# ---- design 1 ----
Fig. 1: design 1, routed metal per tile
20 x 25 tiles, from black (low) to pale yellow (high), scaled to the fullest tile. Values are wire area over tile area, all layers added.
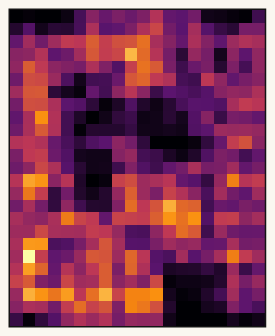
Fig. 2: design 1, zoomed window
The bar under the picture is 10 um long. Region (38, 25) to (63, 50) um. Cells in gray, sequential cells in the stronger gray; small squares are vias.
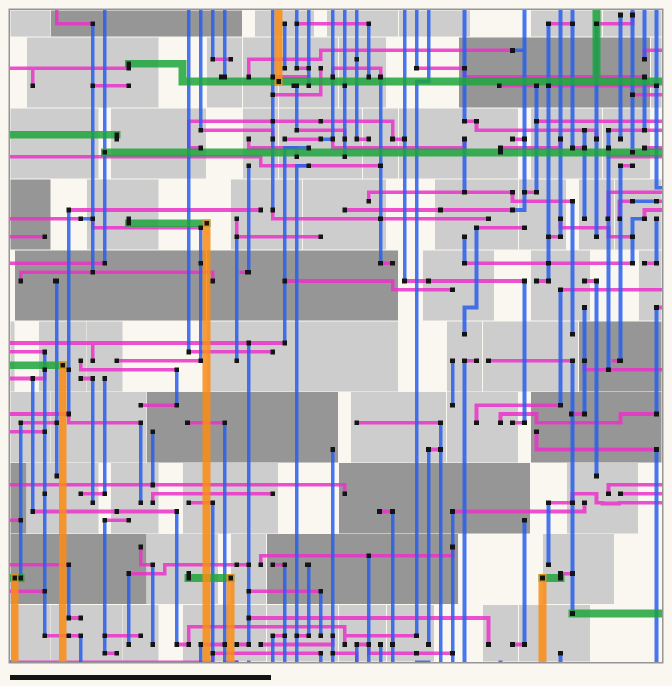
Fig. 3: design 1, logic cells by family
The bar under the picture is 20 um long.
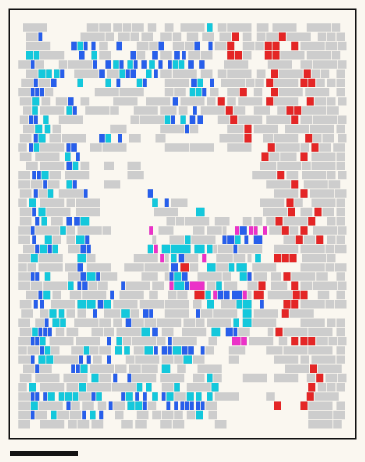
$ cat src/rtl/mem_port_arbiter.sv
// Arbitrates a single memory port between instruction fetch and data access.
// Data wins ties until MAX_DSTREAK back-to-back data grants, then fetch is forced.
module mem_port_arbiter #(
    parameter int AW          = 32,
    parameter int DW          = 32,
    parameter int MAX_DSTREAK = 4,
    parameter int TIMEOUT     = 64
) (
    input  logic            clk,
    input  logic            rst,
    input  logic            if_req,
    input  logic [AW-1:0]   if_addr,
    output logic            if_ack,
    output logic [DW-1:0]   if_rdata,
    output logic            if_err,
    input  logic            d_req,
    input  logic            d_we,
    input  logic [DW/8-1:0] d_be,
    input  logic [AW-1:0]   d_addr,
    input  logic [DW-1:0]   d_wdata,
    output logic            d_ack,
    output logic [DW-1:0]   d_rdata,
    output logic            d_err,
    output logic            mem_req,
    output logic            mem_we,
    output logic [DW/8-1:0] mem_be,
    output logic [AW-1:0]   mem_addr,
    output logic [DW-1:0]   mem_wdata,
    input  logic [DW-1:0]   mem_rdata,
    input  logic            mem_ready
);

    localparam int BW = DW / 8;
    localparam int SW = $clog2(MAX_DSTREAK + 1);
    localparam int TW = (TIMEOUT > 1) ? $clog2(TIMEOUT) : 1;

    typedef enum logic [1:0] {IDLE, BUSY_I, BUSY_D, DONE} state_t;

    state_t          state_q, state_d;
    logic [SW-1:0]   streak_q, streak_d;
    logic [TW-1:0]   tcnt_q, tcnt_d;
    logic            mem_req_q, mem_req_d;
    logic            mem_we_q, mem_we_d;
    logic [BW-1:0]   mem_be_q, mem_be_d;
    logic [AW-1:0]   mem_addr_q, mem_addr_d;
    logic [DW-1:0]   mem_wdata_q, mem_wdata_d;
    logic            if_ack_q, if_ack_d;
    logic            if_err_q, if_err_d;
    logic [DW-1:0]   if_rdata_q, if_rdata_d;
    logic            d_ack_q, d_ack_d;
    logic            d_err_q, d_err_d;
    logic [DW-1:0]   d_rdata_q, d_rdata_d;
    logic            streak_full;
    logic            done_ok;
    logic            done_to;
    logic [DW-1:0]   done_rdata;

    assign streak_full = (streak_q == SW'(MAX_DSTREAK));

    always_comb begin
        state_d     = state_q;
        streak_d    = streak_q;
        tcnt_d      = tcnt_q;
        mem_req_d   = mem_req_q;
        mem_we_d    = mem_we_q;
        mem_be_d    = mem_be_q;
        mem_addr_d  = mem_addr_q;
        mem_wdata_d = mem_wdata_q;
        if_ack_d    = 1'b0;
        if_err_d    = 1'b0;
        if_rdata_d  = '0;
        d_ack_d     = 1'b0;
        d_err_d     = 1'b0;
        d_rdata_d   = '0;
        done_ok     = 1'b0;
        done_to     = 1'b0;
        done_rdata  = '0;

        case (state_q)
            IDLE: begin
                if (d_req && !(if_req && streak_full)) begin
                    state_d     = BUSY_D;
                    mem_req_d   = 1'b1;
                    mem_we_d    = d_we;
                    mem_be_d    = d_be;
                    mem_addr_d  = d_addr;
                    mem_wdata_d = d_wdata;
                    tcnt_d      = '0;
                    if (!if_req)
                        streak_d = '0;
                    else if (!streak_full)
                        streak_d = streak_q + SW'(1);
                end else if (if_req) begin
                    state_d     = BUSY_I;
                    mem_req_d   = 1'b1;
                    mem_we_d    = 1'b0;
                    mem_be_d    = '0;
                    mem_addr_d  = if_addr;
                    mem_wdata_d = '0;
                    tcnt_d      = '0;
                    streak_d    = '0;
                end
            end
            BUSY_I, BUSY_D: begin
                if (mem_ready) begin
                    done_ok    = 1'b1;
                    done_rdata = mem_we_q ? '0 : mem_rdata;
                end else if (tcnt_q == TW'(TIMEOUT - 1)) begin
                    done_to = 1'b1;
                end else begin
                    tcnt_d = tcnt_q + TW'(1);
                end
                // Completion and abort share the handoff; only err differs.
                if (done_ok || done_to) begin
                    mem_req_d = 1'b0;
                    state_d   = DONE;
                    if (state_q == BUSY_D) begin
                        d_ack_d   = 1'b1;
                        d_err_d   = done_to;
                        d_rdata_d = done_rdata;
                    end else begin
                        if_ack_d   = 1'b1;
                        if_err_d   = done_to;
                        if_rdata_d = done_rdata;
                    end
                end
            end
            DONE: state_d = IDLE;
            default: state_d = IDLE;
        endcase
    end

    always_ff @(posedge clk) begin
        if (!rst) begin
            state_q     <= IDLE;
            streak_q    <= '0;
            tcnt_q      <= '0;
            mem_req_q   <= 1'b0;
            mem_we_q    <= 1'b0;
            mem_be_q    <= '0;
            mem_addr_q  <= '0;
            mem_wdata_q <= '0;
            if_ack_q    <= 1'b0;
            if_err_q    <= 1'b0;
            if_rdata_q  <= '0;
            d_ack_q     <= 1'b0;
            d_err_q     <= 1'b0;
            d_rdata_q   <= '0;
        end else begin
            state_q     <= state_d;
            streak_q    <= streak_d;
            tcnt_q      <= tcnt_d;
            mem_req_q   <= mem_req_d;
            mem_we_q    <= mem_we_d;
            mem_be_q    <= mem_be_d;
            mem_addr_q  <= mem_addr_d;
            mem_wdata_q <= mem_wdata_d;
            if_ack_q    <= if_ack_d;
            if_err_q    <= if_err_d;
            if_rdata_q  <= if_rdata_d;
            d_ack_q     <= d_ack_d;
            d_err_q     <= d_err_d;
            d_rdata_q   <= d_rdata_d;
        end
    end

    assign if_ack    = if_ack_q;
    assign if_err    = if_err_q;
    assign if_rdata  = if_rdata_q;
    assign d_ack     = d_ack_q;
    assign d_err     = d_err_q;
    assign d_rdata   = d_rdata_q;
    assign mem_req   = mem_req_q;
    assign mem_we    = mem_we_q;
    assign mem_be    = mem_be_q;
    assign mem_addr  = mem_addr_q;
    assign mem_wdata = mem_wdata_q;

endmodule
$ cat config.mk
export PLATFORM = sky130hd
export DESIGN_NAME = mem_port_arbiter
export DESIGN_NICKNAME = d
export VERILOG_FILES = /design/src/rtl/mem_port_arbiter.sv
export SDC_FILE = /design/constraint.sdc
export NUM_CORES = 1
export LEC_CHECK = 0
export CAP_MARGIN = 20
export CORE_ASPECT_RATIO = 1.25
export CORE_MARGIN = 2
export CORE_UTILIZATION = 44
export CTS_BUF_LIST = sky130_fd_sc_hd__clkbuf_4 sky130_fd_sc_hd__clkbuf_8
export DETAILED_ROUTE_END_ITERATION = 12
export PLACE_DENSITY = 0.91
export SYNTH_ARGS = -nofsm -noshare
export SYNTH_HDL_FRONTEND = slang
export SYNTH_SLANG_ARGS = --single-unit
$ cat constraint.sdc
create_clock -name clk -period 3.03 [get_ports clk]
set_clock_uncertainty 0.2 [all_clocks]
set_input_delay 0.606 -clock clk [delete_from_list [all_inputs] [get_ports clk]]
set_output_delay 0.606 -clock clk [all_outputs]
set_load 0.1 [all_outputs]
==> flow_summary.ini <==
; synthesis and place-and-route metrics
[finish]
buf_share = 0.308
nets = 987
final_cell_area_mm2 = 0.00818
layout_top_cells = 149 x dfxtp_1, 147 x buf_4, 137 x clkdlybuf4s50_1
final.fill_count = 825

[worst_setup_path]
r2r_start = state_q[1]
cp_slowest_cell = nor3b_2
startpoint_type = flip-flop
r2r-end = tcnt_q[5]
r2r_setup_slack_ns = 0.93

[yosys]
yosysSeqAreaShare = 0.567
yosys_warnings = 0
yosys_area_mm2 = 0.00526
synth-compound-area-share = 0.155

[drt]
first_pass_iters = 4

[floorplan]
fp_util = 0.453

[sta]
finalHoldViolCount = 0
rsz0062_at_grt = no

[pwr]
p_int_mw = 3.74
p_per_area_mw_per_mm2 = 943

[global_route]
grt_overflow = 0

[status]
status = finished clean
About Fig. 1:
tiles over half the peak: 20%
densest ninth of the die: lower left
fullest tile: 0.59
Tot GR Track Use: 0.234
final wirelength: 15.3 mm
via count: 5120

About Fig. 2:
legend:
  met3:
    color: green
  met1:
    color: magenta
  met2:
    color: blue
  met4:
    color: orange
netlist names of flops here include: `mem_wdata` (5)
cells with their middle in the window: 53
sequential cells in the window: 8
most frequent: nand2_1 (8), dfxtp_1 (8), nand3_1 (7)

About Fig. 3:
legend:
  inverting AOI/OAI gates:
    color: cyan
    cells: 126
    most_used: o21ai_0
  NAND gates:
    color: blue
    cells: 157
    most_used: nand2_1
  NOR gates:
    color: magenta
    cells: 14
    most_used: nor2_1
  AND and OR gates:
    color: red
    cells: 68
    most_used: and2_1
    where: a vertical strip on the right

layer usage:
metal	share of wire	global-route usage	vias to the layer above
li1	-	-	2485
met1	0.37	0.240	2359
met2	0.52	0.417	246
met3	0.091	0.0877	30
met4	0.026	0.0994	0
met5	0	0	-
power by group through the flow:
stage | combinational [mW] | clock [mW] | sequential (mW)
global route | 4.01 | 1.54 | 2.48
global placement | 3.78 | 0 | 2.47
detailed placement | 3.85 | 0 | 2.48
CTS | 3.86 | 1.46 | 2.44
floorplan | 0.790 | 0 | 4.60
finish | 3.85 | 1.42 | 2.44

# ---- design 2 ----
Fig. 4: design 2, logic cells by family
The bar under the picture is 20 um long.
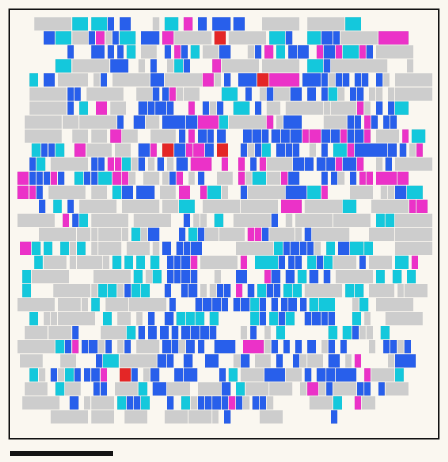
Fig. 5: design 2, routed metal per tile
17 x 17 tiles, from black (low) to pale yellow (high), scaled to the fullest tile. Values are wire area over tile area, all layers added.
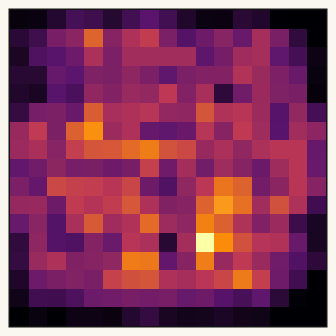
===== src/rtl/pwm_ramp_ctrl.sv =====
// pwm_ramp_ctrl: walks a PWM duty value toward a commanded target in
// fixed-size steps, one step every programmed number of clock cycles.
//
// Ports:
//   clk        system clock, rising edge
//   rst        synchronous reset, active-high
//   start      1 runs an in-progress ramp, 0 freezes it
//   cmd_valid  command present
//   cmd_ready  controller is idle and can accept a command
//   cmd_duty   target duty
//   cmd_step   duty increment per step (0 acts as 1)
//   cmd_rate   clock cycles per step (0 acts as 1)
//   duty_out   registered duty value to the PWM core
//   duty_load  one-cycle pulse after each duty_out change
//   busy       ramp in progress
//   done       one-cycle pulse on ramp completion
module pwm_ramp_ctrl #(
    parameter int DUTY_W = 8,
    parameter int RATE_W = 16,
    parameter int STEP_W = 4
) (
    input  logic              clk,
    input  logic              rst,
    input  logic              start,
    input  logic              cmd_valid,
    output logic              cmd_ready,
    input  logic [DUTY_W-1:0] cmd_duty,
    input  logic [STEP_W-1:0] cmd_step,
    input  logic [RATE_W-1:0] cmd_rate,
    output logic [DUTY_W-1:0] duty_out,
    output logic              duty_load,
    output logic              busy,
    output logic              done
);
    localparam int EW = DUTY_W + 1;

    typedef enum logic {IDLE, RAMP} state_t;

    state_t            state;
    logic [DUTY_W-1:0] target;
    logic [STEP_W-1:0] step;
    logic [RATE_W-1:0] rate;
    logic [RATE_W-1:0] prescaler;
    logic              dir;
    logic [EW-1:0]     up_sum;
    logic [EW-1:0]     dn_diff;
    logic [DUTY_W-1:0] nxt;

    assign cmd_ready = (state == IDLE) && !rst;

    // Step math is one bit wider than the duty so an overshoot past the top
    // or a borrow below zero is visible and clamps to the target instead of
    // wrapping.
    always_comb begin
        up_sum  = {1'b0, duty_out} + EW'(step);
        dn_diff = {1'b0, duty_out} - EW'(step);
        nxt     = dir
                ? ((up_sum > {1'b0, target}) ? target : up_sum[DUTY_W-1:0])
                : ((dn_diff[DUTY_W] || dn_diff[DUTY_W-1:0] < target) ? target : dn_diff[DUTY_W-1:0]);
    end

    always_ff @(posedge clk) begin
        if (rst) begin
            state     <= IDLE;
            target    <= '0;
            step      <= '0;
            rate      <= '0;
            prescaler <= '0;
            dir       <= 1'b0;
            duty_out  <= '0;
            duty_load <= 1'b0;
            busy      <= 1'b0;
            done      <= 1'b0;
        end else begin
            duty_load <= 1'b0;
            done      <= 1'b0;
            if (state == IDLE) begin
                if (cmd_valid) begin
                    target <= cmd_duty;
                    step   <= (cmd_step == '0) ? STEP_W'(1) : cmd_step;
                    rate   <= (cmd_rate == '0) ? RATE_W'(1) : cmd_rate;
                    dir    <= cmd_duty > duty_out;
                    if (cmd_duty == duty_out) begin
                        done <= 1'b1;
                    end else begin
                        state     <= RAMP;
                        busy      <= 1'b1;
                        prescaler <= '0;
                    end
                end
            end else if (start) begin
                if (prescaler == rate - RATE_W'(1)) begin
                    prescaler <= '0;
                    duty_out  <= nxt;
                    duty_load <= 1'b1;
                    if (nxt == target) begin
                        state <= IDLE;
                        busy  <= 1'b0;
                        done  <= 1'b1;
                    end
                end else begin
                    prescaler <= prescaler + RATE_W'(1);
                end
            end
        end
    end
endmodule


===== config.mk =====
export PLATFORM = sky130hd
export DESIGN_NAME = pwm_ramp_ctrl
export DESIGN_NICKNAME = d
export VERILOG_FILES = /design/src/rtl/pwm_ramp_ctrl.sv
export SDC_FILE = /design/constraint.sdc
export NUM_CORES = 1
export LEC_CHECK = 0
export ABC_AREA = 1
export CORE_UTILIZATION = 70
export CTS_CLUSTER_SIZE = 24
export DETAILED_ROUTE_END_ITERATION = 8
export DONT_BUFFER_PORTS = 1
export PLACE_DENSITY_LB_ADDON = 0.25
export SLEW_MARGIN = 40
export SYNTH_ARGS = -nofsm -noshare
export SYNTH_HDL_FRONTEND = slang
export SYNTH_SLANG_ARGS = --single-unit

===== constraint.sdc =====
create_clock -name clk -period 6.05 [get_ports clk]
set_input_delay 1.21 -clock clk [delete_from_list [all_inputs] [get_ports clk]]
set_output_delay 1.21 -clock clk [all_outputs]
set_load 0.01 [all_outputs]

==> flow_summary.ini <==
; synthesis and place-and-route metrics
[pwr]
combPwrFrac = 0.285
pwr-share-seq = 0.374
p_int_uw = 697
p_clk_uw = 374

[yosys]
yosysMostFrequentCell = nand2_1
ys.flops = 57
yosys_area_mm2 = 0.00458
largest_area_cell = dfxtp_1
synth_top_flop_cell = dfxtp_1
ys_cells = 684
netlist_area_mm2 = 0.00458
synthArstFlopShare = 0
synthesis.nets = 751

[floorplan]
row_count = 29
fp_util = 0.722

[global_route]
grt_overflow = 0
grt_busiest_layer = met2
grtUsageMet2 = 0.584
use_met3 = 0.0944

[drt]
dr_wl_met2_mm = 5.48
drtIter0Drc = 417

[finish]
final.fill_count = 509
drive_above_1_share = 0.116
reg.largest.list = prescaler x16, rate x16

[sta]
max-slew-margin-rel = 0.467
fin_crit_ns = 3.84
fmax_ghz = 0.261
period_used_share = 0.634
tightestPinTransition_ns = 0.793

[worst_setup_path]
required_ns = 6.28
path_buffers = 2
path_depth = 22
cp.arrival_ns = 4.07
cpPeakStageDelay_ns = 0.45
crit_top_cell = nand2_1
crit_family = simple AND/OR/NAND/NOR gates
reg2reg_depth = 22

[clock_network]
cts_buffers = 9
h-tree-depth = 3
clk_pin_slew_ns = 0.07

[status]
status = finished clean

[placed_design]
hpwl_mm = 9.00

[hold_path]
min-delay-start = step[2]
hold_class = flip-flop to flip-flop
## Picture notes: Fig. 4
legend:
  NAND gates:
    color: blue
    cells: 270
    most_used: nand2_1
    where: all over the die
  NOR gates:
    color: magenta
    cells: 76
    most_used: nor2_1
    where: all over the die
  AND and OR gates:
    color: red
    cells: 5
    most_used: or2_1
  inverting AOI/OAI gates:
    color: cyan
    cells: 112
    most_used: a21oi_1
    where: all over the die
Top cell excl fill/tap: nand2_1
Comb area share: 0.630
Cell Count, Final, Fillers Out: 759

## Picture notes: Fig. 5
tiles over half the peak: 16%
fullest tile: 0.87
nearly empty tiles: 4.5%
routed len/inst: 15.9 um
final wirelength: 12.0 mm
Tot GR Track Use: 0.364
via count: 4621

==> cell families after synthesis <==
family | synth area share
AND-OR/OR-AND | 0.144
XOR/XNOR | 0.0456
adder cells (fa/ha/maj) | 0.0988
buffers and inverters | 0.0942
flip-flops | 0.249
AND/OR/NAND/NOR | 0.368
==> area by class of cell <==
class	count	area, um2	area share
multi-input combinational	522	3010	0.630
sequential	57	1140	0.238
inverter	86	323	0.0675
clock buffer	10	138	0.0288
tap	77	96.3	0.0201
clock inverter	6	67.6	0.0141
timing repair buffer	1	7.51	0.00157

# ---- design 3 ----
**src/rtl/bound_flasher_ctrl.sv**
```systemverilog
// Bound flasher sequencer: steers an external 4-bit up/down counter through
// 0->15->LOW_B->MID_B->0 and drives a 16-lamp thermometer of its value.
module bound_flasher_ctrl #(
    parameter logic [3:0] LOW_B = 4'd5,
    parameter logic [3:0] MID_B = 4'd10
) (
    input  logic        clk,
    input  logic        reset,
    input  logic        flick,
    input  logic [3:0]  count,
    output logic        upcount,
    output logic        enable,
    output logic [15:0] lamps,
    output logic        busy,
    output logic [2:0]  dbg_state
);

    typedef enum logic [2:0] {
        IDLE = 3'd0,
        UP1  = 3'd1,
        DN1  = 3'd2,
        UP2  = 3'd3,
        DN2  = 3'd4
    } state_t;

    localparam logic [3:0] TOP    = 4'd15;
    localparam logic [3:0] BOTTOM = 4'd0;

    state_t state;
    state_t state_nxt;

    always_ff @(posedge clk or posedge reset) begin
        if (reset) begin
            state <= IDLE;
        end else begin
            state <= state_nxt;
        end
    end

    // Each leg stops stepping at its target, so the counter dwells there for
    // one cycle and can never be asked to wrap past 15 or 0.
    always_comb begin
        state_nxt = IDLE;
        upcount   = 1'b0;
        enable    = 1'b0;
        case (state)
            IDLE: begin
                state_nxt = flick ? UP1 : IDLE;
            end
            UP1: begin
                upcount = 1'b1;
                enable  = (count != TOP);
                if (flick && (count == LOW_B || count == MID_B)) begin
                    state_nxt = DN2;
                end else if (count == TOP) begin
                    state_nxt = DN1;
                end else begin
                    state_nxt = UP1;
                end
            end
            DN1: begin
                upcount   = 1'b0;
                enable    = (count != LOW_B);
                state_nxt = (count == LOW_B) ? UP2 : DN1;
            end
            UP2: begin
                upcount = 1'b1;
                enable  = (count != MID_B);
                if (flick && count == LOW_B) begin
                    state_nxt = DN1;
                end else if (count == MID_B) begin
                    state_nxt = DN2;
                end else begin
                    state_nxt = UP2;
                end
            end
            DN2: begin
                upcount = 1'b0;
                enable  = (count != BOTTOM);
                if (count == BOTTOM) begin
                    state_nxt = flick ? UP1 : IDLE;
                end else begin
                    state_nxt = DN2;
                end
            end
            default: begin
                state_nxt = IDLE;
            end
        endcase
    end

    assign busy      = (state != IDLE);
    assign dbg_state = state;

    always_comb begin
        lamps = '0;
        for (int i = 0; i < 16; i++) begin
            lamps[i] = busy && (4'(i) <= count);
        end
    end

endmodule

```
**config.mk**
```make
export PLATFORM = sky130hd
export DESIGN_NAME = bound_flasher_ctrl
export DESIGN_NICKNAME = d
export VERILOG_FILES = /design/src/rtl/bound_flasher_ctrl.sv
export SDC_FILE = /design/constraint.sdc
export NUM_CORES = 1
export LEC_CHECK = 0
export CAP_MARGIN = 20
export CORE_MARGIN = 4
export CORE_UTILIZATION = 35
export DETAILED_ROUTE_END_ITERATION = 10
export PLACE_DENSITY = 0.86
export SLEW_MARGIN = 30
export SYNTH_ARGS = -nofsm -noshare
export SYNTH_HDL_FRONTEND = slang
export SYNTH_SLANG_ARGS = --single-unit
```
**constraint.sdc**
```tcl
create_clock -name clk -period 1.75 [get_ports clk]
set_clock_uncertainty 0.05 [all_clocks]
set_input_delay 0.35 -clock clk [delete_from_list [all_inputs] [get_ports clk]]
set_output_delay 0.35 -clock clk [all_outputs]
set_load 0.02 [all_outputs]
```
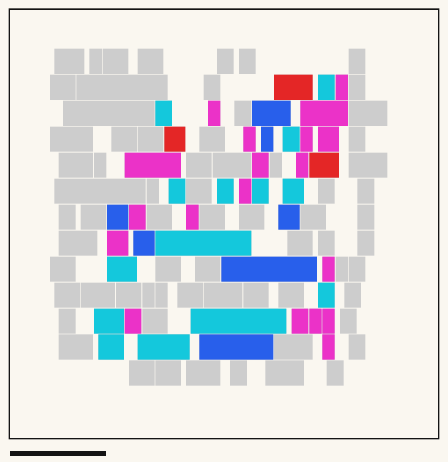
Fig. 6. Logic cells by family (design 3).
The bar under the picture is 10 um long.
legend:
  NOR gates:
    color: magenta
    cells: 19
    most_used: nor2_1
  AND and OR gates:
    color: red
    cells: 3
  NAND gates:
    color: blue
    cells: 7
    most_used: nand2b_1
  inverting AOI/OAI gates:
    color: cyan
    cells: 14
    most_used: a21oi_1

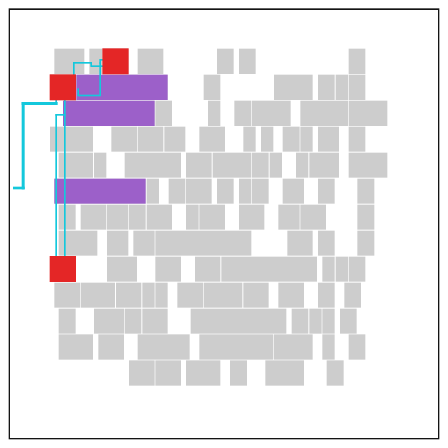
Fig. 7. Clock network drawn from the DEF (design 3).
legend:
  clock wires:
    color: cyan
    length: 66.5 um
  flip-flops:
    color: purple
    count: 3
  cells driving clock nets:
    color: red
    count: 3
routed clock nets: 4

==> flow_summary.ini <==
; synthesis and place-and-route metrics
[yosys]
synthArstFlopShare = 1.00
netlist_area_um2 = 474
yosysSeqAreaShare = 0.158
mux_area_frac = 0.0211

[finish]
seq_area_um2 = 78.8
dominant-cell-class = non-clock buffers
flop-count = 3
diodes = 0

[floorplan]
fp_util = 0.369
die_y_um = 44.8

[worst_setup_path]
r2r_start = dbg_state[2]
required_ns = 1.35
cp.arrival_ns = 1.39

[status]
violations = setup timing
status = complete, but fails checks

[drt]
drcViolationCount = 0

[global_route]
grt_start_max_net_pins = 11
grtUsageTotal = 0.176
grt_overflow = 0
grt_pass1_wl_mm = 2.62

[pwr]
p_switching_uw = 658
pg_seq_uw = 138
power.total_mw = 1.33

[sta]
fmax_ghz = 0.557
fin_ws_ns = -0.0444
finalSetupViolations = 2
fin_crit_ns = 1.79

[placed_design]
finalWeightedCongestion = 0.760
io_buffer_count = 28
place_ws_ns = -0.806

[clock_network]
h-tree-depth = 1
cts_buffers = 3
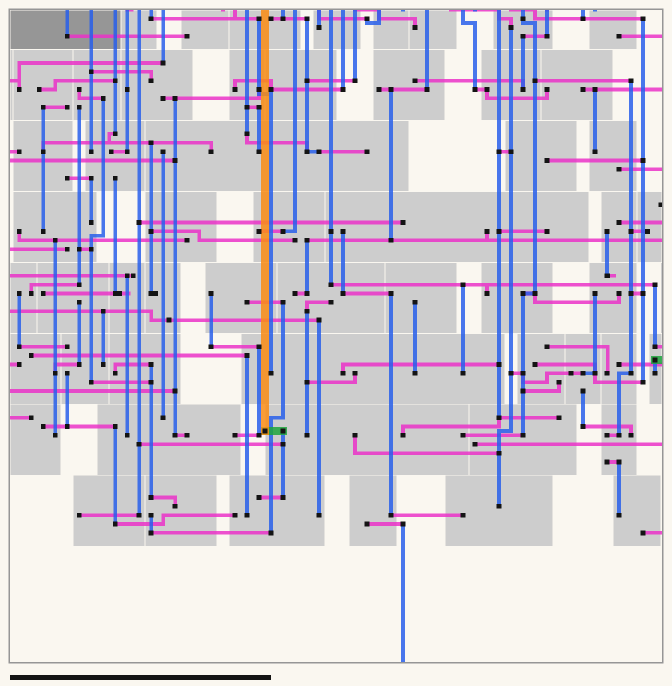
Fig. 8. Zoomed window (design 3).
The bar under the picture is 10 um long. Region (10, 1) to (35, 26) um. Cells in gray, sequential cells in the stronger gray; small squares are vias.
legend:
  met2:
    color: blue
  met3:
    color: green
  met1:
    color: magenta
  met4:
    color: orange
cells with their middle in the window: 53
sequential cells in the window: 0
most frequent: buf_4 (15), nor2_1 (6)

==> metal layers <==
| metal | routed length [um] | up-vias | share of wire | global-route usage |
|---|---|---|---|---|
| met5 | 0 | - | 0 | 0 |
| met4 | 29 | 0 | 0.018 | 0.117 |
| met3 | 107 | 4 | 0.068 | 0.0279 |
| met2 | 850 | 27 | 0.54 | 0.327 |
| met1 | 587 | 287 | 0.37 | 0.177 |
| li1 | - | 312 | - | - |
==> critical path, delay by kind of cell <==
family                 cells  cell delay, ns
AOI/OAI and AO/OA          3            0.66
buffers and inverters      3            0.38

# ---- design 4 ----
Fig. 9: design 4, clock network drawn from the DEF
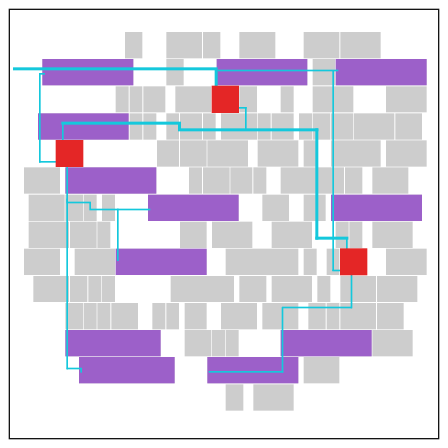
Fig. 10: design 4, cell placement
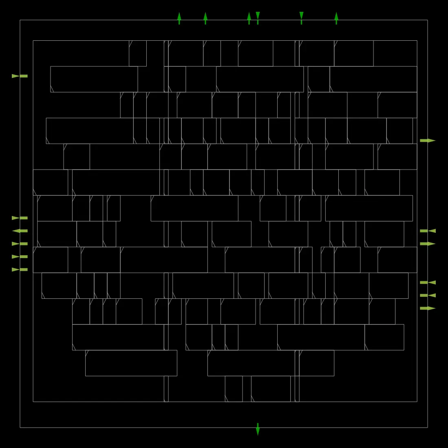
===== src/rtl/demux_1x4_pipe.sv =====
// rtl/demux_1x4_pipe.sv - two-stage pipelined 1:4 demultiplexer with valid/ready lanes
// Optional stall counter port enabled by DEMUX_STALL_CNT_EN.
module demux_1x4_pipe #(
  parameter int DATA_WIDTH = 1,
  parameter int SEL_WIDTH  = 2
) (
  input  logic                    clk,
  input  logic                    rst_n,
  input  logic [DATA_WIDTH-1:0]   in,
  input  logic [SEL_WIDTH-1:0]    sel,
  input  logic                    in_valid,
  output logic                    in_ready,
  output logic [4*DATA_WIDTH-1:0] out,
  output logic [3:0]              out_valid,
`ifdef DEMUX_STALL_CNT_EN
  output logic [15:0]             stall_cnt,
`endif
  input  logic [3:0]              out_ready
);

  if (SEL_WIDTH != 2) begin : g_bad_sel
    $error("demux_1x4_pipe: SEL_WIDTH must be 2");
  end

  logic                  s1_valid;
  logic [DATA_WIDTH-1:0] s1_data;
  logic [SEL_WIDTH-1:0]  s1_sel;
  logic                  s1_adv;
  logic                  accept;
  logic [DATA_WIDTH-1:0] lane_data [4];

  // Stage 1 only waits on its own target lane; other lanes never block it.
  assign s1_adv   = s1_valid && (!out_valid[s1_sel] || out_ready[s1_sel]);
  assign in_ready = !s1_valid || s1_adv;
  assign accept   = in_valid && in_ready;

  always_ff @(posedge clk or negedge rst_n) begin
    if (!rst_n) begin
      s1_valid <= 1'b0;
      s1_data  <= '0;
      s1_sel   <= '0;
    end else if (accept) begin
      s1_valid <= 1'b1;
      s1_data  <= in;
      s1_sel   <= sel;
    end else if (s1_adv) begin
      s1_valid <= 1'b0;
    end
  end

  // A load into a lane wins over its hand-off, so a busy lane streams without bubbles.
  always_ff @(posedge clk or negedge rst_n) begin
    if (!rst_n) begin
      out_valid <= 4'b0000;
      for (int i = 0; i < 4; i++) lane_data[i] <= '0;
    end else begin
      for (int i = 0; i < 4; i++) begin
        if (s1_adv && (s1_sel == SEL_WIDTH'(i))) begin
          lane_data[i] <= s1_data;
          out_valid[i] <= 1'b1;
        end else if (out_valid[i] && out_ready[i]) begin
          out_valid[i] <= 1'b0;
        end
      end
    end
  end

  for (genvar g = 0; g < 4; g++) begin : g_lane_out
    assign out[g*DATA_WIDTH +: DATA_WIDTH] = lane_data[g];
  end

`ifdef DEMUX_STALL_CNT_EN
  always_ff @(posedge clk or negedge rst_n) begin
    if (!rst_n) begin
      stall_cnt <= 16'h0000;
    end else if (in_valid && !in_ready && (stall_cnt != 16'hFFFF)) begin
      stall_cnt <= stall_cnt + 16'h0001;
    end
  end
`endif

endmodule

===== config.mk =====
export PLATFORM = sky130hd
export DESIGN_NAME = demux_1x4_pipe
export DESIGN_NICKNAME = d
export VERILOG_FILES = /design/src/rtl/demux_1x4_pipe.sv
export SDC_FILE = /design/constraint.sdc
export NUM_CORES = 1
export LEC_CHECK = 0
export ABC_AREA = 1
export CORE_MARGIN = 1
export CORE_UTILIZATION = 41
export CTS_CLUSTER_SIZE = 10
export DETAILED_ROUTE_END_ITERATION = 8
export PLACE_DENSITY = 0.73
export SYNTH_ARGS = -nofsm -noshare
export SYNTH_HDL_FRONTEND = slang
export SYNTH_SLANG_ARGS = --single-unit

===== constraint.sdc =====
create_clock -name clk -period 1.3 [get_ports clk]
set_clock_uncertainty 0.15 [all_clocks]
set_input_delay 0.26 -clock clk [delete_from_list [all_inputs] [get_ports clk]]
set_output_delay 0.26 -clock clk [all_outputs]
set_load 0.01 [all_outputs]

==> flow_summary.ini <==
; synthesis and place-and-route metrics
[status]
status = complete, but fails checks
violations = setup timing

[sta]
finalSetupViolations = 17
fin_ws_ns = -0.481

[worst_setup_path]
cpPeakStageDelay_ns = 0.49
r2r_start = s1_sel[0]
startpoint_type = flip-flop
crit_top_cell = buf_6
r2r_setup_slack_ns = -0.33

[yosys]
topCombFamilyByArea = simple AND/OR/NAND/NOR gates
synthesis.nets = 85
synth-edff-count = 0
synth_top_flop_cell = dfrtp_1

[clock_network]
cts_tree = done
cts_buffers = 3
cts_sinks = 12

[floorplan]
num_tap_cells = 16
row_count = 14
chip_area_mm2 = 0.00185

[finish]
final-clk-cell-share = 0.0345
nets = 122
seq_share = 0.288
comb_area_frac = 0.330
lay_top_count = nand2_1

[drt]
first_pass_iters = 4
vias = 629
drt-met1-wl_um = 598

[job]
tool_warnings = 29

[global_route]
grt_pass1_wl_mm = 2.38
grt_start_max_net_pins = 13
grtUsageTotal = 0.179

[placed_design]
finalWeightedCongestion = 0.779
placed_area_um2 = 938
io_buffer_count = 18
About Fig. 9:
legend:
  cells driving clock nets:
    color: red
    count: 3
  clock wires:
    color: cyan
    length: 179 um
  flip-flops:
    color: purple
    count: 12
flops lie: all over the die
routed clock nets: 4

About Fig. 10:
area of the core: 0.00154 mm2
FILL cells: 130

stage by stage:
step           TNS (ns)  instances  hold WS [ns]
5_1_grt           -4.85        127         0.120
3_3_place_gp      -5.27        116         0.307
4_1_cts           -2.77        124         0.111
6_report          -3.56        127         0.119
3_5_place_dp      -5.32        116         0.314
2_1_floorplan    -0.165         75        -0.186
state kept, by name (all words and copies together) (netlist names):
name / flops
out: 4
out_valid: 4
s1_data: 1
s1_valid: 1
s1_sel: 2
where the power goes:
group	internal, mW	switching (mW)
Sequential	0.485	0.100
Clock	0.171	0.134
Combinational	0.402	0.361

# ---- design 5 ----
Fig. 11: design 5, zoomed window
The bar under the picture is 10 um long. Region (65, 25) to (90, 50) um. Cells in gray, sequential cells in the stronger gray; small squares are vias.
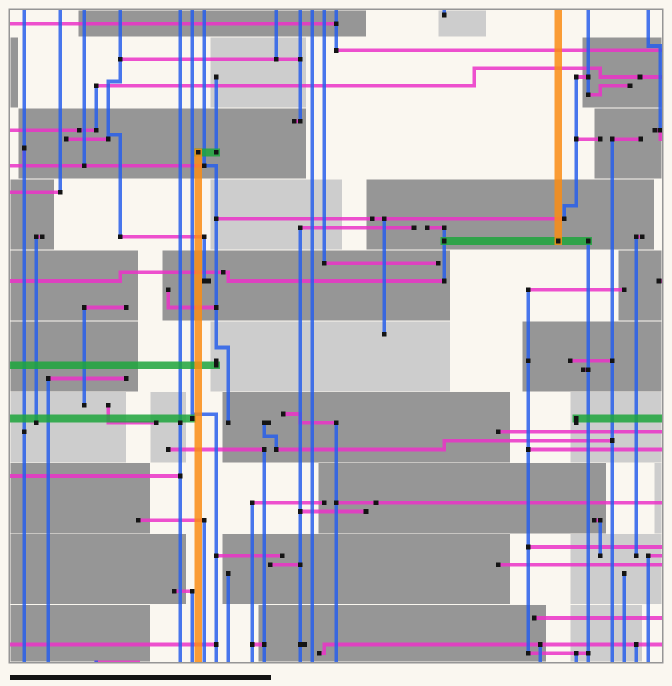
Fig. 12: design 5, routed metal per tile
31 x 25 tiles, from black (low) to pale yellow (high), scaled to the fullest tile. Values are wire area over tile area, all layers added.
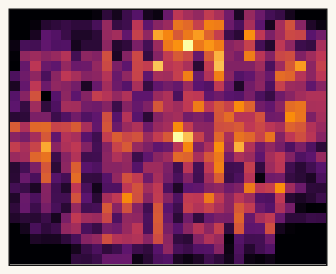
Fig. 13: design 5, logic cells by family
The bar under the picture is 50 um long.
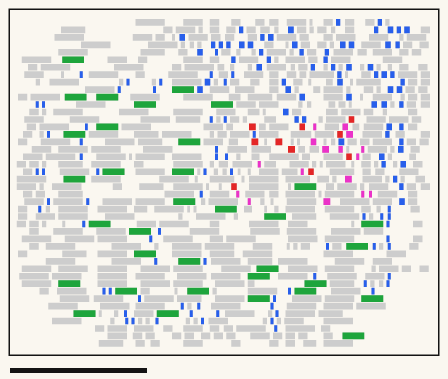
==> src/rtl/ongorucu_erisim_hakemi_pkg.sv <==
// Shared types and defaults for the branch-predictor access arbiter.
package ongorucu_erisim_hakemi_pkg;

  localparam int PS_W = 32;
  localparam int VARSAYILAN_KUYRUK_DERINLIK = 4;
  localparam int VARSAYILAN_ACLIK_SINIRI = 3;

  typedef enum logic [1:0] {
    HAKEM_YOK      = 2'd0,
    HAKEM_GETIR    = 2'd1,
    HAKEM_GUNCELLE = 2'd2
  } hakem_t;

  typedef struct packed {
    logic [PS_W-1:0] ps;
    logic            atladi;
    logic            yanlis_tahmin;
  } kuyruk_girdi_t;

endpackage

==> src/rtl/ongorucu_kuyrugu.sv <==
// Update FIFO holding resolved branches until the predictor port is free.
module ongorucu_kuyrugu
  import ongorucu_erisim_hakemi_pkg::*;
#(
  parameter int DERINLIK = VARSAYILAN_KUYRUK_DERINLIK
) (
  input  logic                       clk_i,
  input  logic                       rst_i,
  input  logic                       yaz_i,
  input  kuyruk_girdi_t              yazilan_i,
  input  logic                       oku_i,
  output kuyruk_girdi_t              bas_o,
  output logic [$clog2(DERINLIK):0]  sayi_o,
  output logic                       dolu_o,
  output logic                       bos_o
);

  localparam int IW = $clog2(DERINLIK);
  localparam int SW = IW + 1;
  localparam logic [SW-1:0] DOLU_SAYI = SW'(DERINLIK);

  kuyruk_girdi_t   mem [DERINLIK];
  logic [IW-1:0]   yaz_ptr;
  logic [IW-1:0]   oku_ptr;
  logic [SW-1:0]   sayi;
  logic            yaz_ok;
  logic            oku_ok;

  // Guard internally as well so occupancy can never leave [0, DERINLIK].
  assign dolu_o = (sayi == DOLU_SAYI);
  assign bos_o  = (sayi == '0);
  assign yaz_ok = yaz_i && !dolu_o;
  assign oku_ok = oku_i && !bos_o;
  assign bas_o  = mem[oku_ptr];
  assign sayi_o = sayi;

  always_ff @(posedge clk_i) begin
    if (rst_i) begin
      yaz_ptr <= '0;
      oku_ptr <= '0;
      sayi    <= '0;
    end else begin
      if (yaz_ok) yaz_ptr <= yaz_ptr + IW'(1);
      if (oku_ok) oku_ptr <= oku_ptr + IW'(1);
      case ({yaz_ok, oku_ok})
        2'b10:   sayi <= sayi + SW'(1);
        2'b01:   sayi <= sayi - SW'(1);
        default: sayi <= sayi;
      endcase
    end
  end

  always_ff @(posedge clk_i) begin
    if (yaz_ok) mem[yaz_ptr] <= yazilan_i;
  end

endmodule

==> src/rtl/ongorucu_erisim_hakemi.sv <==
// Arbitrates the single predictor port between fetch lookups and queued updates.
module ongorucu_erisim_hakemi
  import ongorucu_erisim_hakemi_pkg::*;
#(
  parameter int KUYRUK_DERINLIK = VARSAYILAN_KUYRUK_DERINLIK,
  parameter int ACLIK_SINIRI    = VARSAYILAN_ACLIK_SINIRI
) (
  input  logic                              clk_i,
  input  logic                              rst_i,
  input  logic                              getir_istek_i,
  input  logic [PS_W-1:0]                   getir_ps_i,
  output logic                              getir_hazir_o,
  input  logic                              yurut_gecerli_i,
  input  logic [PS_W-1:0]                   yurut_ps_i,
  input  logic                              yurut_atladi_i,
  input  logic                              yanlis_tahmin_i,
  output logic                              yurut_hazir_o,
  output logic                              tahmin_ps_gecerli_o,
  output logic [PS_W-1:0]                   tahmin_ps_o,
  output logic                              yurut_ps_gecerli_o,
  output logic [PS_W-1:0]                   yurut_ps_o,
  output logic                              yurut_atladi_o,
  output logic                              yanlis_tahmin_o,
  output logic [$clog2(KUYRUK_DERINLIK):0]  kuyruk_sayisi_o
);

  localparam int AW = (ACLIK_SINIRI < 1) ? 1 : $clog2(ACLIK_SINIRI + 1);
  localparam logic [AW-1:0] ACLIK_UST = AW'(ACLIK_SINIRI);

  kuyruk_girdi_t  yeni_girdi;
  kuyruk_girdi_t  bas;
  logic           dolu;
  logic           bos;
  logic           yaz;
  logic           guncelle;
  logic [AW-1:0]  aclik_q;
  hakem_t         hakem;

  assign yurut_hazir_o = !rst_i && !dolu;
  assign yaz           = yurut_gecerli_i && yurut_hazir_o;
  assign yeni_girdi    = '{ps: yurut_ps_i, atladi: yurut_atladi_i, yanlis_tahmin: yanlis_tahmin_i};
  assign guncelle      = (hakem == HAKEM_GUNCELLE);
  assign getir_hazir_o = getir_istek_i && (hakem == HAKEM_GETIR);

  ongorucu_kuyrugu #(
    .DERINLIK (KUYRUK_DERINLIK)
  ) u_kuyruk (
    .clk_i     (clk_i),
    .rst_i     (rst_i),
    .yaz_i     (yaz),
    .yazilan_i (yeni_girdi),
    .oku_i     (guncelle),
    .bas_o     (bas),
    .sayi_o    (kuyruk_sayisi_o),
    .dolu_o    (dolu),
    .bos_o     (bos)
  );

  // Updates win on mispredict, full queue, starvation, or an idle fetch port.
  always_comb begin
    hakem = HAKEM_YOK;
    if (!rst_i) begin
      if (!bos && (bas.yanlis_tahmin || dolu || (aclik_q == ACLIK_UST) || !getir_istek_i))
        hakem = HAKEM_GUNCELLE;
      else if (getir_istek_i)
        hakem = HAKEM_GETIR;
    end
  end

  always_ff @(posedge clk_i) begin
    if (rst_i) begin
      tahmin_ps_gecerli_o <= 1'b0;
      tahmin_ps_o         <= '0;
      yurut_ps_gecerli_o  <= 1'b0;
      yurut_ps_o          <= '0;
      yurut_atladi_o      <= 1'b0;
      yanlis_tahmin_o     <= 1'b0;
      aclik_q             <= '0;
    end else begin
      tahmin_ps_gecerli_o <= (hakem == HAKEM_GETIR);
      yurut_ps_gecerli_o  <= guncelle;
      if (hakem == HAKEM_GETIR) tahmin_ps_o <= getir_ps_i;
      if (guncelle) begin
        yurut_ps_o      <= bas.ps;
        yurut_atladi_o  <= bas.atladi;
        yanlis_tahmin_o <= bas.yanlis_tahmin;
      end
      if (guncelle || bos)
        aclik_q <= '0;
      else if ((hakem == HAKEM_GETIR) && (aclik_q != ACLIK_UST))
        aclik_q <= aclik_q + AW'(1);
    end
  end

endmodule

==> config.mk <==
export PLATFORM = sky130hd
export DESIGN_NAME = ongorucu_erisim_hakemi
export DESIGN_NICKNAME = d
export VERILOG_FILES = /design/src/rtl/ongorucu_erisim_hakemi_pkg.sv /design/src/rtl/ongorucu_kuyrugu.sv /design/src/rtl/ongorucu_erisim_hakemi.sv
export SDC_FILE = /design/constraint.sdc
export NUM_CORES = 1
export LEC_CHECK = 0
export CELL_PAD_IN_SITES_DETAIL_PLACEMENT = 1
export CELL_PAD_IN_SITES_GLOBAL_PLACEMENT = 1
export CORE_ASPECT_RATIO = 0.8
export CORE_MARGIN = 2
export CORE_UTILIZATION = 43
export DETAILED_ROUTE_END_ITERATION = 7
export GPL_ROUTABILITY_DRIVEN = 1
export GPL_TIMING_DRIVEN = 0
export PLACE_DENSITY = 0.9
export SLEW_MARGIN = 0
export SYNTH_ARGS = -nofsm -noshare
export SYNTH_HDL_FRONTEND = slang
export SYNTH_SLANG_ARGS = --single-unit
==> constraint.sdc <==
create_clock -name clk_i -period 3.8 [get_ports clk_i]
set_input_delay 0.76 -clock clk_i [delete_from_list [all_inputs] [get_ports clk_i]]
set_output_delay 0.76 -clock clk_i [all_outputs]
set_load 0.1 [all_outputs]
==> flow_summary.ini <==
; synthesis and place-and-route metrics
[worst_setup_path]
reg2reg_depth = 9
cp_slowest_cell = mux4_2
r2r-end = u_kuyruk.sayi_o[2]

[yosys]
synth_adder_area_share = 0.0120
xor_area_frac = 0.00441

[pwr]
pg_seq_mw = 2.90

[drt]
drt-met1-wl_mm = 8.12

[finish]
nets = 784
n_all_inverters = 8
seq_area_mm2 = 0.00567
comb_area_frac = 0.199

[floorplan]
row_count = 44
chip_area_mm2 = 0.0196

[clock_network]
clock_latency_ns = 0.50

[status]
status = finished clean

[global_route]
grt_start_max_net_pins = 34
About Fig. 11:
legend:
  met1:
    color: magenta
  met3:
    color: green
  met4:
    color: orange
  met2:
    color: blue
most frequent: edfxtp_1 (8)
sequential cells in the window: 8
cells with their middle in the window: 14
netlist names of flops here include: `u_kuyruk.mem` (8)

About Fig. 12:
mean over tiles: 0.15
nearly empty tiles: 7.5%
tiles over half the peak: 21%
routed len/inst: 20.0 um
Tot GR Track Use: 0.198
via count: 4981

About Fig. 13:
legend:
  multiplexers:
    color: green
    cells: 34
    most_used: mux4_2
  NOR gates:
    color: magenta
    cells: 16
    most_used: nor2_1
    where: middle right
  AND and OR gates:
    color: red
    cells: 10
  NAND gates:
    color: blue
    cells: 132
    most_used: nand2_1
    where: all over the die

==> sequential cells by signal, indices dropped and copies added, names as in the netlist, named ones only <==
signal / cells
yurut_atladi_o: 1
tahmin_ps_o: 32
u_kuyruk.mem: 136
aclik_q: 2
u_kuyruk.sayi_o: 3
yanlis_tahmin_o: 1
yurut_ps_gecerli_o: 1
tahmin_ps_gecerli_o: 1
u_kuyruk.oku_ptr: 2
yurut_ps_o: 32
u_kuyruk.yaz_ptr: 2

# ---- design 6 ----
Fig. 14: design 6, cell placement
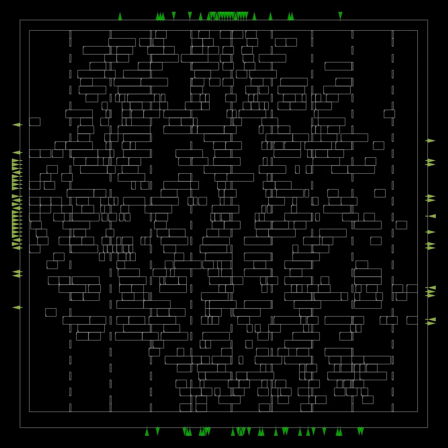
Fig. 15: design 6, clock network drawn from the DEF
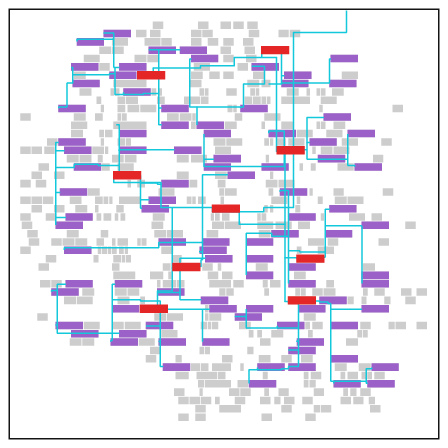
**config.mk**
```make
export PLATFORM = sky130hd
export DESIGN_NAME = mic1_shifter_stage
export DESIGN_NICKNAME = d
export VERILOG_FILES = /design/src/rtl/mic1_pkg.sv /design/src/rtl/mic1_shifter.sv /design/src/rtl/mic1_shifter_stage.sv
export SDC_FILE = /design/constraint.sdc
export NUM_CORES = 1
export LEC_CHECK = 0
export ABC_CLOCK_PERIOD_IN_PS = 3850
export CAP_MARGIN = 0
export CORE_MARGIN = 3
export CORE_UTILIZATION = 27
export DETAILED_ROUTE_END_ITERATION = 12
export GPL_TIMING_DRIVEN = 1
export PLACE_DENSITY = 0.46
export SETUP_SLACK_MARGIN = 0.3
export SLEW_MARGIN = 30
export SYNTH_ARGS = -nofsm -noshare
export SYNTH_HDL_FRONTEND = slang
export SYNTH_SLANG_ARGS = --single-unit
```
**constraint.sdc**
```tcl
create_clock -name clk -period 3.85 [get_ports clk]
set_input_delay 0.77 -clock clk [delete_from_list [all_inputs] [get_ports clk]]
set_output_delay 0.77 -clock clk [all_outputs]
set_load 0.005 [all_outputs]
```
**src/rtl/mic1_pkg.sv**
```systemverilog
// Shared constants and types for the MIC-1 post-ALU shifter stage.
package mic1_pkg;

  localparam int DATA_WIDTH = 32;
  localparam int C_WIDTH    = 9;

  localparam logic [1:0] SH_NONE    = 2'b00;
  localparam logic [1:0] SH_SRA1    = 2'b01;
  localparam logic [1:0] SH_SLL8    = 2'b10;
  localparam logic [1:0] SH_ILLEGAL = 2'b11;

  // Bit positions of the C-bus destination mask
  localparam int C_H   = 0;
  localparam int C_OPC = 1;
  localparam int C_TOS = 2;
  localparam int C_CPP = 3;
  localparam int C_LV  = 4;
  localparam int C_SP  = 5;
  localparam int C_PC  = 6;
  localparam int C_MDR = 7;
  localparam int C_MAR = 8;

  typedef enum logic [1:0] {
    EMPTY = 2'd0,
    ONE   = 2'd1,
    TWO   = 2'd2
  } buf_state_e;

endpackage

```
**src/rtl/mic1_shifter.sv**
```systemverilog
// MIC-1 shifter: pass, SLL8 or SRA1; code 11 passes the word and flags it.
module mic1_shifter
  import mic1_pkg::*;
#(
  parameter int W = DATA_WIDTH
) (
  input  logic [W-1:0] data_in,
  input  logic [1:0]   shift,
  output logic [W-1:0] data_out,
  output logic         illegal
);

  always_comb begin
    data_out = data_in;
    illegal  = 1'b0;
    case (shift)
      SH_SLL8:    data_out = data_in << 8;
      SH_SRA1:    data_out = {data_in[W-1], data_in[W-1:1]};
      SH_ILLEGAL: illegal  = 1'b1;
      default:    data_out = data_in;
    endcase
  end

endmodule

```
**src/rtl/mic1_shifter_stage.sv**
```systemverilog
// Post-ALU stage: shift at input, 2-entry elastic buffer to C-bus write-back,
// N/Z flip-flops loaded when an entry retires.
//
// state | meaning
// EMPTY | no entry buffered, out_valid = 0
// ONE   | head entry valid, room for one more
// TWO   | head and tail valid, in_ready = 0
module mic1_shifter_stage
  import mic1_pkg::*;
#(
  parameter int DATA_WIDTH = mic1_pkg::DATA_WIDTH,
  parameter int C_WIDTH    = mic1_pkg::C_WIDTH
) (
  input  logic                  clk,
  input  logic                  reset,
  input  logic                  in_valid,
  output logic                  in_ready,
  input  logic [DATA_WIDTH-1:0] alu_out,
  input  logic                  alu_n,
  input  logic                  alu_z,
  input  logic [1:0]            shift,
  input  logic [C_WIDTH-1:0]    c_sel,
  output logic                  out_valid,
  input  logic                  out_ready,
  output logic [DATA_WIDTH-1:0] c_bus,
  output logic [C_WIDTH-1:0]    c_en,
  output logic                  n_flag,
  output logic                  z_flag,
  output logic                  shift_err
);

  buf_state_e state_q, state_d;

  logic [DATA_WIDTH-1:0] head_data_q, tail_data_q, shifted;
  logic [C_WIDTH-1:0]    head_sel_q, tail_sel_q;
  logic                  head_n_q, head_z_q, tail_n_q, tail_z_q;
  logic                  out_valid_q, n_q, z_q, err_q;
  logic                  illegal, push, pop;
  logic                  load_head_new, load_head_tail, load_tail;

  mic1_shifter #(.W(DATA_WIDTH)) u_shifter (
    .data_in  (alu_out),
    .shift    (shift),
    .data_out (shifted),
    .illegal  (illegal)
  );

  assign push = in_valid && in_ready;
  assign pop  = out_valid_q && out_ready;

  always_ff @(posedge clk or posedge reset) begin
    if (reset) state_q <= EMPTY;
    else       state_q <= state_d;
  end

  always_comb begin
    state_d = state_q;
    case (state_q)
      EMPTY:   if (push) state_d = ONE;
      ONE:     if (push && !pop) state_d = TWO;
               else if (pop && !push) state_d = EMPTY;
      TWO:     if (pop) state_d = ONE;
      default: state_d = EMPTY;
    endcase
  end

  always_comb begin
    in_ready  = (state_q != TWO) && !reset;
    out_valid = out_valid_q;
    c_bus     = head_data_q;
    c_en      = head_sel_q & {C_WIDTH{out_valid_q}};
    n_flag    = n_q;
    z_flag    = z_q;
    shift_err = err_q;
  end

  // A push that coincides with the last pop goes straight to the head slot
  assign load_head_new  = push && ((state_q == EMPTY) || ((state_q == ONE) && pop));
  assign load_tail      = push && (state_q == ONE) && !pop;
  assign load_head_tail = pop && (state_q == TWO);

  always_ff @(posedge clk or posedge reset) begin
    if (reset) begin
      head_data_q <= '0;
      head_sel_q  <= '0;
      head_n_q    <= 1'b0;
      head_z_q    <= 1'b0;
      tail_data_q <= '0;
      tail_sel_q  <= '0;
      tail_n_q    <= 1'b0;
      tail_z_q    <= 1'b0;
      out_valid_q <= 1'b0;
      n_q         <= 1'b0;
      z_q         <= 1'b0;
      err_q       <= 1'b0;
    end else begin
      if (load_head_new) begin
        head_data_q <= shifted;
        head_sel_q  <= c_sel;
        head_n_q    <= alu_n;
        head_z_q    <= alu_z;
      end else if (load_head_tail) begin
        head_data_q <= tail_data_q;
        head_sel_q  <= tail_sel_q;
        head_n_q    <= tail_n_q;
        head_z_q    <= tail_z_q;
      end
      if (load_tail) begin
        tail_data_q <= shifted;
        tail_sel_q  <= c_sel;
        tail_n_q    <= alu_n;
        tail_z_q    <= alu_z;
      end
      if (pop) begin
        n_q <= head_n_q;
        z_q <= head_z_q;
      end
      if (push && illegal) err_q <= 1'b1;
      out_valid_q <= (state_d != EMPTY);
    end
  end

endmodule

```
==> flow_summary.ini <==
; synthesis and place-and-route metrics
[global_route]
grt_pass1_wl_mm = 20.2
grt_pass1_vias = 3578
grt_overflow = 0
grt_busiest_layer = met2

[drt]
post_drt_via_cell_ratio = 4.72

[yosys]
topCombFamilyByArea = multiplexers
common_cells = 92 x dfrtp_1, 68 x mux2_2, 43 x o21ai_0, 42 x nand2_1, 38 x mux2_4
yosys_area_mm2 = 0.00482
synth-compound-area-share = 0.0873
netlist_area_mm2 = 0.00482
mux_area_frac = 0.311

[sta]
finalSetupViolations = 0
drv_slew = 0
fin_crit_ns = 2.69
period_used_share = 0.699

[finish]
area_growth_pct = 31.0
final_cell_area_mm2 = 0.00631

[worst_setup_path]
r2r_setup_slack_ns = 1.73
crit_end = in_ready
path_depth = 3
cp_slowest_cell = clkdlybuf4s50_1
r2r_start = out_valid

[floorplan]
fp_util = 0.278
num_tap_cells = 225
dieWidth_um = 140
io_pins = 95

[clock_network]
hold_buffers = 0
post_cts_resized = 0

[status]
status = finished clean

[pwr]
power.total_mw = 4.29
Notes on Fig. 14 above:
utilization after layout: 0.364
Cell Rows: 48

Notes on Fig. 15 above:
legend:
  cells driving clock nets:
    color: red
    count: 9
  clock wires:
    color: cyan
    length: 1330 um
  flip-flops:
    color: purple
    count: 92
routed clock nets: 10
flops lie: all over the die

## state kept, by name (all words and copies together) (netlist names)
name / count
c_bus: 32
head_n_q: 1
head_sel_q: 9
head_z_q: 1
n_flag: 1
out_valid: 1
shift_err: 1
state_q: 2
tail_data_q: 32
tail_n_q: 1
tail_sel_q: 9
tail_z_q: 1
z_flag: 1
## where the power goes
part | leakage [nW] | internal [mW] | switching (mW)
logic | 1.57 | 1.09 | 0.533
clock network | 0.160 | 0.572 | 0.394
registers | 1.14 | 1.42 | 0.284
total | 2.87 | 3.08 | 1.21

# ---- design 7 ----
--- src/rtl/pc_unit_ras.sv ---
// Fetch-stage program counter with a circular return-address stack.
// Run/halt control, stall freeze, and sticky RAS overflow/underflow flags.
module pc_unit_ras #(
  parameter int unsigned      XLEN      = 32,
  parameter logic [XLEN-1:0]  STEP      = XLEN'(1),
  parameter logic [XLEN-1:0]  RESET_VEC = '0,
  parameter logic [XLEN-1:0]  TRAP_VEC  = XLEN'(16),
  parameter int unsigned      RAS_DEPTH = 4
) (
  input  logic                          clk,
  input  logic                          rst,
  input  logic                          op_valid,
  input  logic [2:0]                    op,
  input  logic                          br_taken,
  input  logic [XLEN-1:0]               imm,
  input  logic [XLEN-1:0]               jmp_target,
  input  logic                          stall,
  input  logic                          resume,
  output logic [XLEN-1:0]               pc_out,
  output logic [XLEN-1:0]               pc_next,
  output logic [$clog2(RAS_DEPTH):0]    ras_count,
  output logic                          ras_full,
  output logic                          ras_empty,
  output logic                          halted,
  output logic                          err_ovf,
  output logic                          err_udf
);

  localparam int unsigned PTR_W = $clog2(RAS_DEPTH);
  localparam int unsigned CNT_W = PTR_W + 1;
  localparam logic [CNT_W-1:0] DEPTH_C = CNT_W'(RAS_DEPTH);

  localparam logic [2:0] OP_BR   = 3'd1;
  localparam logic [2:0] OP_JMP  = 3'd2;
  localparam logic [2:0] OP_CALL = 3'd3;
  localparam logic [2:0] OP_RET  = 3'd4;
  localparam logic [2:0] OP_HALT = 3'd5;

  typedef enum logic {S_RUN, S_HALT} state_e;

  state_e            state_q, state_d;
  logic [XLEN-1:0]   pc_q, pc_d;
  logic [PTR_W-1:0]  wp_q, wp_d;
  logic [CNT_W-1:0]  cnt_q, cnt_d;
  logic              ovf_q, ovf_d;
  logic              udf_q, udf_d;
  logic              push;
  logic [PTR_W-1:0]  top_idx;
  logic [XLEN-1:0]   pc_inc;
  logic [XLEN-1:0]   mem_q [RAS_DEPTH];

  always_comb begin
    state_d = state_q;
    pc_d    = pc_q;
    wp_d    = wp_q;
    cnt_d   = cnt_q;
    ovf_d   = ovf_q;
    udf_d   = udf_q;
    push    = 1'b0;
    top_idx = wp_q - PTR_W'(1);
    pc_inc  = pc_q + STEP;

    if (state_q == S_HALT) begin
      if (resume && !stall) begin
        state_d = S_RUN;
        pc_d    = pc_inc;
      end
    end else if (op_valid && !stall) begin
      case (op)
        OP_BR:   pc_d = br_taken ? (pc_q + imm) : pc_inc;
        OP_JMP:  pc_d = jmp_target;
        OP_CALL: begin
          // A full stack silently drops its oldest entry as the pointer wraps.
          push  = 1'b1;
          pc_d  = jmp_target;
          wp_d  = wp_q + PTR_W'(1);
          if (cnt_q == DEPTH_C) ovf_d = 1'b1;
          else                  cnt_d = cnt_q + CNT_W'(1);
        end
        OP_RET: begin
          if (cnt_q == '0) begin
            pc_d  = TRAP_VEC;
            udf_d = 1'b1;
          end else begin
            pc_d  = mem_q[top_idx];
            wp_d  = top_idx;
            cnt_d = cnt_q - CNT_W'(1);
          end
        end
        OP_HALT: state_d = S_HALT;
        default: pc_d = pc_inc;
      endcase
    end
  end

  always_ff @(posedge clk or negedge rst) begin
    if (!rst) begin
      state_q <= S_RUN;
      pc_q    <= RESET_VEC;
      wp_q    <= '0;
      cnt_q   <= '0;
      ovf_q   <= 1'b0;
      udf_q   <= 1'b0;
    end else begin
      state_q <= state_d;
      pc_q    <= pc_d;
      wp_q    <= wp_d;
      cnt_q   <= cnt_d;
      ovf_q   <= ovf_d;
      udf_q   <= udf_d;
    end
  end

  // Stack storage carries no reset; entries beyond ras_count are never read.
  always_ff @(posedge clk) begin
    if (push) mem_q[wp_q] <= pc_inc;
  end

  assign pc_out    = pc_q;
  assign pc_next   = pc_d;
  assign ras_count = cnt_q;
  assign ras_full  = (cnt_q == DEPTH_C);
  assign ras_empty = (cnt_q == '0);
  assign halted    = (state_q == S_HALT);
  assign err_ovf   = ovf_q;
  assign err_udf   = udf_q;

endmodule

--- config.mk ---
export PLATFORM = sky130hd
export DESIGN_NAME = pc_unit_ras
export DESIGN_NICKNAME = d
export VERILOG_FILES = /design/src/rtl/pc_unit_ras.sv
export SDC_FILE = /design/constraint.sdc
export NUM_CORES = 1
export LEC_CHECK = 0
export CAP_MARGIN = 20
export CORE_UTILIZATION = 35
export CTS_BUF_LIST = sky130_fd_sc_hd__clkbuf_4
export DETAILED_ROUTE_END_ITERATION = 8
export PLACE_DENSITY = 0.59
export SLEW_MARGIN = 20
export SYNTH_ARGS = -nofsm -noshare
export SYNTH_HDL_FRONTEND = slang
export SYNTH_SLANG_ARGS = --single-unit
--- constraint.sdc ---
create_clock -name clk -period 6.7 [get_ports clk]
set_input_delay 1.005 -clock clk [delete_from_list [all_inputs] [get_ports clk]]
set_output_delay 1.005 -clock clk [all_outputs]
set_load 0.1 [all_outputs]
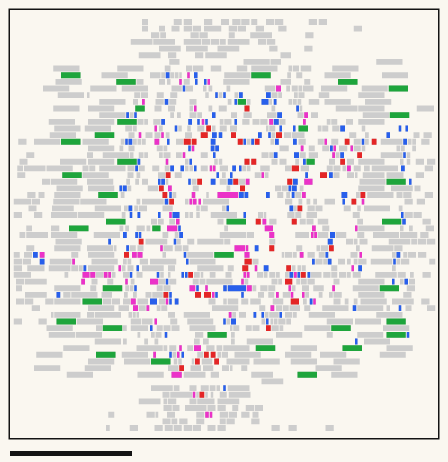
Fig. 16. Logic cells by family (design 7).
The bar under the picture is 50 um long.
legend:
  multiplexers:
    color: green
    cells: 37
    most_used: mux4_2
    where: all over the die
  NAND gates:
    color: blue
    cells: 158
    most_used: nand2_1
  AND and OR gates:
    color: red
    cells: 51
    most_used: and3_1
  NOR gates:
    color: magenta
    cells: 95
    most_used: nor2_1

==> flow_summary.ini <==
; synthesis and place-and-route metrics
[status]
status = finished clean

[clock_network]
cts_buffers = 17

[job]
max-cap-violations = 0

[drt]
detail-route-antenna-nets = 0
drtIter0Drc = 864

[finish]
n_all_inverters = 26

[global_route]
use_met1 = 0.337
grtUsageTotal = 0.242

[sta]
max-slew-margin-rel = 0.301

[yosys]
synthArstFlopShare = 0.238
ys_cells = 999
synth_area_per_cell_um2 = 10.5
yosys_warnings = 0

[placed_design]
finalWeightedCongestion = 0.965
placed_area_mm2 = 0.0124

[floorplan]
dieWidth_um = 175
design.core.area_mm2 = 0.0291

[hold_path]
hold_class = primary input to asynchronous set/reset pin
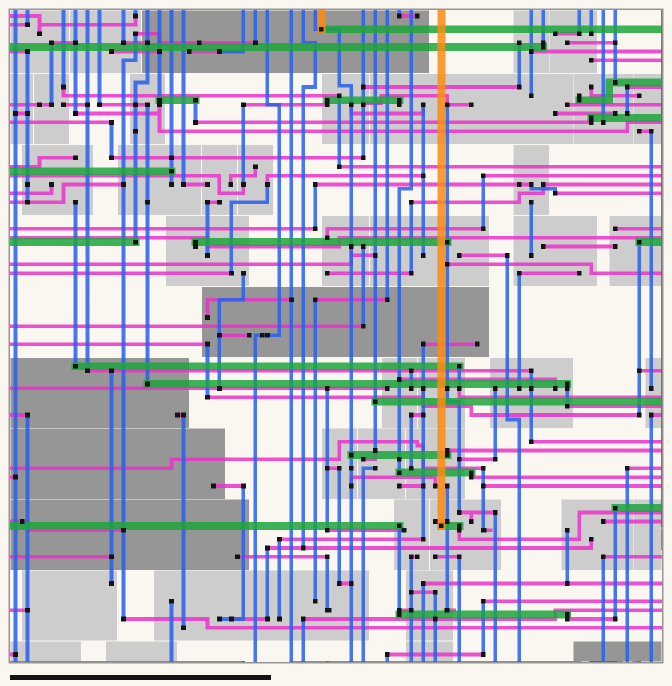
Fig. 17. Zoomed window (design 7).
The bar under the picture is 10 um long. Region (75, 40) to (100, 65) um. Cells in gray, sequential cells in the stronger gray; small squares are vias.
legend:
  met1:
    color: magenta
  met2:
    color: blue
  met3:
    color: green
  met4:
    color: orange
netlist names of flops here include: `mem_q` (5)
most frequent: edfxtp_1 (5)
cells with their middle in the window: 36
sequential cells in the window: 5

[power groups by stage]
stage	clock network [mW]	logic (mW)	registers, mW
2_1_floorplan	0	1.91	2.06
3_3_place_gp	0	3.35	1.57
3_5_place_dp	0	3.35	1.57
4_1_cts	0.650	3.37	1.54
5_1_grt	0.678	3.55	1.57
6_report	0.635	3.38	1.55
[layer usage]
layer	up-vias	wire, um
met5	-	0
met4	0	897
met3	52	3130
met2	480	17200
met1	4498	15700
li1	4094	-
[sequential cells by signal, indices dropped and copies added, names as in the netlist]
register   count
err_ovf        1
err_udf        1
halted         1
mem_q        128
pc_out        32
ras_count      3
wp_q           2

# ---- design 8 ----
Fig. 18: design 8, routed metal per tile
27 x 27 tiles, from black (low) to pale yellow (high), scaled to the fullest tile. Values are wire area over tile area, all layers added.
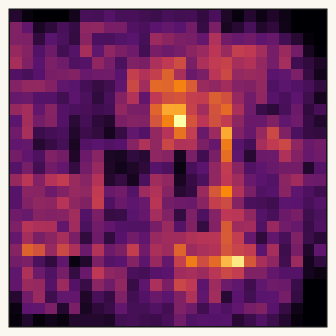
Fig. 19: design 8, cell placement
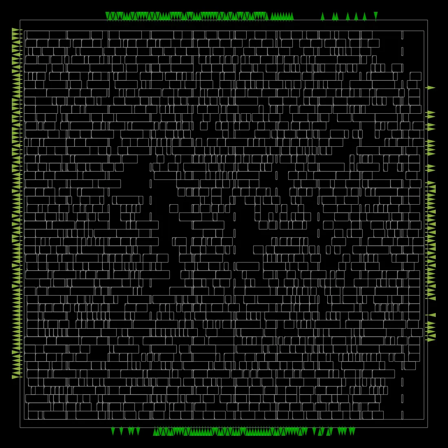
### src/rtl/if_fetch_stage.sv
// Instruction-fetch stage: owns PC_F, drives the IM address, computes the delay-slot next PC
// and fills the IF/ID register. Optional alignment halt is built when FETCH_ALIGN_CHECK_EN is defined.
module if_fetch_stage #(
    parameter logic [31:0] PC_RESET = 32'h0000_3000,
    parameter int          IM_WORDS = 4096
) (
    input  logic        clk,
    input  logic        reset,
    input  logic        stall,
    input  logic [1:0]  pc_sel,
    input  logic [15:0] imm16_d,
    input  logic [25:0] idx26_d,
    input  logic [31:0] jr_addr,
    input  logic [31:0] instr_f,
    output logic [31:0] im_addr,
    output logic [31:0] instr_d,
    output logic [31:0] pc_d,
    output logic [31:0] pc8_d,
    output logic        halted,
    output logic [1:0]  halt_cause,
    output logic [31:0] fetch_cnt
);

    typedef enum logic {
        S_RUN,
        S_HALT
    } state_t;

    localparam logic [1:0] SEL_PC4    = 2'b00;
    localparam logic [1:0] SEL_BRANCH = 2'b01;
    localparam logic [1:0] SEL_JUMP   = 2'b10;

    localparam logic [1:0] CAUSE_NONE  = 2'b00;
    localparam logic [1:0] CAUSE_RANGE = 2'b01;
`ifdef FETCH_ALIGN_CHECK_EN
    localparam logic [1:0] CAUSE_ALIGN = 2'b10;
`endif

    // Last fetchable word address; compared against the full 32-bit PC.
    localparam logic [31:0] PC_LAST = PC_RESET + 32'(IM_WORDS) * 32'd4 - 32'd4;

    state_t      r_state;
    logic [31:0] r_pc;
    logic [31:0] r_instr_d;
    logic [31:0] r_pc_d;
    logic [1:0]  r_halt_cause;
    logic [31:0] r_fetch_cnt;

    state_t      w_state_nxt;
    logic [31:0] w_pc_nxt;
    logic [31:0] w_instr_d_nxt;
    logic [31:0] w_pc_d_nxt;
    logic [1:0]  w_halt_cause_nxt;
    logic [31:0] w_fetch_cnt_nxt;
    logic [31:0] w_npc;
    logic [31:0] w_branch_tgt;
    logic        w_out_of_range;

    // Redirect targets are relative to pc_d: D holds the branch while F fetches its delay slot.
    assign w_branch_tgt   = r_pc_d + 32'd4 + {{14{imm16_d[15]}}, imm16_d, 2'b00};
    assign w_out_of_range = (r_pc < PC_RESET) || (r_pc > PC_LAST);

    always_comb begin
        case (pc_sel)
            SEL_PC4:    w_npc = r_pc + 32'd4;
            SEL_BRANCH: w_npc = w_branch_tgt;
            SEL_JUMP:   w_npc = {r_pc_d[31:28], idx26_d, 2'b00};
            default:    w_npc = jr_addr;
        endcase
    end

    always_comb begin
        // NOTE: every next-state signal gets a hold value first so no path can infer a latch.
        w_state_nxt      = r_state;
        w_pc_nxt         = r_pc;
        w_instr_d_nxt    = r_instr_d;
        w_pc_d_nxt       = r_pc_d;
        w_halt_cause_nxt = r_halt_cause;
        w_fetch_cnt_nxt  = r_fetch_cnt;

        if (!stall) begin
            case (r_state)
                S_RUN: begin
`ifdef FETCH_ALIGN_CHECK_EN
                    if (r_pc[1:0] != 2'b00) begin
                        w_state_nxt      = S_HALT;
                        w_halt_cause_nxt = CAUSE_ALIGN;
                        w_instr_d_nxt    = 32'd0;
                        w_pc_d_nxt       = r_pc;
                    end else
`endif
                    if (w_out_of_range) begin
                        w_state_nxt      = S_HALT;
                        w_halt_cause_nxt = CAUSE_RANGE;
                        w_instr_d_nxt    = 32'd0;
                        w_pc_d_nxt       = r_pc;
                    end else begin
                        w_pc_nxt        = w_npc;
                        w_instr_d_nxt   = instr_f;
                        w_pc_d_nxt      = r_pc;
                        w_fetch_cnt_nxt = r_fetch_cnt + 32'd1;
                    end
                end
                default: begin
                    // Halted: keep feeding nops downstream, ignore redirects.
                    w_instr_d_nxt = 32'd0;
                end
            endcase
        end
    end

    always_ff @(posedge clk) begin
        // NOTE: sequential state uses non-blocking assignments so all registers update together.
        if (reset) begin
            r_state      <= S_RUN;
            r_pc         <= PC_RESET;
            r_instr_d    <= 32'd0;
            r_pc_d       <= 32'd0;
            r_halt_cause <= CAUSE_NONE;
            r_fetch_cnt  <= 32'd0;
        end else begin
            r_state      <= w_state_nxt;
            r_pc         <= w_pc_nxt;
            r_instr_d    <= w_instr_d_nxt;
            r_pc_d       <= w_pc_d_nxt;
            r_halt_cause <= w_halt_cause_nxt;
            r_fetch_cnt  <= w_fetch_cnt_nxt;
        end
    end

    assign im_addr    = r_pc;
    assign instr_d    = r_instr_d;
    assign pc_d       = r_pc_d;
    assign pc8_d      = r_pc_d + 32'd8;
    assign halted     = (r_state == S_HALT);
    assign halt_cause = r_halt_cause;
    assign fetch_cnt  = r_fetch_cnt;

endmodule

### config.mk
export PLATFORM = sky130hd
export DESIGN_NAME = if_fetch_stage
export DESIGN_NICKNAME = d
export VERILOG_FILES = /design/src/rtl/if_fetch_stage.sv
export SDC_FILE = /design/constraint.sdc
export NUM_CORES = 1
export LEC_CHECK = 0
export CORE_UTILIZATION = 48
export CTS_BUF_LIST = sky130_fd_sc_hd__clkbuf_4 sky130_fd_sc_hd__clkbuf_8
export CTS_CLUSTER_SIZE = 12
export DETAILED_ROUTE_END_ITERATION = 10
export MAX_ROUTING_LAYER = met4
export PLACE_DENSITY = 0.83
export SLEW_MARGIN = 30
export SYNTH_ARGS = -nofsm -noshare
export SYNTH_HDL_FRONTEND = slang
export SYNTH_SLANG_ARGS = --single-unit
### constraint.sdc
create_clock -name clk -period 4 [get_ports clk]
set_input_delay 0.6 -clock clk [delete_from_list [all_inputs] [get_ports clk]]
set_output_delay 0.6 -clock clk [all_outputs]
set_load 0.01 [all_outputs]
==> flow_summary.ini <==
; synthesis and place-and-route metrics
[status]
status = finished clean

[global_route]
use_met3 = 0.0571
antenna_found_initial = 1
grt_pass1_wl_mm = 43.6

[drt]
met3_length_mm = 2.32
dr_wl_met2_mm = 12.8

[worst_setup_path]
crit_path_end_kind = output port
path_depth = 8
cpPeakStageDelay_ns = 0.55
cp_max_fo = 7
cp.arrival_ns = 3.00

[yosys]
xor_area_frac = 0.0930
yosysSeqAreaShare = 0.311
topCombFamilyByArea = simple AND/OR/NAND/NOR gates
synth_area_per_cell_um2 = 8.09
ys_cells = 1036

[finish]
final_cell_area_mm2 = 0.0116
drive_above_1_share = 0.0674
area_growth_pct = 38.5

[pwr]
combPwrFrac = 0.499
pg_seq_mw = 2.06
p_per_area_mw_per_mm2 = 553
maxPowerGroup = combinational cells
p_switching_mw = 2.71

[clock_network]
clk_pin_slew_ns = 0.09
clock_latency_ns = 0.46
cts_sinks = 130
post_cts_resized = 0

[placed_design]
io_buffer_count = 272
place_ws_ns = 0.0848

[hold_path]
hold_class = flip-flop to flip-flop

[sta]
finalClockSkew_ns = 0.0179
rsz0062_at_grt = no
finalHoldViolCount = 0
fmax_ghz = 0.277
timing.hold.ws_ns = 0.484

[floorplan]
chip_area_mm2 = 0.0180
row_count = 47
io_pins = 274
About Fig. 18:
densest ninth of the die: top center
nearly empty tiles: 3.0%
fullest tile: 0.85
tiles over half the peak: 10%
mean over tiles: 0.25
Tot GR Track Use: 0.319
via count: 8639
final wirelength: 27.7 mm
routed len/inst: 18.3 um

About Fig. 19:
area of the core: 0.0168 mm2
utilization after layout: 0.690
num sequential: 130
Cell Count, Final, Fillers Out: 1511
flop share of the area: 0.224

final cells by class:
| cell class | count | area [um2] | area share |
|---|---|---|---|
| Antenna cell | 1 | 2.50 | 0.000216 |
| Clock buffer | 17 | 234 | 0.0202 |
| Clock inverter | 14 | 158 | 0.0136 |
| Inverter | 33 | 124 | 0.0107 |
| Multi-Input combinational cell | 811 | 5410 | 0.466 |
| Sequential cell | 130 | 2600 | 0.224 |
| Tap cell | 220 | 275 | 0.0237 |
| Timing Repair Buffer | 285 | 2810 | 0.242 |

# ---- design 9 ----
$ cat src/rtl/demux_rr_dispatcher.sv
// demux_rr_dispatcher: single-entry buffer routing each word to one of four channels
module demux_rr_dispatcher #(
  parameter int WIDTH = 8,
  parameter int CNT_W = 8
) (
  input  logic             clk,
  input  logic             rst,
  input  logic             in_valid,
  input  logic [WIDTH-1:0] in_data,
  output logic             in_ready,
  input  logic [3:0]       ch_en,
  input  logic             mode,
  input  logic [1:0]       fix_sel,
  input  logic [3:0]       out_ready,
  output logic [3:0]       out_valid,
  output logic [WIDTH-1:0] out_data,
  output logic             dmx_a,
  output logic             dmx_b,
  output logic             dmx_f,
  output logic             busy,
  input  logic             cnt_clr,
  output logic [CNT_W-1:0] cnt0,
  output logic [CNT_W-1:0] cnt1,
  output logic [CNT_W-1:0] cnt2,
  output logic [CNT_W-1:0] cnt3
);
  logic             full_q, full_d;
  logic [WIDTH-1:0] hold_q, hold_d;
  logic [1:0]       sel_q, sel_d, ptr_q, ptr_d;
  logic [1:0]       base, rr_sel, nxt, idx;
  logic             rr_ok, avail, xfer, acc;
  logic [CNT_W-1:0] cnt_q [4];
  assign xfer = full_q & out_ready[sel_q];
  // a same-cycle transfer moves the pointer, so the search already starts past it
  assign base = xfer ? sel_q + 2'd1 : ptr_q;
  // first enabled channel at or after base; scanned backwards so the nearest wins
  always_comb begin
    rr_sel = base;
    rr_ok  = 1'b0;
    idx    = base;
    for (int k = 3; k >= 0; k--) begin
      idx = base + 2'(k);
      if (ch_en[idx]) begin
        rr_sel = idx;
        rr_ok  = 1'b1;
      end
    end
  end
  assign nxt      = mode ? fix_sel : rr_sel;
  assign avail    = mode ? ch_en[fix_sel] : rr_ok;
  assign in_ready = avail & (~full_q | xfer);
  assign acc      = in_valid & in_ready;
  // buffer next state: a held word is committed until it transfers
  always_comb begin
    full_d = acc | (full_q & ~xfer);
    hold_d = acc ? in_data : hold_q;
    sel_d  = acc ? nxt : sel_q;
    ptr_d  = xfer ? sel_q + 2'd1 : ptr_q;
  end
  // buffer and pointer registers
  always_ff @(posedge clk) begin
    if (rst) begin
      full_q <= 1'b0;
      hold_q <= '0;
      sel_q  <= 2'd0;
      ptr_q  <= 2'd0;
    end else begin
      full_q <= full_d;
      hold_q <= hold_d;
      sel_q  <= sel_d;
      ptr_q  <= ptr_d;
    end
  end
  // per-channel delivery counters; clear wins over a same-cycle delivery
  always_ff @(posedge clk) begin
    if (rst || cnt_clr) begin
      for (int i = 0; i < 4; i++) cnt_q[i] <= '0;
    end else if (xfer) begin
      cnt_q[sel_q] <= cnt_q[sel_q] + CNT_W'(1);
    end
  end
  assign out_valid = {4{full_q}} & (4'b0001 << sel_q);
  assign out_data  = hold_q;
  assign dmx_a     = sel_q[0];
  assign dmx_b     = sel_q[1];
  assign dmx_f     = full_q;
  assign busy      = full_q;
  assign cnt0      = cnt_q[0];
  assign cnt1      = cnt_q[1];
  assign cnt2      = cnt_q[2];
  assign cnt3      = cnt_q[3];
endmodule
$ cat config.mk
export PLATFORM = sky130hd
export DESIGN_NAME = demux_rr_dispatcher
export DESIGN_NICKNAME = d
export VERILOG_FILES = /design/src/rtl/demux_rr_dispatcher.sv
export SDC_FILE = /design/constraint.sdc
export NUM_CORES = 1
export LEC_CHECK = 0
export CAP_MARGIN = 20
export CORE_ASPECT_RATIO = 1.4
export CORE_MARGIN = 5
export CORE_UTILIZATION = 40
export CTS_CLUSTER_DIAMETER = 40
export DETAILED_ROUTE_END_ITERATION = 6
export HOLD_SLACK_MARGIN = 0.08
export PLACE_DENSITY = 0.68
export SETUP_SLACK_MARGIN = 0.5
export SYNTH_ARGS = -nofsm -noshare
export SYNTH_HDL_FRONTEND = slang
export SYNTH_SLANG_ARGS = --single-unit
$ cat constraint.sdc
create_clock -name clk -period 3.85 [get_ports clk]
set_input_delay 0.77 -clock clk [delete_from_list [all_inputs] [get_ports clk]]
set_output_delay 0.77 -clock clk [all_outputs]
set_load 0.03 [all_outputs]
==> flow_summary.ini <==
; synthesis and place-and-route metrics
[status]
status = finished clean

[finish]
n_all_inverters = 12
final-clk-cell-share = 0.0400
dominant-cell-class = flip-flops and latches
final_core_util = 0.556
logic_gates = 151
seq_share = 0.370
clkbuf_count = 5

[sta]
fin_ws_ns = 0.675
finalSetupTns_ns = 0
rsz0062_at_grt = no
period_used_share = 0.825
max-slew-margin-rel = 0.610
finalSetupViolations = 0

[yosys]
ys.flops = 47
synthesis.nets = 247
largest_area_cell = edfxtp_1
yosys_warnings = 0
xor_area_frac = 0.0141
synth_area_per_cell_um2 = 11.4
topCombFamilyByArea = simple AND/OR/NAND/NOR gates
top_cell_area_share = 0.386
synth_adder_area_share = 0.0251
ys_cells = 219

[clock_network]
cts_tree = done
cts_buffers = 5
cts_sinks = 47

[worst_setup_path]
cpPeakStageDelay_ns = 0.48
cp_max_fo = 6
reg2reg_depth = 5
crit_family = simple AND/OR/NAND/NOR gates
path_buffers = 2
cp.arrival_ns = 2.40
path_cells = clkdlybuf4s50_1, or2_2, or4_1, and3_1, clkbuf_2

[hold_path]
hold_class = flip-flop to flip-flop

[drt]
first_pass_iters = 4
post_drt_via_cell_ratio = 5.41

[pwr]
switching_share = 0.276

[floorplan]
dieWidth_um = 76.7
num_tap_cells = 72

[job]
max-cap-violations = 0
tool_warnings = 29

[global_route]
antenna_found_initial = 0
grt_pass1_vias = 2056

[placed_design]
dp.cells = 360
final timing paths:
kind | end | start | slack, ns
worst min-delay path | out_data[3] | out_data[3] | 0.51
worst min register to register | out_data[3] | out_data[3] | 0.51
worst max-delay path | in_ready | ch_en[3] | 0.68
worst max register to register | cnt_q[1][6] | flip-flop | 1.39
layer usage:
layer	GRT usage	up-vias	part of all wire
li1	-	949	-
met1	0.173	948	0.38
met2	0.328	87	0.54
met3	0.0407	7	0.073
met4	0.0552	0	0.012
met5	0	-	0
state kept, by name (all words and copies together) (netlist names), named ones only:
signal    cells
cnt_q        32
out_data      8
ptr_q         2
sel_q         2
busy          1
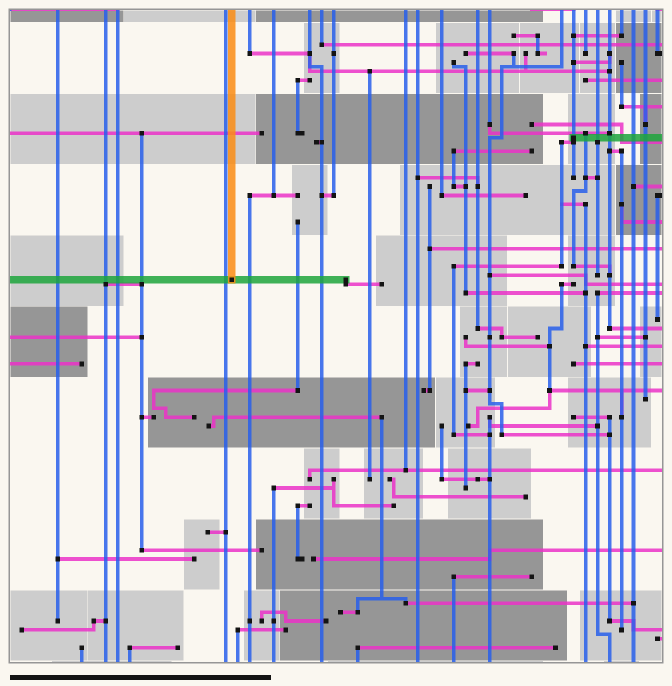
Fig. 20. Zoomed window (design 9).
The bar under the picture is 10 um long. Region (26, 19) to (51, 44) um. Cells in gray, sequential cells in the stronger gray; small squares are vias.
legend:
  met2:
    color: blue
  met1:
    color: magenta
  met4:
    color: orange
  met3:
    color: green
sequential cells in the window: 4
most frequent: nor2_1 (6), edfxtp_1 (4)
netlist names of flops here include: `cnt_q` (4)
cells with their middle in the window: 28

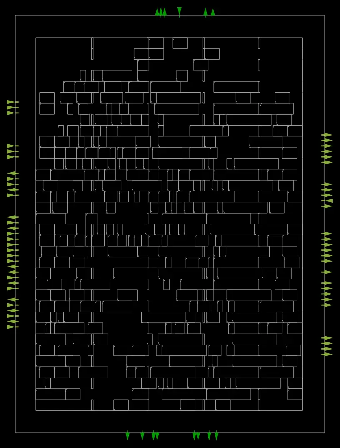
Fig. 21. Cell placement (design 9).
num sequential: 47
FILL cells: 558
area of the core: 0.00613 mm2
Cell Rows: 34

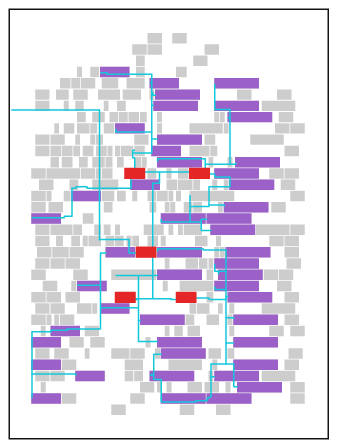
Fig. 22. Clock network drawn from the DEF (design 9).
legend:
  cells driving clock nets:
    color: red
    count: 5
  clock wires:
    color: cyan
    length: 550 um
  flip-flops:
    color: purple
    count: 47
routed clock nets: 6


# ---- design 10 ----
Fig. 23: design 10, clock network drawn from the DEF
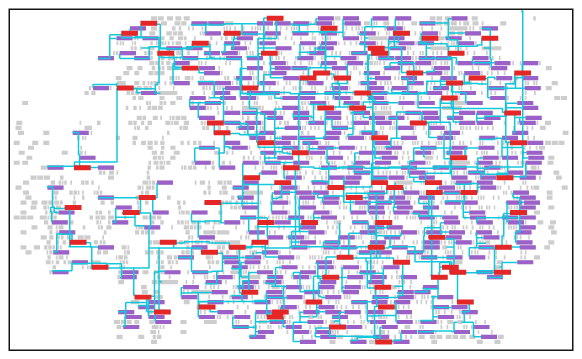
Fig. 24: design 10, zoomed window
The bar under the picture is 10 um long. Region (141, 43) to (166, 68) um. Cells in gray, sequential cells in the stronger gray; small squares are vias.
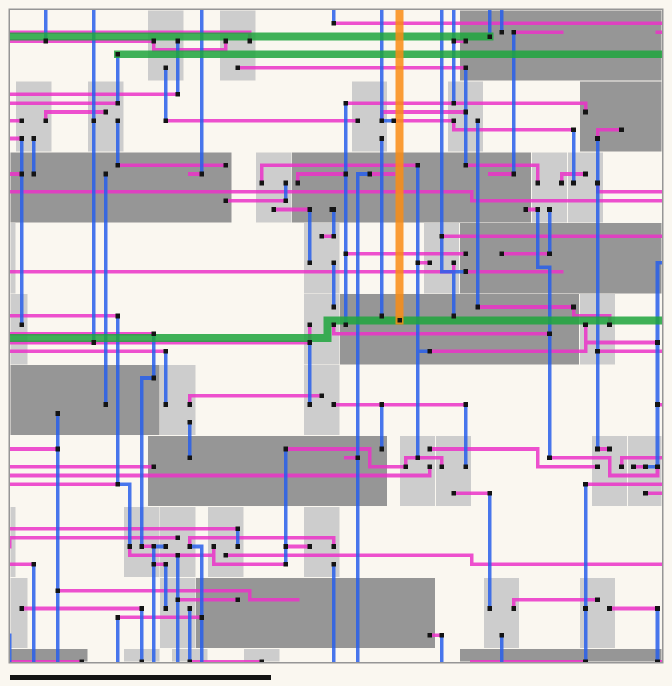
File: src/rtl/tscomp_pkg.sv
// Shared definitions for the two's-complement negate/abs pipeline.
package tscomp_pkg;

    typedef enum logic [1:0] {
        MODE_PASS = 2'b00,
        MODE_NEG  = 2'b01,
        MODE_ABS  = 2'b10,
        MODE_NEG2 = 2'b11
    } mode_e;

endpackage

File: src/rtl/tscomp_stage.sv
// One enabled pipeline register holding {valid, data, ovf}.
module tscomp_stage #(
    parameter int WIDTH = 64
) (
    input  logic             clk,
    input  logic             rst_n,
    input  logic             en,
    input  logic             d_valid,
    input  logic [WIDTH-1:0] d_data,
    input  logic             d_ovf,
    output logic             q_valid,
    output logic [WIDTH-1:0] q_data,
    output logic             q_ovf
);

    // Data and ovf are cleared as well so the last stage reads as zero in reset.
    always_ff @(posedge clk or negedge rst_n) begin
        if (!rst_n) begin
            q_valid <= 1'b0;
            q_data  <= '0;
            q_ovf   <= 1'b0;
        end else if (en) begin
            q_valid <= d_valid;
            q_data  <= d_data;
            q_ovf   <= d_ovf;
        end
    end

endmodule

File: src/rtl/tscomp_pipe.sv
// Two's-complement PASS/NEG/ABS unit followed by a DEPTH-stage
// valid/ready pipeline with flush.
module tscomp_pipe
    import tscomp_pkg::*;
#(
    parameter int WIDTH = 64,
    parameter int DEPTH = 7
) (
    input  logic             clk,
    input  logic             rst_n,
    input  logic             in_valid,
    output logic             in_ready,
    input  logic [WIDTH-1:0] in_data,
    input  logic [1:0]       in_mode,
    input  logic             flush,
    output logic             out_valid,
    input  logic             out_ready,
    output logic [WIDTH-1:0] out_data,
    output logic             out_ovf
);

    localparam logic [WIDTH-1:0] MIN_VAL = {1'b1, {(WIDTH-1){1'b0}}};
    localparam logic [WIDTH-1:0] ONE     = {{(WIDTH-1){1'b0}}, 1'b1};

    logic             advance;
    logic             negate;
    logic             is_min;
    logic [WIDTH-1:0] neg_data;

    logic [DEPTH:0]   v;
    logic [WIDTH-1:0] d [DEPTH+1];
    logic [DEPTH:0]   o;

    assign advance  = !out_valid || out_ready;
    assign in_ready = advance && !flush;

    always_comb begin
        negate = 1'b0;
        case (mode_e'(in_mode))
            MODE_PASS: negate = 1'b0;
            MODE_ABS:  negate = in_data[WIDTH-1];
            default:   negate = 1'b1;
        endcase
    end

    // The most negative value negates to itself, which is exactly the overflow result.
    assign neg_data = ~in_data + ONE;
    assign is_min   = (in_data == MIN_VAL);

    assign v[0] = in_valid && in_ready;
    assign d[0] = negate ? neg_data : in_data;
    assign o[0] = (mode_e'(in_mode) != MODE_PASS) && is_min;

    // Flush forces every stage to load and clears all valid bits.
    for (genvar k = 0; k < DEPTH; k++) begin : g_stage
        tscomp_stage #(.WIDTH(WIDTH)) u_stage (
            .clk     (clk),
            .rst_n   (rst_n),
            .en      (advance || flush),
            .d_valid (v[k] && !flush),
            .d_data  (d[k]),
            .d_ovf   (o[k]),
            .q_valid (v[k+1]),
            .q_data  (d[k+1]),
            .q_ovf   (o[k+1])
        );
    end

    assign out_valid = v[DEPTH];
    assign out_data  = d[DEPTH];
    assign out_ovf   = o[DEPTH];

endmodule

File: config.mk
export PLATFORM = sky130hd
export DESIGN_NAME = tscomp_pipe
export DESIGN_NICKNAME = d
export VERILOG_FILES = /design/src/rtl/tscomp_pkg.sv /design/src/rtl/tscomp_stage.sv /design/src/rtl/tscomp_pipe.sv
export SDC_FILE = /design/constraint.sdc
export NUM_CORES = 1
export LEC_CHECK = 0
export CORE_ASPECT_RATIO = 0.6
export CORE_MARGIN = 1.5
export CORE_UTILIZATION = 35
export CTS_CLUSTER_DIAMETER = 30
export DETAILED_ROUTE_END_ITERATION = 8
export MAX_ROUTING_LAYER = met4
export RECOVER_POWER = 50
export SKIP_CTS_REPAIR_TIMING = 1
export SLEW_MARGIN = 5
export SYNTH_ARGS = -nofsm -noshare
export SYNTH_HDL_FRONTEND = slang
export SYNTH_SLANG_ARGS = --single-unit
File: constraint.sdc
create_clock -name clk -period 6.1 [get_ports clk]
set_input_delay 0.915 -clock clk [delete_from_list [all_inputs] [get_ports clk]]
set_output_delay 0.915 -clock clk [all_outputs]
set_load 0.02 [all_outputs]
==> flow_summary.ini <==
; synthesis and place-and-route metrics
[status]
status = complete, but fails checks
violations = capacitance limit, slew limit

[finish]
final_core_util = 0.440
reg.largest.list = g_stage.u_stage.q_data x448, g_stage.u_stage.q_ovf x7, g_stage.u_stage.q_valid x7

[yosys]
netlist-cell-type-count = 44
yosys_warnings = 0
topCombFamilyByArea = simple AND/OR/NAND/NOR gates

[worst_setup_path]
path_depth = 2
cpPeakStageDelay_ns = 2.14

[pwr]
combPwrFrac = 0.072
p_switching_mw = 2.24

[sta]
drv_slew = 153

[job]
max-cap-violations = 2

[drt]
wl_per_cell_um = 16.1

[global_route]
grt_start_max_net_pins = 211

[hold_path]
min-delay-start = g_stage[1].u_stage.q_data[21]

[floorplan]
io_pins = 138
## Picture notes: Fig. 23
legend:
  flip-flops:
    color: purple
    count: 462
  cells driving clock nets:
    color: red
    count: 85
  clock wires:
    color: cyan
    length: 6600 um
routed clock nets: 86
clk latency of the worst-skew pair: 0.62 ns
P_clk: 4.89 mW
clock share of power: 0.537

## Picture notes: Fig. 24
legend:
  met3:
    color: green
  met1:
    color: magenta
  met2:
    color: blue
  met4:
    color: orange
sequential cells in the window: 8
netlist names of flops here include: `g_stage.u_stage.q_data` (8)
most frequent: nand2_1 (26), dfrtp_1 (8)
cells with their middle in the window: 34

per-stage QoR:
stage                     instances  area (um2)  worst slack [ns]  total power, mW
after global routing           3076       24000              1.38             9.49
after global placement         2921       20900              2.16             4.25
after CTS                      3076       24000              2.64             9.22
final                          3076       24000              2.17             9.11
after detailed placement       2921       20900              2.17             4.27
after floorplan                2240       19400              3.05             3.95
final cells by class:
cell class,instances,area [um2]
repair buffers,149,1510
flip-flops and latches,462,11600
clock buffers,104,2330
inverters,4,15.0
well taps,714,893
fillers,5324,30500
clock inverters,51,718
multi-input cells,1592,6930

# ---- design 11 ----
Fig. 25: design 11, cell placement
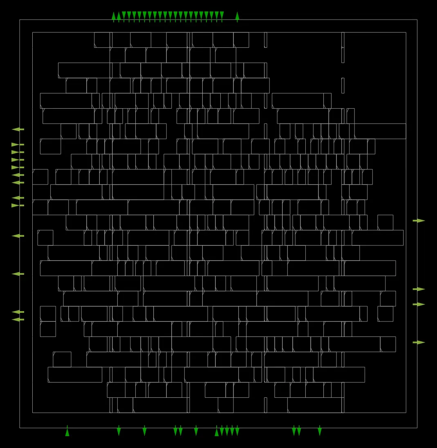
Fig. 26: design 11, clock network drawn from the DEF
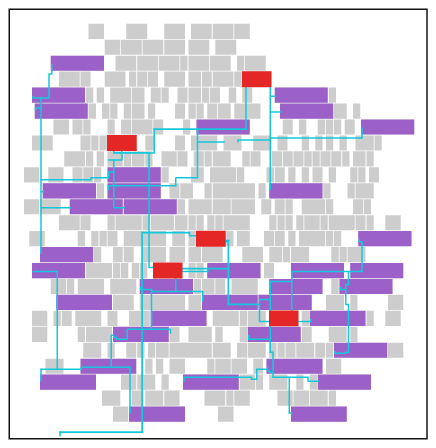
### src/rtl/hub75_pkg.sv
// Shared types, default geometry and helper functions for the HUB75 BCM scan driver.
package hub75_pkg;

   // Scan FSM phases, in the order a plane walks through them.
   typedef enum logic [2:0] {
      ST_IDLE,
      ST_SHIFT,
      ST_BLANK,
      ST_LATCH,
      ST_DISPLAY
   } scan_state_t;

   // Default panel geometry (64x32 panel, 4-bit colour).
   localparam int DEF_PANEL_W = 64;
   localparam int DEF_ADDR_W  = 5;
   localparam int DEF_BPC     = 4;
   localparam int DEF_CLK_DIV = 2;
   localparam int DEF_BASE_ON = 16;

   // Column counter width for a given shift length.
   function automatic int col_w(input int panel_w);
      return $clog2(panel_w);
   endfunction

   // One column slot covers a full low+high period of the panel shift clock.
   function automatic int slot_len(input int clk_div);
      return 2 * clk_div;
   endfunction

   // Display counter width: the largest plane time BASE_ON<<(BPC-1) fits without overflow.
   function automatic int disp_w(input int bpc, input int base_on);
      return bpc - 1 + $clog2(base_on) + 1;
   endfunction

   function automatic int max_int(input int a, input int b);
      return (a > b) ? a : b;
   endfunction

   // Display time of bit-plane p: binary weighting of the plane.
   function automatic int unsigned plane_time(input int unsigned base_on, input int unsigned p);
      return base_on << p;
   endfunction

   localparam int COL_W    = col_w(DEF_PANEL_W);
   localparam int SLOT_LEN = slot_len(DEF_CLK_DIV);
   localparam int DISP_W   = disp_w(DEF_BPC, DEF_BASE_ON);

endpackage

### src/rtl/hub75_bcm_timer.sv
// Loadable down-counter timing the BLANK, LATCH and DISPLAY phases.
// Load N-1 to obtain a phase of N cycles: done is high in the last one.
module hub75_bcm_timer #(
   parameter int W = 8
) (
   input  logic         clk,
   input  logic         rst,
   input  logic         load,
   input  logic [W-1:0] load_val,
   output logic         done
);

   logic [W-1:0] count;

   // Count down from the loaded value and park at zero.
   // NOTE: clocked state uses non-blocking assignments so every register samples pre-edge values.
   always_ff @(posedge clk or posedge rst) begin
      if (rst) begin
         count <= '0;
      end else if (load) begin
         count <= load_val;
      end else if (count != '0) begin
         count <= count - 1'b1;
      end
   end

   assign done = (count == '0);

endmodule

### src/rtl/hub75_bcm_scan_driver.sv
// HUB75 panel scan driver with binary-coded modulation greyscale.
// Each row is shown as BPC bit-planes: shift the plane's bits, blank, latch,
// then light the row for BASE_ON<<p cycles.
module hub75_bcm_scan_driver
   import hub75_pkg::*;
#(
   parameter int PANEL_W   = 64,
   parameter int ADDR_W    = 5,
   parameter int BPC       = 4,
   parameter int CLK_DIV   = 2,
   parameter int BLANK_CYC = 4,
   parameter int LATCH_CYC = 2,
   parameter int BASE_ON   = 16
) (
   input  logic                               clk,
   input  logic                               rst,
   input  logic                               enable,
   output logic                               fb_rd_en,
   output logic [ADDR_W+$clog2(PANEL_W)-1:0]  fb_addr,
   input  logic [3*BPC-1:0]                   fb_data0,
   input  logic [3*BPC-1:0]                   fb_data1,
   output logic                               r0,
   output logic                               g0,
   output logic                               b0,
   output logic                               r1,
   output logic                               g1,
   output logic                               b1,
   output logic [ADDR_W-1:0]                  addr,
   output logic                               clk_out,
   output logic                               latch,
   output logic                               oe,
   output logic                               frame_start
);

   localparam int CW = col_w(PANEL_W);
   localparam int SL = slot_len(CLK_DIV);
   localparam int SW = $clog2(SL);
   localparam int PW = (BPC > 1) ? $clog2(BPC) : 1;
   localparam int DW = disp_w(BPC, BASE_ON);
   localparam int TW = max_int(DW, max_int($clog2(BLANK_CYC + 1), $clog2(LATCH_CYC + 1)));

   scan_state_t        state, state_nxt;
   logic [SW-1:0]      slot_cyc;
   logic [CW-1:0]      col;
   logic [ADDR_W-1:0]  row;
   logic [PW-1:0]      plane;

   logic               shift_last;
   logic               plane_end;
   logic               tmr_load;
   logic [TW-1:0]      tmr_val;
   logic               tmr_done;

   // Per-channel views of the two pixels, so the plane bit is a plain index.
   logic [BPC-1:0]     red0, grn0, blu0, red1, grn1, blu1;

   assign red0 = fb_data0[3*BPC-1:2*BPC];
   assign grn0 = fb_data0[2*BPC-1:BPC];
   assign blu0 = fb_data0[BPC-1:0];
   assign red1 = fb_data1[3*BPC-1:2*BPC];
   assign grn1 = fb_data1[2*BPC-1:BPC];
   assign blu1 = fb_data1[BPC-1:0];

   assign shift_last = (state == ST_SHIFT) && (slot_cyc == SW'(SL - 1)) && (col == CW'(PANEL_W - 1));
   assign plane_end  = (state == ST_DISPLAY) && tmr_done;

   hub75_bcm_timer #(
      .W (TW)
   ) u_timer (
      .clk      (clk),
      .rst      (rst),
      .load     (tmr_load),
      .load_val (tmr_val),
      .done     (tmr_done)
   );

   // FSM state register.
   always_ff @(posedge clk or posedge rst) begin
      if (rst) begin
         state <= ST_IDLE;
      end else begin
         state <= state_nxt;
      end
   end

   // Next-state logic; the timer is loaded on the last cycle of the preceding phase.
   // NOTE: every combinational output gets a default first so no path leaves it unassigned (no latch).
   always_comb begin
      state_nxt = state;
      tmr_load  = 1'b0;
      tmr_val   = '0;
      case (state)
         ST_IDLE: begin
            if (enable) state_nxt = ST_SHIFT;
         end
         ST_SHIFT: begin
            if (shift_last) begin
               state_nxt = ST_BLANK;
               tmr_load  = 1'b1;
               tmr_val   = TW'(BLANK_CYC - 1);
            end
         end
         ST_BLANK: begin
            if (tmr_done) begin
               state_nxt = ST_LATCH;
               tmr_load  = 1'b1;
               tmr_val   = TW'(LATCH_CYC - 1);
            end
         end
         ST_LATCH: begin
            if (tmr_done) begin
               state_nxt = ST_DISPLAY;
               tmr_load  = 1'b1;
               tmr_val   = TW'(plane_time(BASE_ON, 32'(plane)) - 1);
            end
         end
         ST_DISPLAY: begin
            if (tmr_done) state_nxt = enable ? ST_SHIFT : ST_IDLE;
         end
         default: state_nxt = ST_IDLE;
      endcase
   end

   // Column and slot-cycle counters; both wrap back to zero at the end of SHIFT.
   always_ff @(posedge clk or posedge rst) begin
      if (rst) begin
         slot_cyc <= '0;
         col      <= '0;
      end else if (state == ST_SHIFT) begin
         if (slot_cyc == SW'(SL - 1)) begin
            slot_cyc <= '0;
            col      <= col + 1'b1;
         end else begin
            slot_cyc <= slot_cyc + 1'b1;
         end
      end
   end

   // Advance plane, and row after the last plane, when a display phase finishes.
   always_ff @(posedge clk or posedge rst) begin
      if (rst) begin
         plane <= '0;
         row   <= '0;
      end else if (plane_end) begin
         if (plane == PW'(BPC - 1)) begin
            plane <= '0;
            row   <= row + 1'b1;
         end else begin
            plane <= plane + 1'b1;
         end
      end
   end

   // Panel row select follows the shifted row once the row is blanked.
   always_ff @(posedge clk or posedge rst) begin
      if (rst) begin
         addr <= '0;
      end else if (shift_last) begin
         addr <= row;
      end
   end

   // Capture the current plane's bit of both pixels while clk_out is still low.
   always_ff @(posedge clk or posedge rst) begin
      if (rst) begin
         {r0, g0, b0, r1, g1, b1} <= '0;
      end else if ((state == ST_SHIFT) && (slot_cyc == SW'(1))) begin
         r0 <= red0[plane];
         g0 <= grn0[plane];
         b0 <= blu0[plane];
         r1 <= red1[plane];
         g1 <= grn1[plane];
         b1 <= blu1[plane];
      end
   end

   assign fb_rd_en    = (state == ST_SHIFT) && (slot_cyc == '0);
   assign fb_addr     = {row, col};
   assign clk_out     = (state == ST_SHIFT) && (slot_cyc >= SW'(CLK_DIV));
   assign latch       = (state == ST_LATCH);
   assign oe          = (state != ST_DISPLAY);
   assign frame_start = fb_rd_en && (col == '0) && (row == '0) && (plane == '0);

endmodule
### config.mk
export PLATFORM = sky130hd
export DESIGN_NAME = hub75_bcm_scan_driver
export DESIGN_NICKNAME = d
export VERILOG_FILES = /design/src/rtl/hub75_pkg.sv /design/src/rtl/hub75_bcm_timer.sv /design/src/rtl/hub75_bcm_scan_driver.sv
export SDC_FILE = /design/constraint.sdc
export NUM_CORES = 1
export LEC_CHECK = 0
export ABC_AREA = 1
export CAP_MARGIN = 25
export CORE_AREA = 2 2 69 71
export DETAILED_ROUTE_END_ITERATION = 6
export DIE_AREA = 0 0 71 73
export MAX_ROUTING_LAYER = met4
export PLACE_DENSITY = 0.85
export SLEW_MARGIN = 20
export SYNTH_ARGS = -nofsm -noshare
export SYNTH_HDL_FRONTEND = slang
export SYNTH_SLANG_ARGS = --single-unit
### constraint.sdc
create_clock -name clk -period 2.6 [get_ports clk]
set_input_delay 0.52 -clock clk [delete_from_list [all_inputs] [get_ports clk]]
set_output_delay 0.52 -clock clk [all_outputs]
set_load 0.1 [all_outputs]
==> flow_summary.ini <==
; synthesis and place-and-route metrics
[drt]
detail-route-antenna-nets = 0
drtIter0Drc = 115
top_layer_used = met4
drt-total-wl_mm = 5.00

[finish]
final_cell_area_mm2 = 0.00294
layout_top_cells = 55 x nand2_1, 33 x inv_1, 30 x o21ai_0

[clock_network]
post_cts_resized = 0
postCtsSetupBuffers = 0

[pwr]
vdd_ir_drop_max_uv = 921
p_clk_uw = 416
p_int_mw = 1.45

[placed_design]
place_ws_ns = 0.559
dp.cells = 385

[global_route]
grt_start_max_net_pins = 38
grt_overflow = 0
grt_busiest_layer = met2

[status]
status = finished clean

[yosys]
synth-compound-area-share = 0.126
yosysSeqAreaShare = 0.404
netlist-cell-type-count = 27
About Fig. 25:
num tapcells: 54
area of the core: 0.00454 mm2
Cell Rows: 25
FILL cells: 367

About Fig. 26:
legend:
  cells driving clock nets:
    color: red
    count: 5
  clock wires:
    color: cyan
    length: 504 um
  flip-flops:
    color: purple
    count: 37
routed clock nets: 6

## layout make-up
cell class                 count  area [um2]  share of cell area
sequential                    37         940               0.319
clock inverter                 3        21.3             0.00722
multi-input combinational    202        1220               0.414
tap                           54        67.6              0.0229
inverter                      37         139              0.0472
clock buffer                   5        68.8              0.0234
timing repair buffer          55         490               0.167
## registers in the layout (all words and copies together) (netlist names)
register / count
g0: 1
addr: 5
b0: 1
col: 6
row: 5
plane: 2
r1: 1
g1: 1
state: 3
b1: 1
slot_cyc: 2
r0: 1
u_timer.count: 8

# ---- design 12 ----
Fig. 27: design 12, cell placement
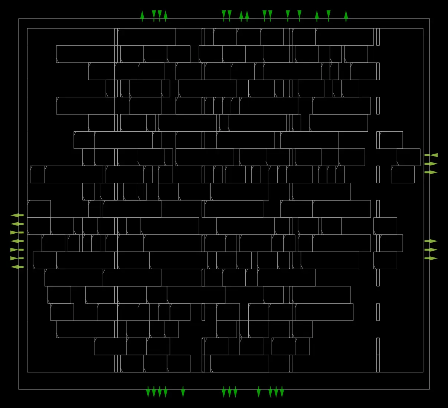
Fig. 28: design 12, routed metal per tile
13 x 12 tiles, from black (low) to pale yellow (high), scaled to the fullest tile. Values are wire area over tile area, all layers added.
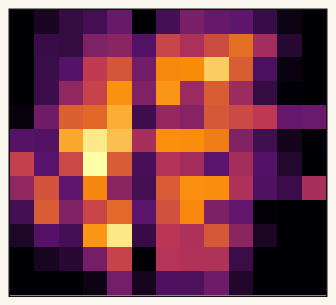
===== config.mk =====
export PLATFORM = sky130hd
export DESIGN_NAME = fifo_stream_drain
export DESIGN_NICKNAME = d
export VERILOG_FILES = /design/src/rtl/fifo_stream_drain.sv
export SDC_FILE = /design/constraint.sdc
export NUM_CORES = 1
export LEC_CHECK = 0
export CORE_ASPECT_RATIO = 0.9
export CORE_UTILIZATION = 45
export CTS_BUF_LIST = sky130_fd_sc_hd__clkbuf_4 sky130_fd_sc_hd__clkbuf_8
export CTS_CLUSTER_SIZE = 16
export DETAILED_ROUTE_END_ITERATION = 12
export GPL_ROUTABILITY_DRIVEN = 0
export GPL_TIMING_DRIVEN = 1
export PLACE_DENSITY = 0.81
export SLEW_MARGIN = 20
export SYNTH_ARGS = -nofsm -noshare
export SYNTH_HDL_FRONTEND = slang
export SYNTH_SLANG_ARGS = --single-unit

===== constraint.sdc =====
create_clock -name clk -period 5.4 [get_ports clk]
set_clock_uncertainty 0.15 [all_clocks]
set_input_delay 0.81 -clock clk [delete_from_list [all_inputs] [get_ports clk]]
set_output_delay 0.81 -clock clk [all_outputs]
set_load 0.05 [all_outputs]

===== src/rtl/fifo_stream_drain.sv =====
// Read-side consumer of the async FIFO. It pops words whenever a buffer
// slot is guaranteed, absorbs the one-cycle read latency, and re-presents
// the words on a valid/ready stream through a two-entry head/skid buffer.
module fifo_stream_drain #(
  parameter int D_WIDTH   = 8,
  parameter int CNT_WIDTH = 16
) (
  input  logic                 clk,
  input  logic                 reset,
  input  logic                 drain_en,
  input  logic                 fifo_empty,
  output logic                 fifo_rd_en,
  input  logic [D_WIDTH-1:0]   fifo_rd_data,
  output logic                 m_valid,
  input  logic                 m_ready,
  output logic [D_WIDTH-1:0]   m_data,
  output logic [CNT_WIDTH-1:0] word_cnt,
  output logic                 busy
);

  typedef enum logic [1:0] {
    EMPTY = 2'd0,
    ONE   = 2'd1,
    TWO   = 2'd2
  } occ_e;

  occ_e                 r_occ;
  occ_e                 w_occNext;
  logic                 r_inflight;
  logic                 r_valid;
  logic [D_WIDTH-1:0]   r_head;
  logic [D_WIDTH-1:0]   r_skid;
  logic [D_WIDTH-1:0]   w_headNext;
  logic [D_WIDTH-1:0]   w_skidNext;
  logic [CNT_WIDTH-1:0] r_cnt;
  logic                 w_pop;
  logic                 w_capture;
  logic [2:0]           w_level;

  // The occupancy value doubles as the word count held in the buffer, so
  // adding the in-flight bit gives the number of slots already committed.
  assign w_pop      = r_valid & m_ready;
  assign w_capture  = r_inflight;
  assign w_level    = {1'b0, r_occ} + {2'b00, r_inflight};
  assign fifo_rd_en = reset & drain_en & ~fifo_empty & ((w_level < 3'd2) | w_pop);

  assign m_valid  = r_valid;
  assign m_data   = r_head;
  assign word_cnt = r_cnt;
  assign busy     = r_inflight | r_valid;

  // Next buffer occupancy and contents from this cycle's capture and pop.
  always_comb begin
    w_occNext  = r_occ;
    w_headNext = r_head;
    w_skidNext = r_skid;
    case (r_occ)
      EMPTY: begin
        if (w_capture) begin
          w_occNext  = ONE;
          w_headNext = fifo_rd_data;
        end
      end
      ONE: begin
        if (w_capture && w_pop) begin
          w_headNext = fifo_rd_data;
        end else if (w_capture) begin
          w_occNext  = TWO;
          w_skidNext = fifo_rd_data;
        end else if (w_pop) begin
          w_occNext = EMPTY;
        end
      end
      TWO: begin
        if (w_pop) begin
          w_headNext = r_skid;
          if (w_capture) begin
            w_skidNext = fifo_rd_data;
          end else begin
            w_occNext = ONE;
          end
        end
      end
      default: begin
        w_occNext = EMPTY;
      end
    endcase
  end

  // Buffer state, read-latency tracker, registered valid and delivery count.
  always_ff @(posedge clk or negedge reset) begin
    if (!reset) begin
      r_occ      <= EMPTY;
      r_inflight <= 1'b0;
      r_valid    <= 1'b0;
      r_head     <= '0;
      r_skid     <= '0;
      r_cnt      <= '0;
    end else begin
      r_occ      <= w_occNext;
      r_inflight <= fifo_rd_en;
      r_valid    <= (w_occNext != EMPTY);
      r_head     <= w_headNext;
      r_skid     <= w_skidNext;
      r_cnt      <= r_cnt + CNT_WIDTH'(w_pop);
    end
  end

  // A returning word with both slots full and nothing leaving would be lost;
  // the issue rule must make this unreachable.
  a_noOverflow : assert property (@(posedge clk) disable iff (!reset)
    !((r_occ == TWO) && r_inflight && !w_pop));

endmodule


==> flow_summary.ini <==
; synthesis and place-and-route metrics
[status]
status = finished clean

[clock_network]
hold_buffers = 0
h-tree-depth = 2
postCtsSetupBuffers = 0

[floorplan]
io_pins = 40

[placed_design]
placed_area_mm2 = 0.00203

[drt]
top_layer_used = met4
wl_per_cell_um = 13.9

[finish]
buf_share = 0.184
signal_buffers = 40
clkbuf_count = 7
final_cells = 226
n_all_inverters = 2

[sta]
fin_ws_ns = 1.84
fmax_ghz = 0.281
period_used_share = 0.660
max-slew-margin-rel = 0.606
rsz0062_at_grt = no

[yosys]
synth_adder_area_share = 0.0156
ys.flops = 36
yosys_warnings = 0

[hold_path]
hold_end = word_cnt[15]

[worst_setup_path]
reg2reg_depth = 7
path_depth = 6
r2r_start = m_valid

[pwr]
p_switching_uw = 446
p_comb_uw = 477
combPwrFrac = 0.433
switching_share = 0.405

[global_route]
grt_start_max_net_pins = 38
About Fig. 27:
area of the core: 0.00340 mm2
utilization after layout: 0.626

About Fig. 28:
nearly empty tiles: 19%
tiles over half the peak: 28%
emptiest ninth of the die: lower right

==> placed cells by master (no fill, tap or decap) <==
master and n:
xor2_1 2, mux2_2 17, o21ai_4 1, buf_4 1
nor2_4 1, clkbuf_8 7, nand2b_2 2, o22ai_1 2
and4_1 3, and3_1 2, dfrtp_1 36, a21oi_1 3
a21oi_2 1, or2_2 1, and3b_1 1, nor3_1 1
nand2_1 28, nor2_2 1, xnor2_1 11, nand2_2 1
a21boi_0 1, nor2_1 3, clkdlybuf4s50_1 38, nand3_1 7
nand2b_1 1, inv_1 2, nand4_1 3, nor2b_1 1
ha_1 2, o21ai_0 1, buf_2 1

# ---- design 13 ----
`config.mk`:
```
export PLATFORM = sky130hd
export DESIGN_NAME = axis_skid_buffer
export DESIGN_NICKNAME = d
export VERILOG_FILES = /design/src/rtl/axis_skid_buffer.sv
export SDC_FILE = /design/constraint.sdc
export NUM_CORES = 1
export LEC_CHECK = 0
export CORE_AREA = 2 2 113 115
export CTS_CLUSTER_DIAMETER = 60
export DETAILED_ROUTE_END_ITERATION = 7
export DIE_AREA = 0 0 115 117
export PLACE_DENSITY = 0.89
export SKIP_CTS_REPAIR_TIMING = 1
export SLEW_MARGIN = 20
export SYNTH_ARGS = -nofsm -noshare
export SYNTH_HDL_FRONTEND = slang
export SYNTH_SLANG_ARGS = --single-unit
```
`constraint.sdc`:
```
create_clock -name clk_i -period 3.85 [get_ports clk_i]
set_input_delay 0.77 -clock clk_i [delete_from_list [all_inputs] [get_ports clk_i]]
set_output_delay 0.77 -clock clk_i [all_outputs]
set_load 0.01 [all_outputs]
```
`src/rtl/axis_skid_buffer.sv`:
```
// AXI-Stream full register slice with a main + skid buffer.
// Every output is a flop; no comb path crosses the slice.
module axis_skid_buffer #(
    parameter int AXIS_DATA_WIDTH = 64
) (
    input  logic                         clk_i,
    input  logic                         arstn_i,
    input  logic                         s_axis_tvalid,
    input  logic [AXIS_DATA_WIDTH-1:0]   s_axis_tdata,
    input  logic [AXIS_DATA_WIDTH/8-1:0] s_axis_tstrb,
    input  logic                         s_axis_tlast,
    output logic                         s_axis_tready,
    output logic                         m_axis_tvalid,
    output logic [AXIS_DATA_WIDTH-1:0]   m_axis_tdata,
    output logic [AXIS_DATA_WIDTH/8-1:0] m_axis_tstrb,
    output logic                         m_axis_tlast,
    input  logic                         m_axis_tready,
    output logic [1:0]                   occupancy_o
);

    localparam int SW = AXIS_DATA_WIDTH / 8;

    typedef enum logic [1:0] {
        EMPTY = 2'd0,
        BUSY  = 2'd1,
        FULL  = 2'd2
    } state_e;

    state_e                     state_q, state_d;
    logic                       s_rdy_q, s_rdy_d;
    logic                       m_vld_q, m_vld_d;
    logic [1:0]                 occ_q, occ_d;
    logic [AXIS_DATA_WIDTH-1:0] m_data_q, m_data_d;
    logic [SW-1:0]              m_strb_q, m_strb_d;
    logic                       m_last_q, m_last_d;
    logic [AXIS_DATA_WIDTH-1:0] k_data_q, k_data_d;
    logic [SW-1:0]              k_strb_q, k_strb_d;
    logic                       k_last_q, k_last_d;
    logic                       s_fire;

    // s_rdy_q stays low for one cycle after reset release, so gate with it
    assign s_fire = s_axis_tvalid & s_rdy_q;

    // Next-state, buffer moves and registered handshake outputs
    always_comb begin
        state_d  = state_q;
        m_data_d = m_data_q;
        m_strb_d = m_strb_q;
        m_last_d = m_last_q;
        k_data_d = k_data_q;
        k_strb_d = k_strb_q;
        k_last_d = k_last_q;
        unique case (state_q)
            EMPTY: begin
                if (s_fire) begin
                    m_data_d = s_axis_tdata;
                    m_strb_d = s_axis_tstrb;
                    m_last_d = s_axis_tlast;
                    state_d  = BUSY;
                end
            end
            BUSY: begin
                if (s_fire && m_axis_tready) begin
                    m_data_d = s_axis_tdata;
                    m_strb_d = s_axis_tstrb;
                    m_last_d = s_axis_tlast;
                end else if (s_fire) begin
                    k_data_d = s_axis_tdata;
                    k_strb_d = s_axis_tstrb;
                    k_last_d = s_axis_tlast;
                    state_d  = FULL;
                end else if (m_axis_tready) begin
                    state_d  = EMPTY;
                end
            end
            FULL: begin
                if (m_axis_tready) begin
                    m_data_d = k_data_q;
                    m_strb_d = k_strb_q;
                    m_last_d = k_last_q;
                    state_d  = BUSY;
                end
            end
            default: state_d = EMPTY;
        endcase
        s_rdy_d = (state_d != FULL);
        m_vld_d = (state_d != EMPTY);
        occ_d   = (state_d == FULL) ? 2'd2 :
                  (state_d == BUSY) ? 2'd1 : 2'd0;
    end

    // State and buffer registers, cleared asynchronously
    always_ff @(posedge clk_i or negedge arstn_i) begin
        if (!arstn_i) begin
            state_q  <= EMPTY;
            s_rdy_q  <= 1'b0;
            m_vld_q  <= 1'b0;
            occ_q    <= 2'd0;
            m_data_q <= '0;
            m_strb_q <= '0;
            m_last_q <= 1'b0;
            k_data_q <= '0;
            k_strb_q <= '0;
            k_last_q <= 1'b0;
        end else begin
            state_q  <= state_d;
            s_rdy_q  <= s_rdy_d;
            m_vld_q  <= m_vld_d;
            occ_q    <= occ_d;
            m_data_q <= m_data_d;
            m_strb_q <= m_strb_d;
            m_last_q <= m_last_d;
            k_data_q <= k_data_d;
            k_strb_q <= k_strb_d;
            k_last_q <= k_last_d;
        end
    end

    assign s_axis_tready = s_rdy_q;
    assign m_axis_tvalid = m_vld_q;
    assign m_axis_tdata  = m_data_q;
    assign m_axis_tstrb  = m_strb_q;
    assign m_axis_tlast  = m_last_q;
    assign occupancy_o   = occ_q;

endmodule

```
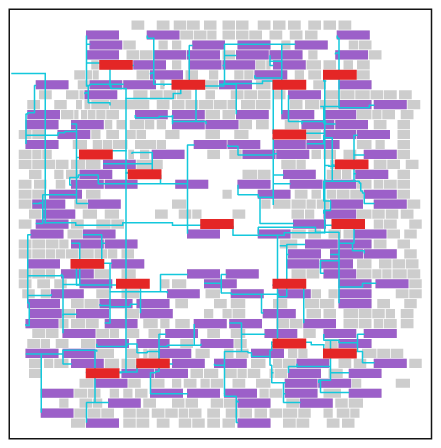
Fig. 29. Clock network drawn from the DEF (design 13).
legend:
  flip-flops:
    color: purple
    count: 152
  clock wires:
    color: cyan
    length: 1670 um
  cells driving clock nets:
    color: red
    count: 17
flops lie: all over the die
routed clock nets: 18
clk latency of the worst-skew pair: 0.42 ns
clock share of power: 0.231
Setup Skew: 0.00819 ns

==> flow_summary.ini <==
; synthesis and place-and-route metrics
[floorplan]
row_count = 41
dieWidth_um = 115

[yosys]
syn_inst = 428
netlist-cell-type-count = 21
topCombFamilyByArea = AND-OR/OR-AND gates
synth_area_per_cell_um2 = 14.7
synth_adder_area_share = 0
synth-edff-count = 0
common_cells = 152 x dfrtp_1, 73 x o21a_1, 73 x o32a_1, 58 x mux2_2, 22 x buf_2
largest_area_cell = dfrtp_1
area_leaders = dfrtp_1 60%, o32a_1 12%, mux2_2 10%, o21a_1 8.7%, mux2_1 2.7%
yosysMostFrequentCell = dfrtp_1

[worst_setup_path]
cp_slowest_cell = clkdlybuf4s50_1
cpPeakStageDelay_ns = 0.55
cp_max_fo = 41
cp.arrival_ns = 2.89
path_depth = 6

[drt]
drt-total-wl_mm = 14.7
first_pass_iters = 4

[global_route]
grt_busiest_layer = met2
use_met1 = 0.286
use_met3 = 0.0536
grt_start_max_net_pins = 98

[finish]
mi_logic_area_mm2 = 0.00223
final_cell_area_mm2 = 0.00840
final_cells = 731
comb_area_frac = 0.266
final-clk-cell-share = 0.0669
flop-count = 152
final_core_util = 0.682
seq_area_mm2 = 0.00380

[pwr]
combPwrFrac = 0.351

[sta]
fin_ws_ns = 1.32
drv_slew = 0
finalSetupTns_ns = 0

[status]
status = finished clean

[clock_network]
cts_sinks = 152
clk_pin_slew_ns = 0.06
h-tree-depth = 4

[placed_design]
place_ws_ns = 0.945
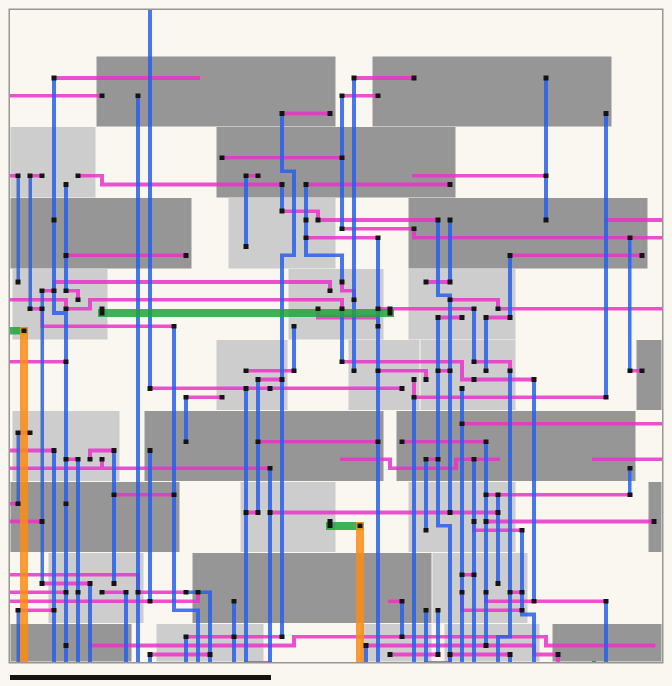
Fig. 30. Zoomed window (design 13).
The bar under the picture is 10 um long. Region (45, 23) to (70, 48) um. Cells in gray, sequential cells in the stronger gray; small squares are vias.
legend:
  met1:
    color: magenta
  met3:
    color: green
  met4:
    color: orange
  met2:
    color: blue
cells with their middle in the window: 26
sequential cells in the window: 10
most frequent: dfrtp_1 (10), mux2_2 (6), o32a_1 (5)
netlist names of flops here include: `k_data_q` (7), `m_axis_tdata` (3)

## path summary, 6_finish.rpt
check,from,endpoint,slack (ns)
max in group asynchronous,arstn_i,m_axis_tdata[47],2.59
hold / removal,arstn_i,m_axis_tstrb[3],0.43
setup reg to reg,state_q[0],m_axis_tlast,1.79
setup / recovery,m_axis_tready,m_axis_tlast,1.32
hold reg to reg,m_axis_tdata[26],m_axis_tdata[26],0.49
min in group clk_i,m_axis_tdata[26],m_axis_tdata[26],0.49


==> gallery <==
Cell placement.
shot_01.png
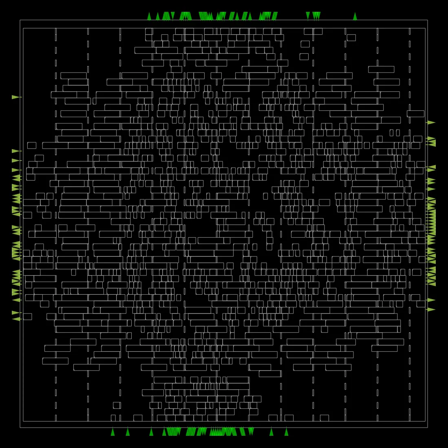
shot_02.png
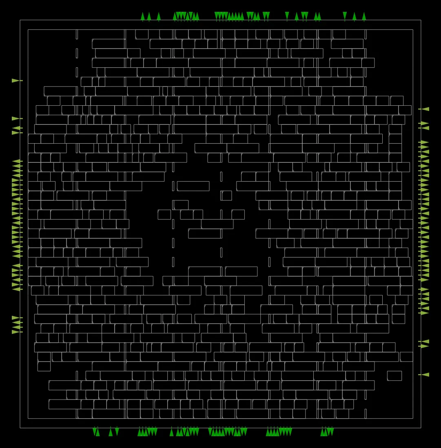
shot_03.png
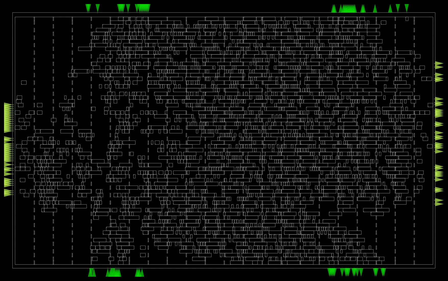
shot_04.png
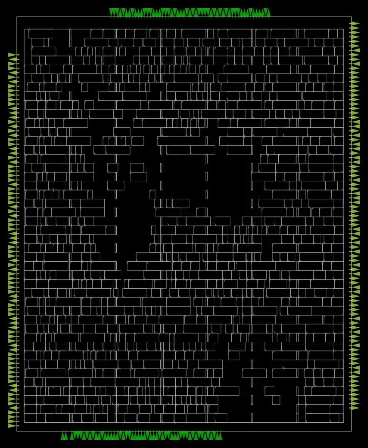
shot_05.png
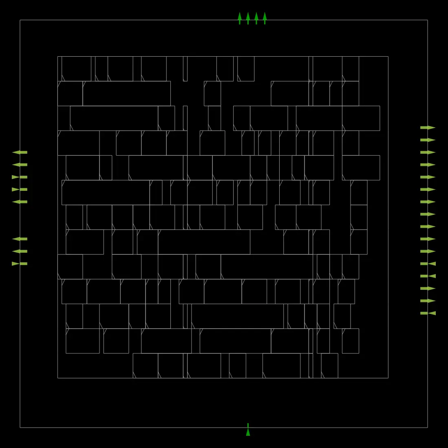
shot_06.png
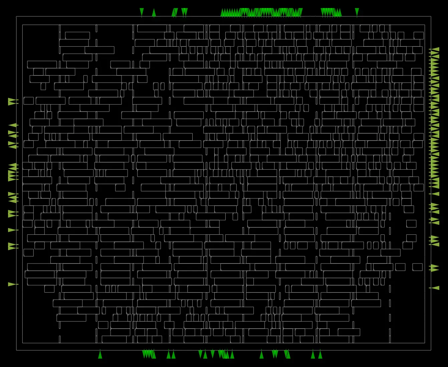
design 1: shot_04.png
design 5: shot_06.png
design 7: shot_01.png
design 10: shot_03.png
design 3: shot_05.png
design 13: shot_02.png
Of these, most cells: shot_03.png


==> screenshots <==
Clock network drawn from the DEF.
panel A
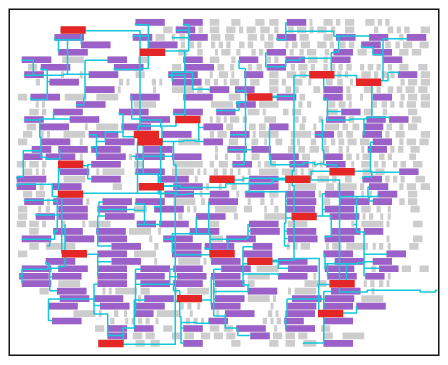
panel B
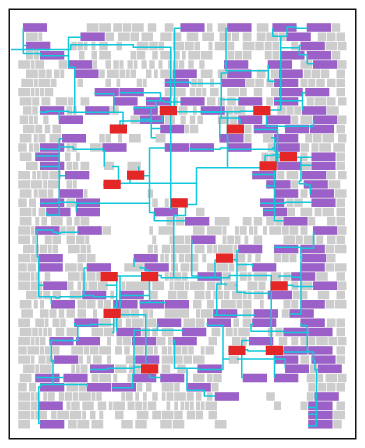
panel C
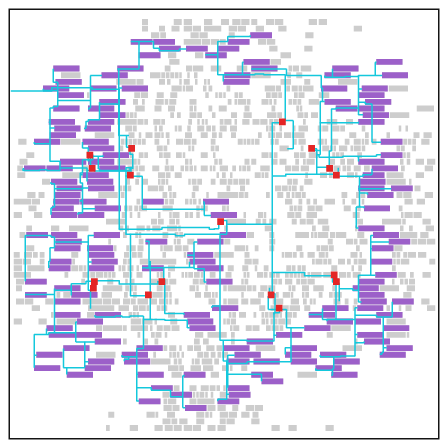
panel D
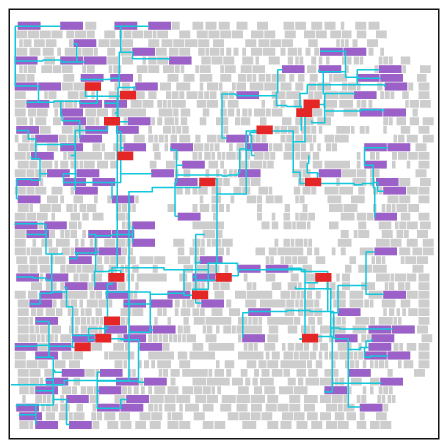
panel E
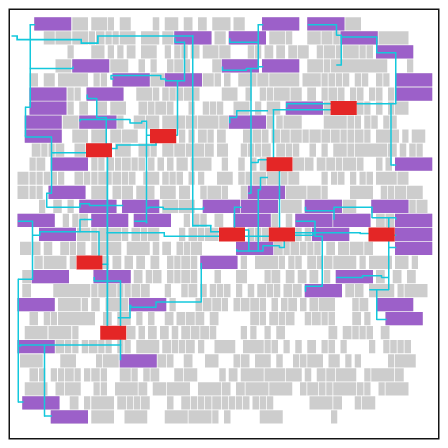
panel F
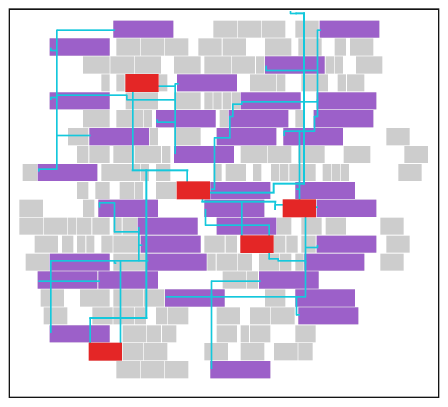
The one with the fewest sequential cells is panel F.
For design 1, see panel B.
For design 2, see panel E.
For design 12, see panel F.
For design 5, see panel A.
For design 8, see panel D.
For design 7, see panel C.

Key to panel C:
legend:
  flip-flops:
    color: purple
    count: 168
  clock wires:
    color: cyan
    length: 2210 um
  cells driving clock nets:
    color: red
    count: 17
routed clock nets: 18

Power is estimated from default activity; no workload was simulated.
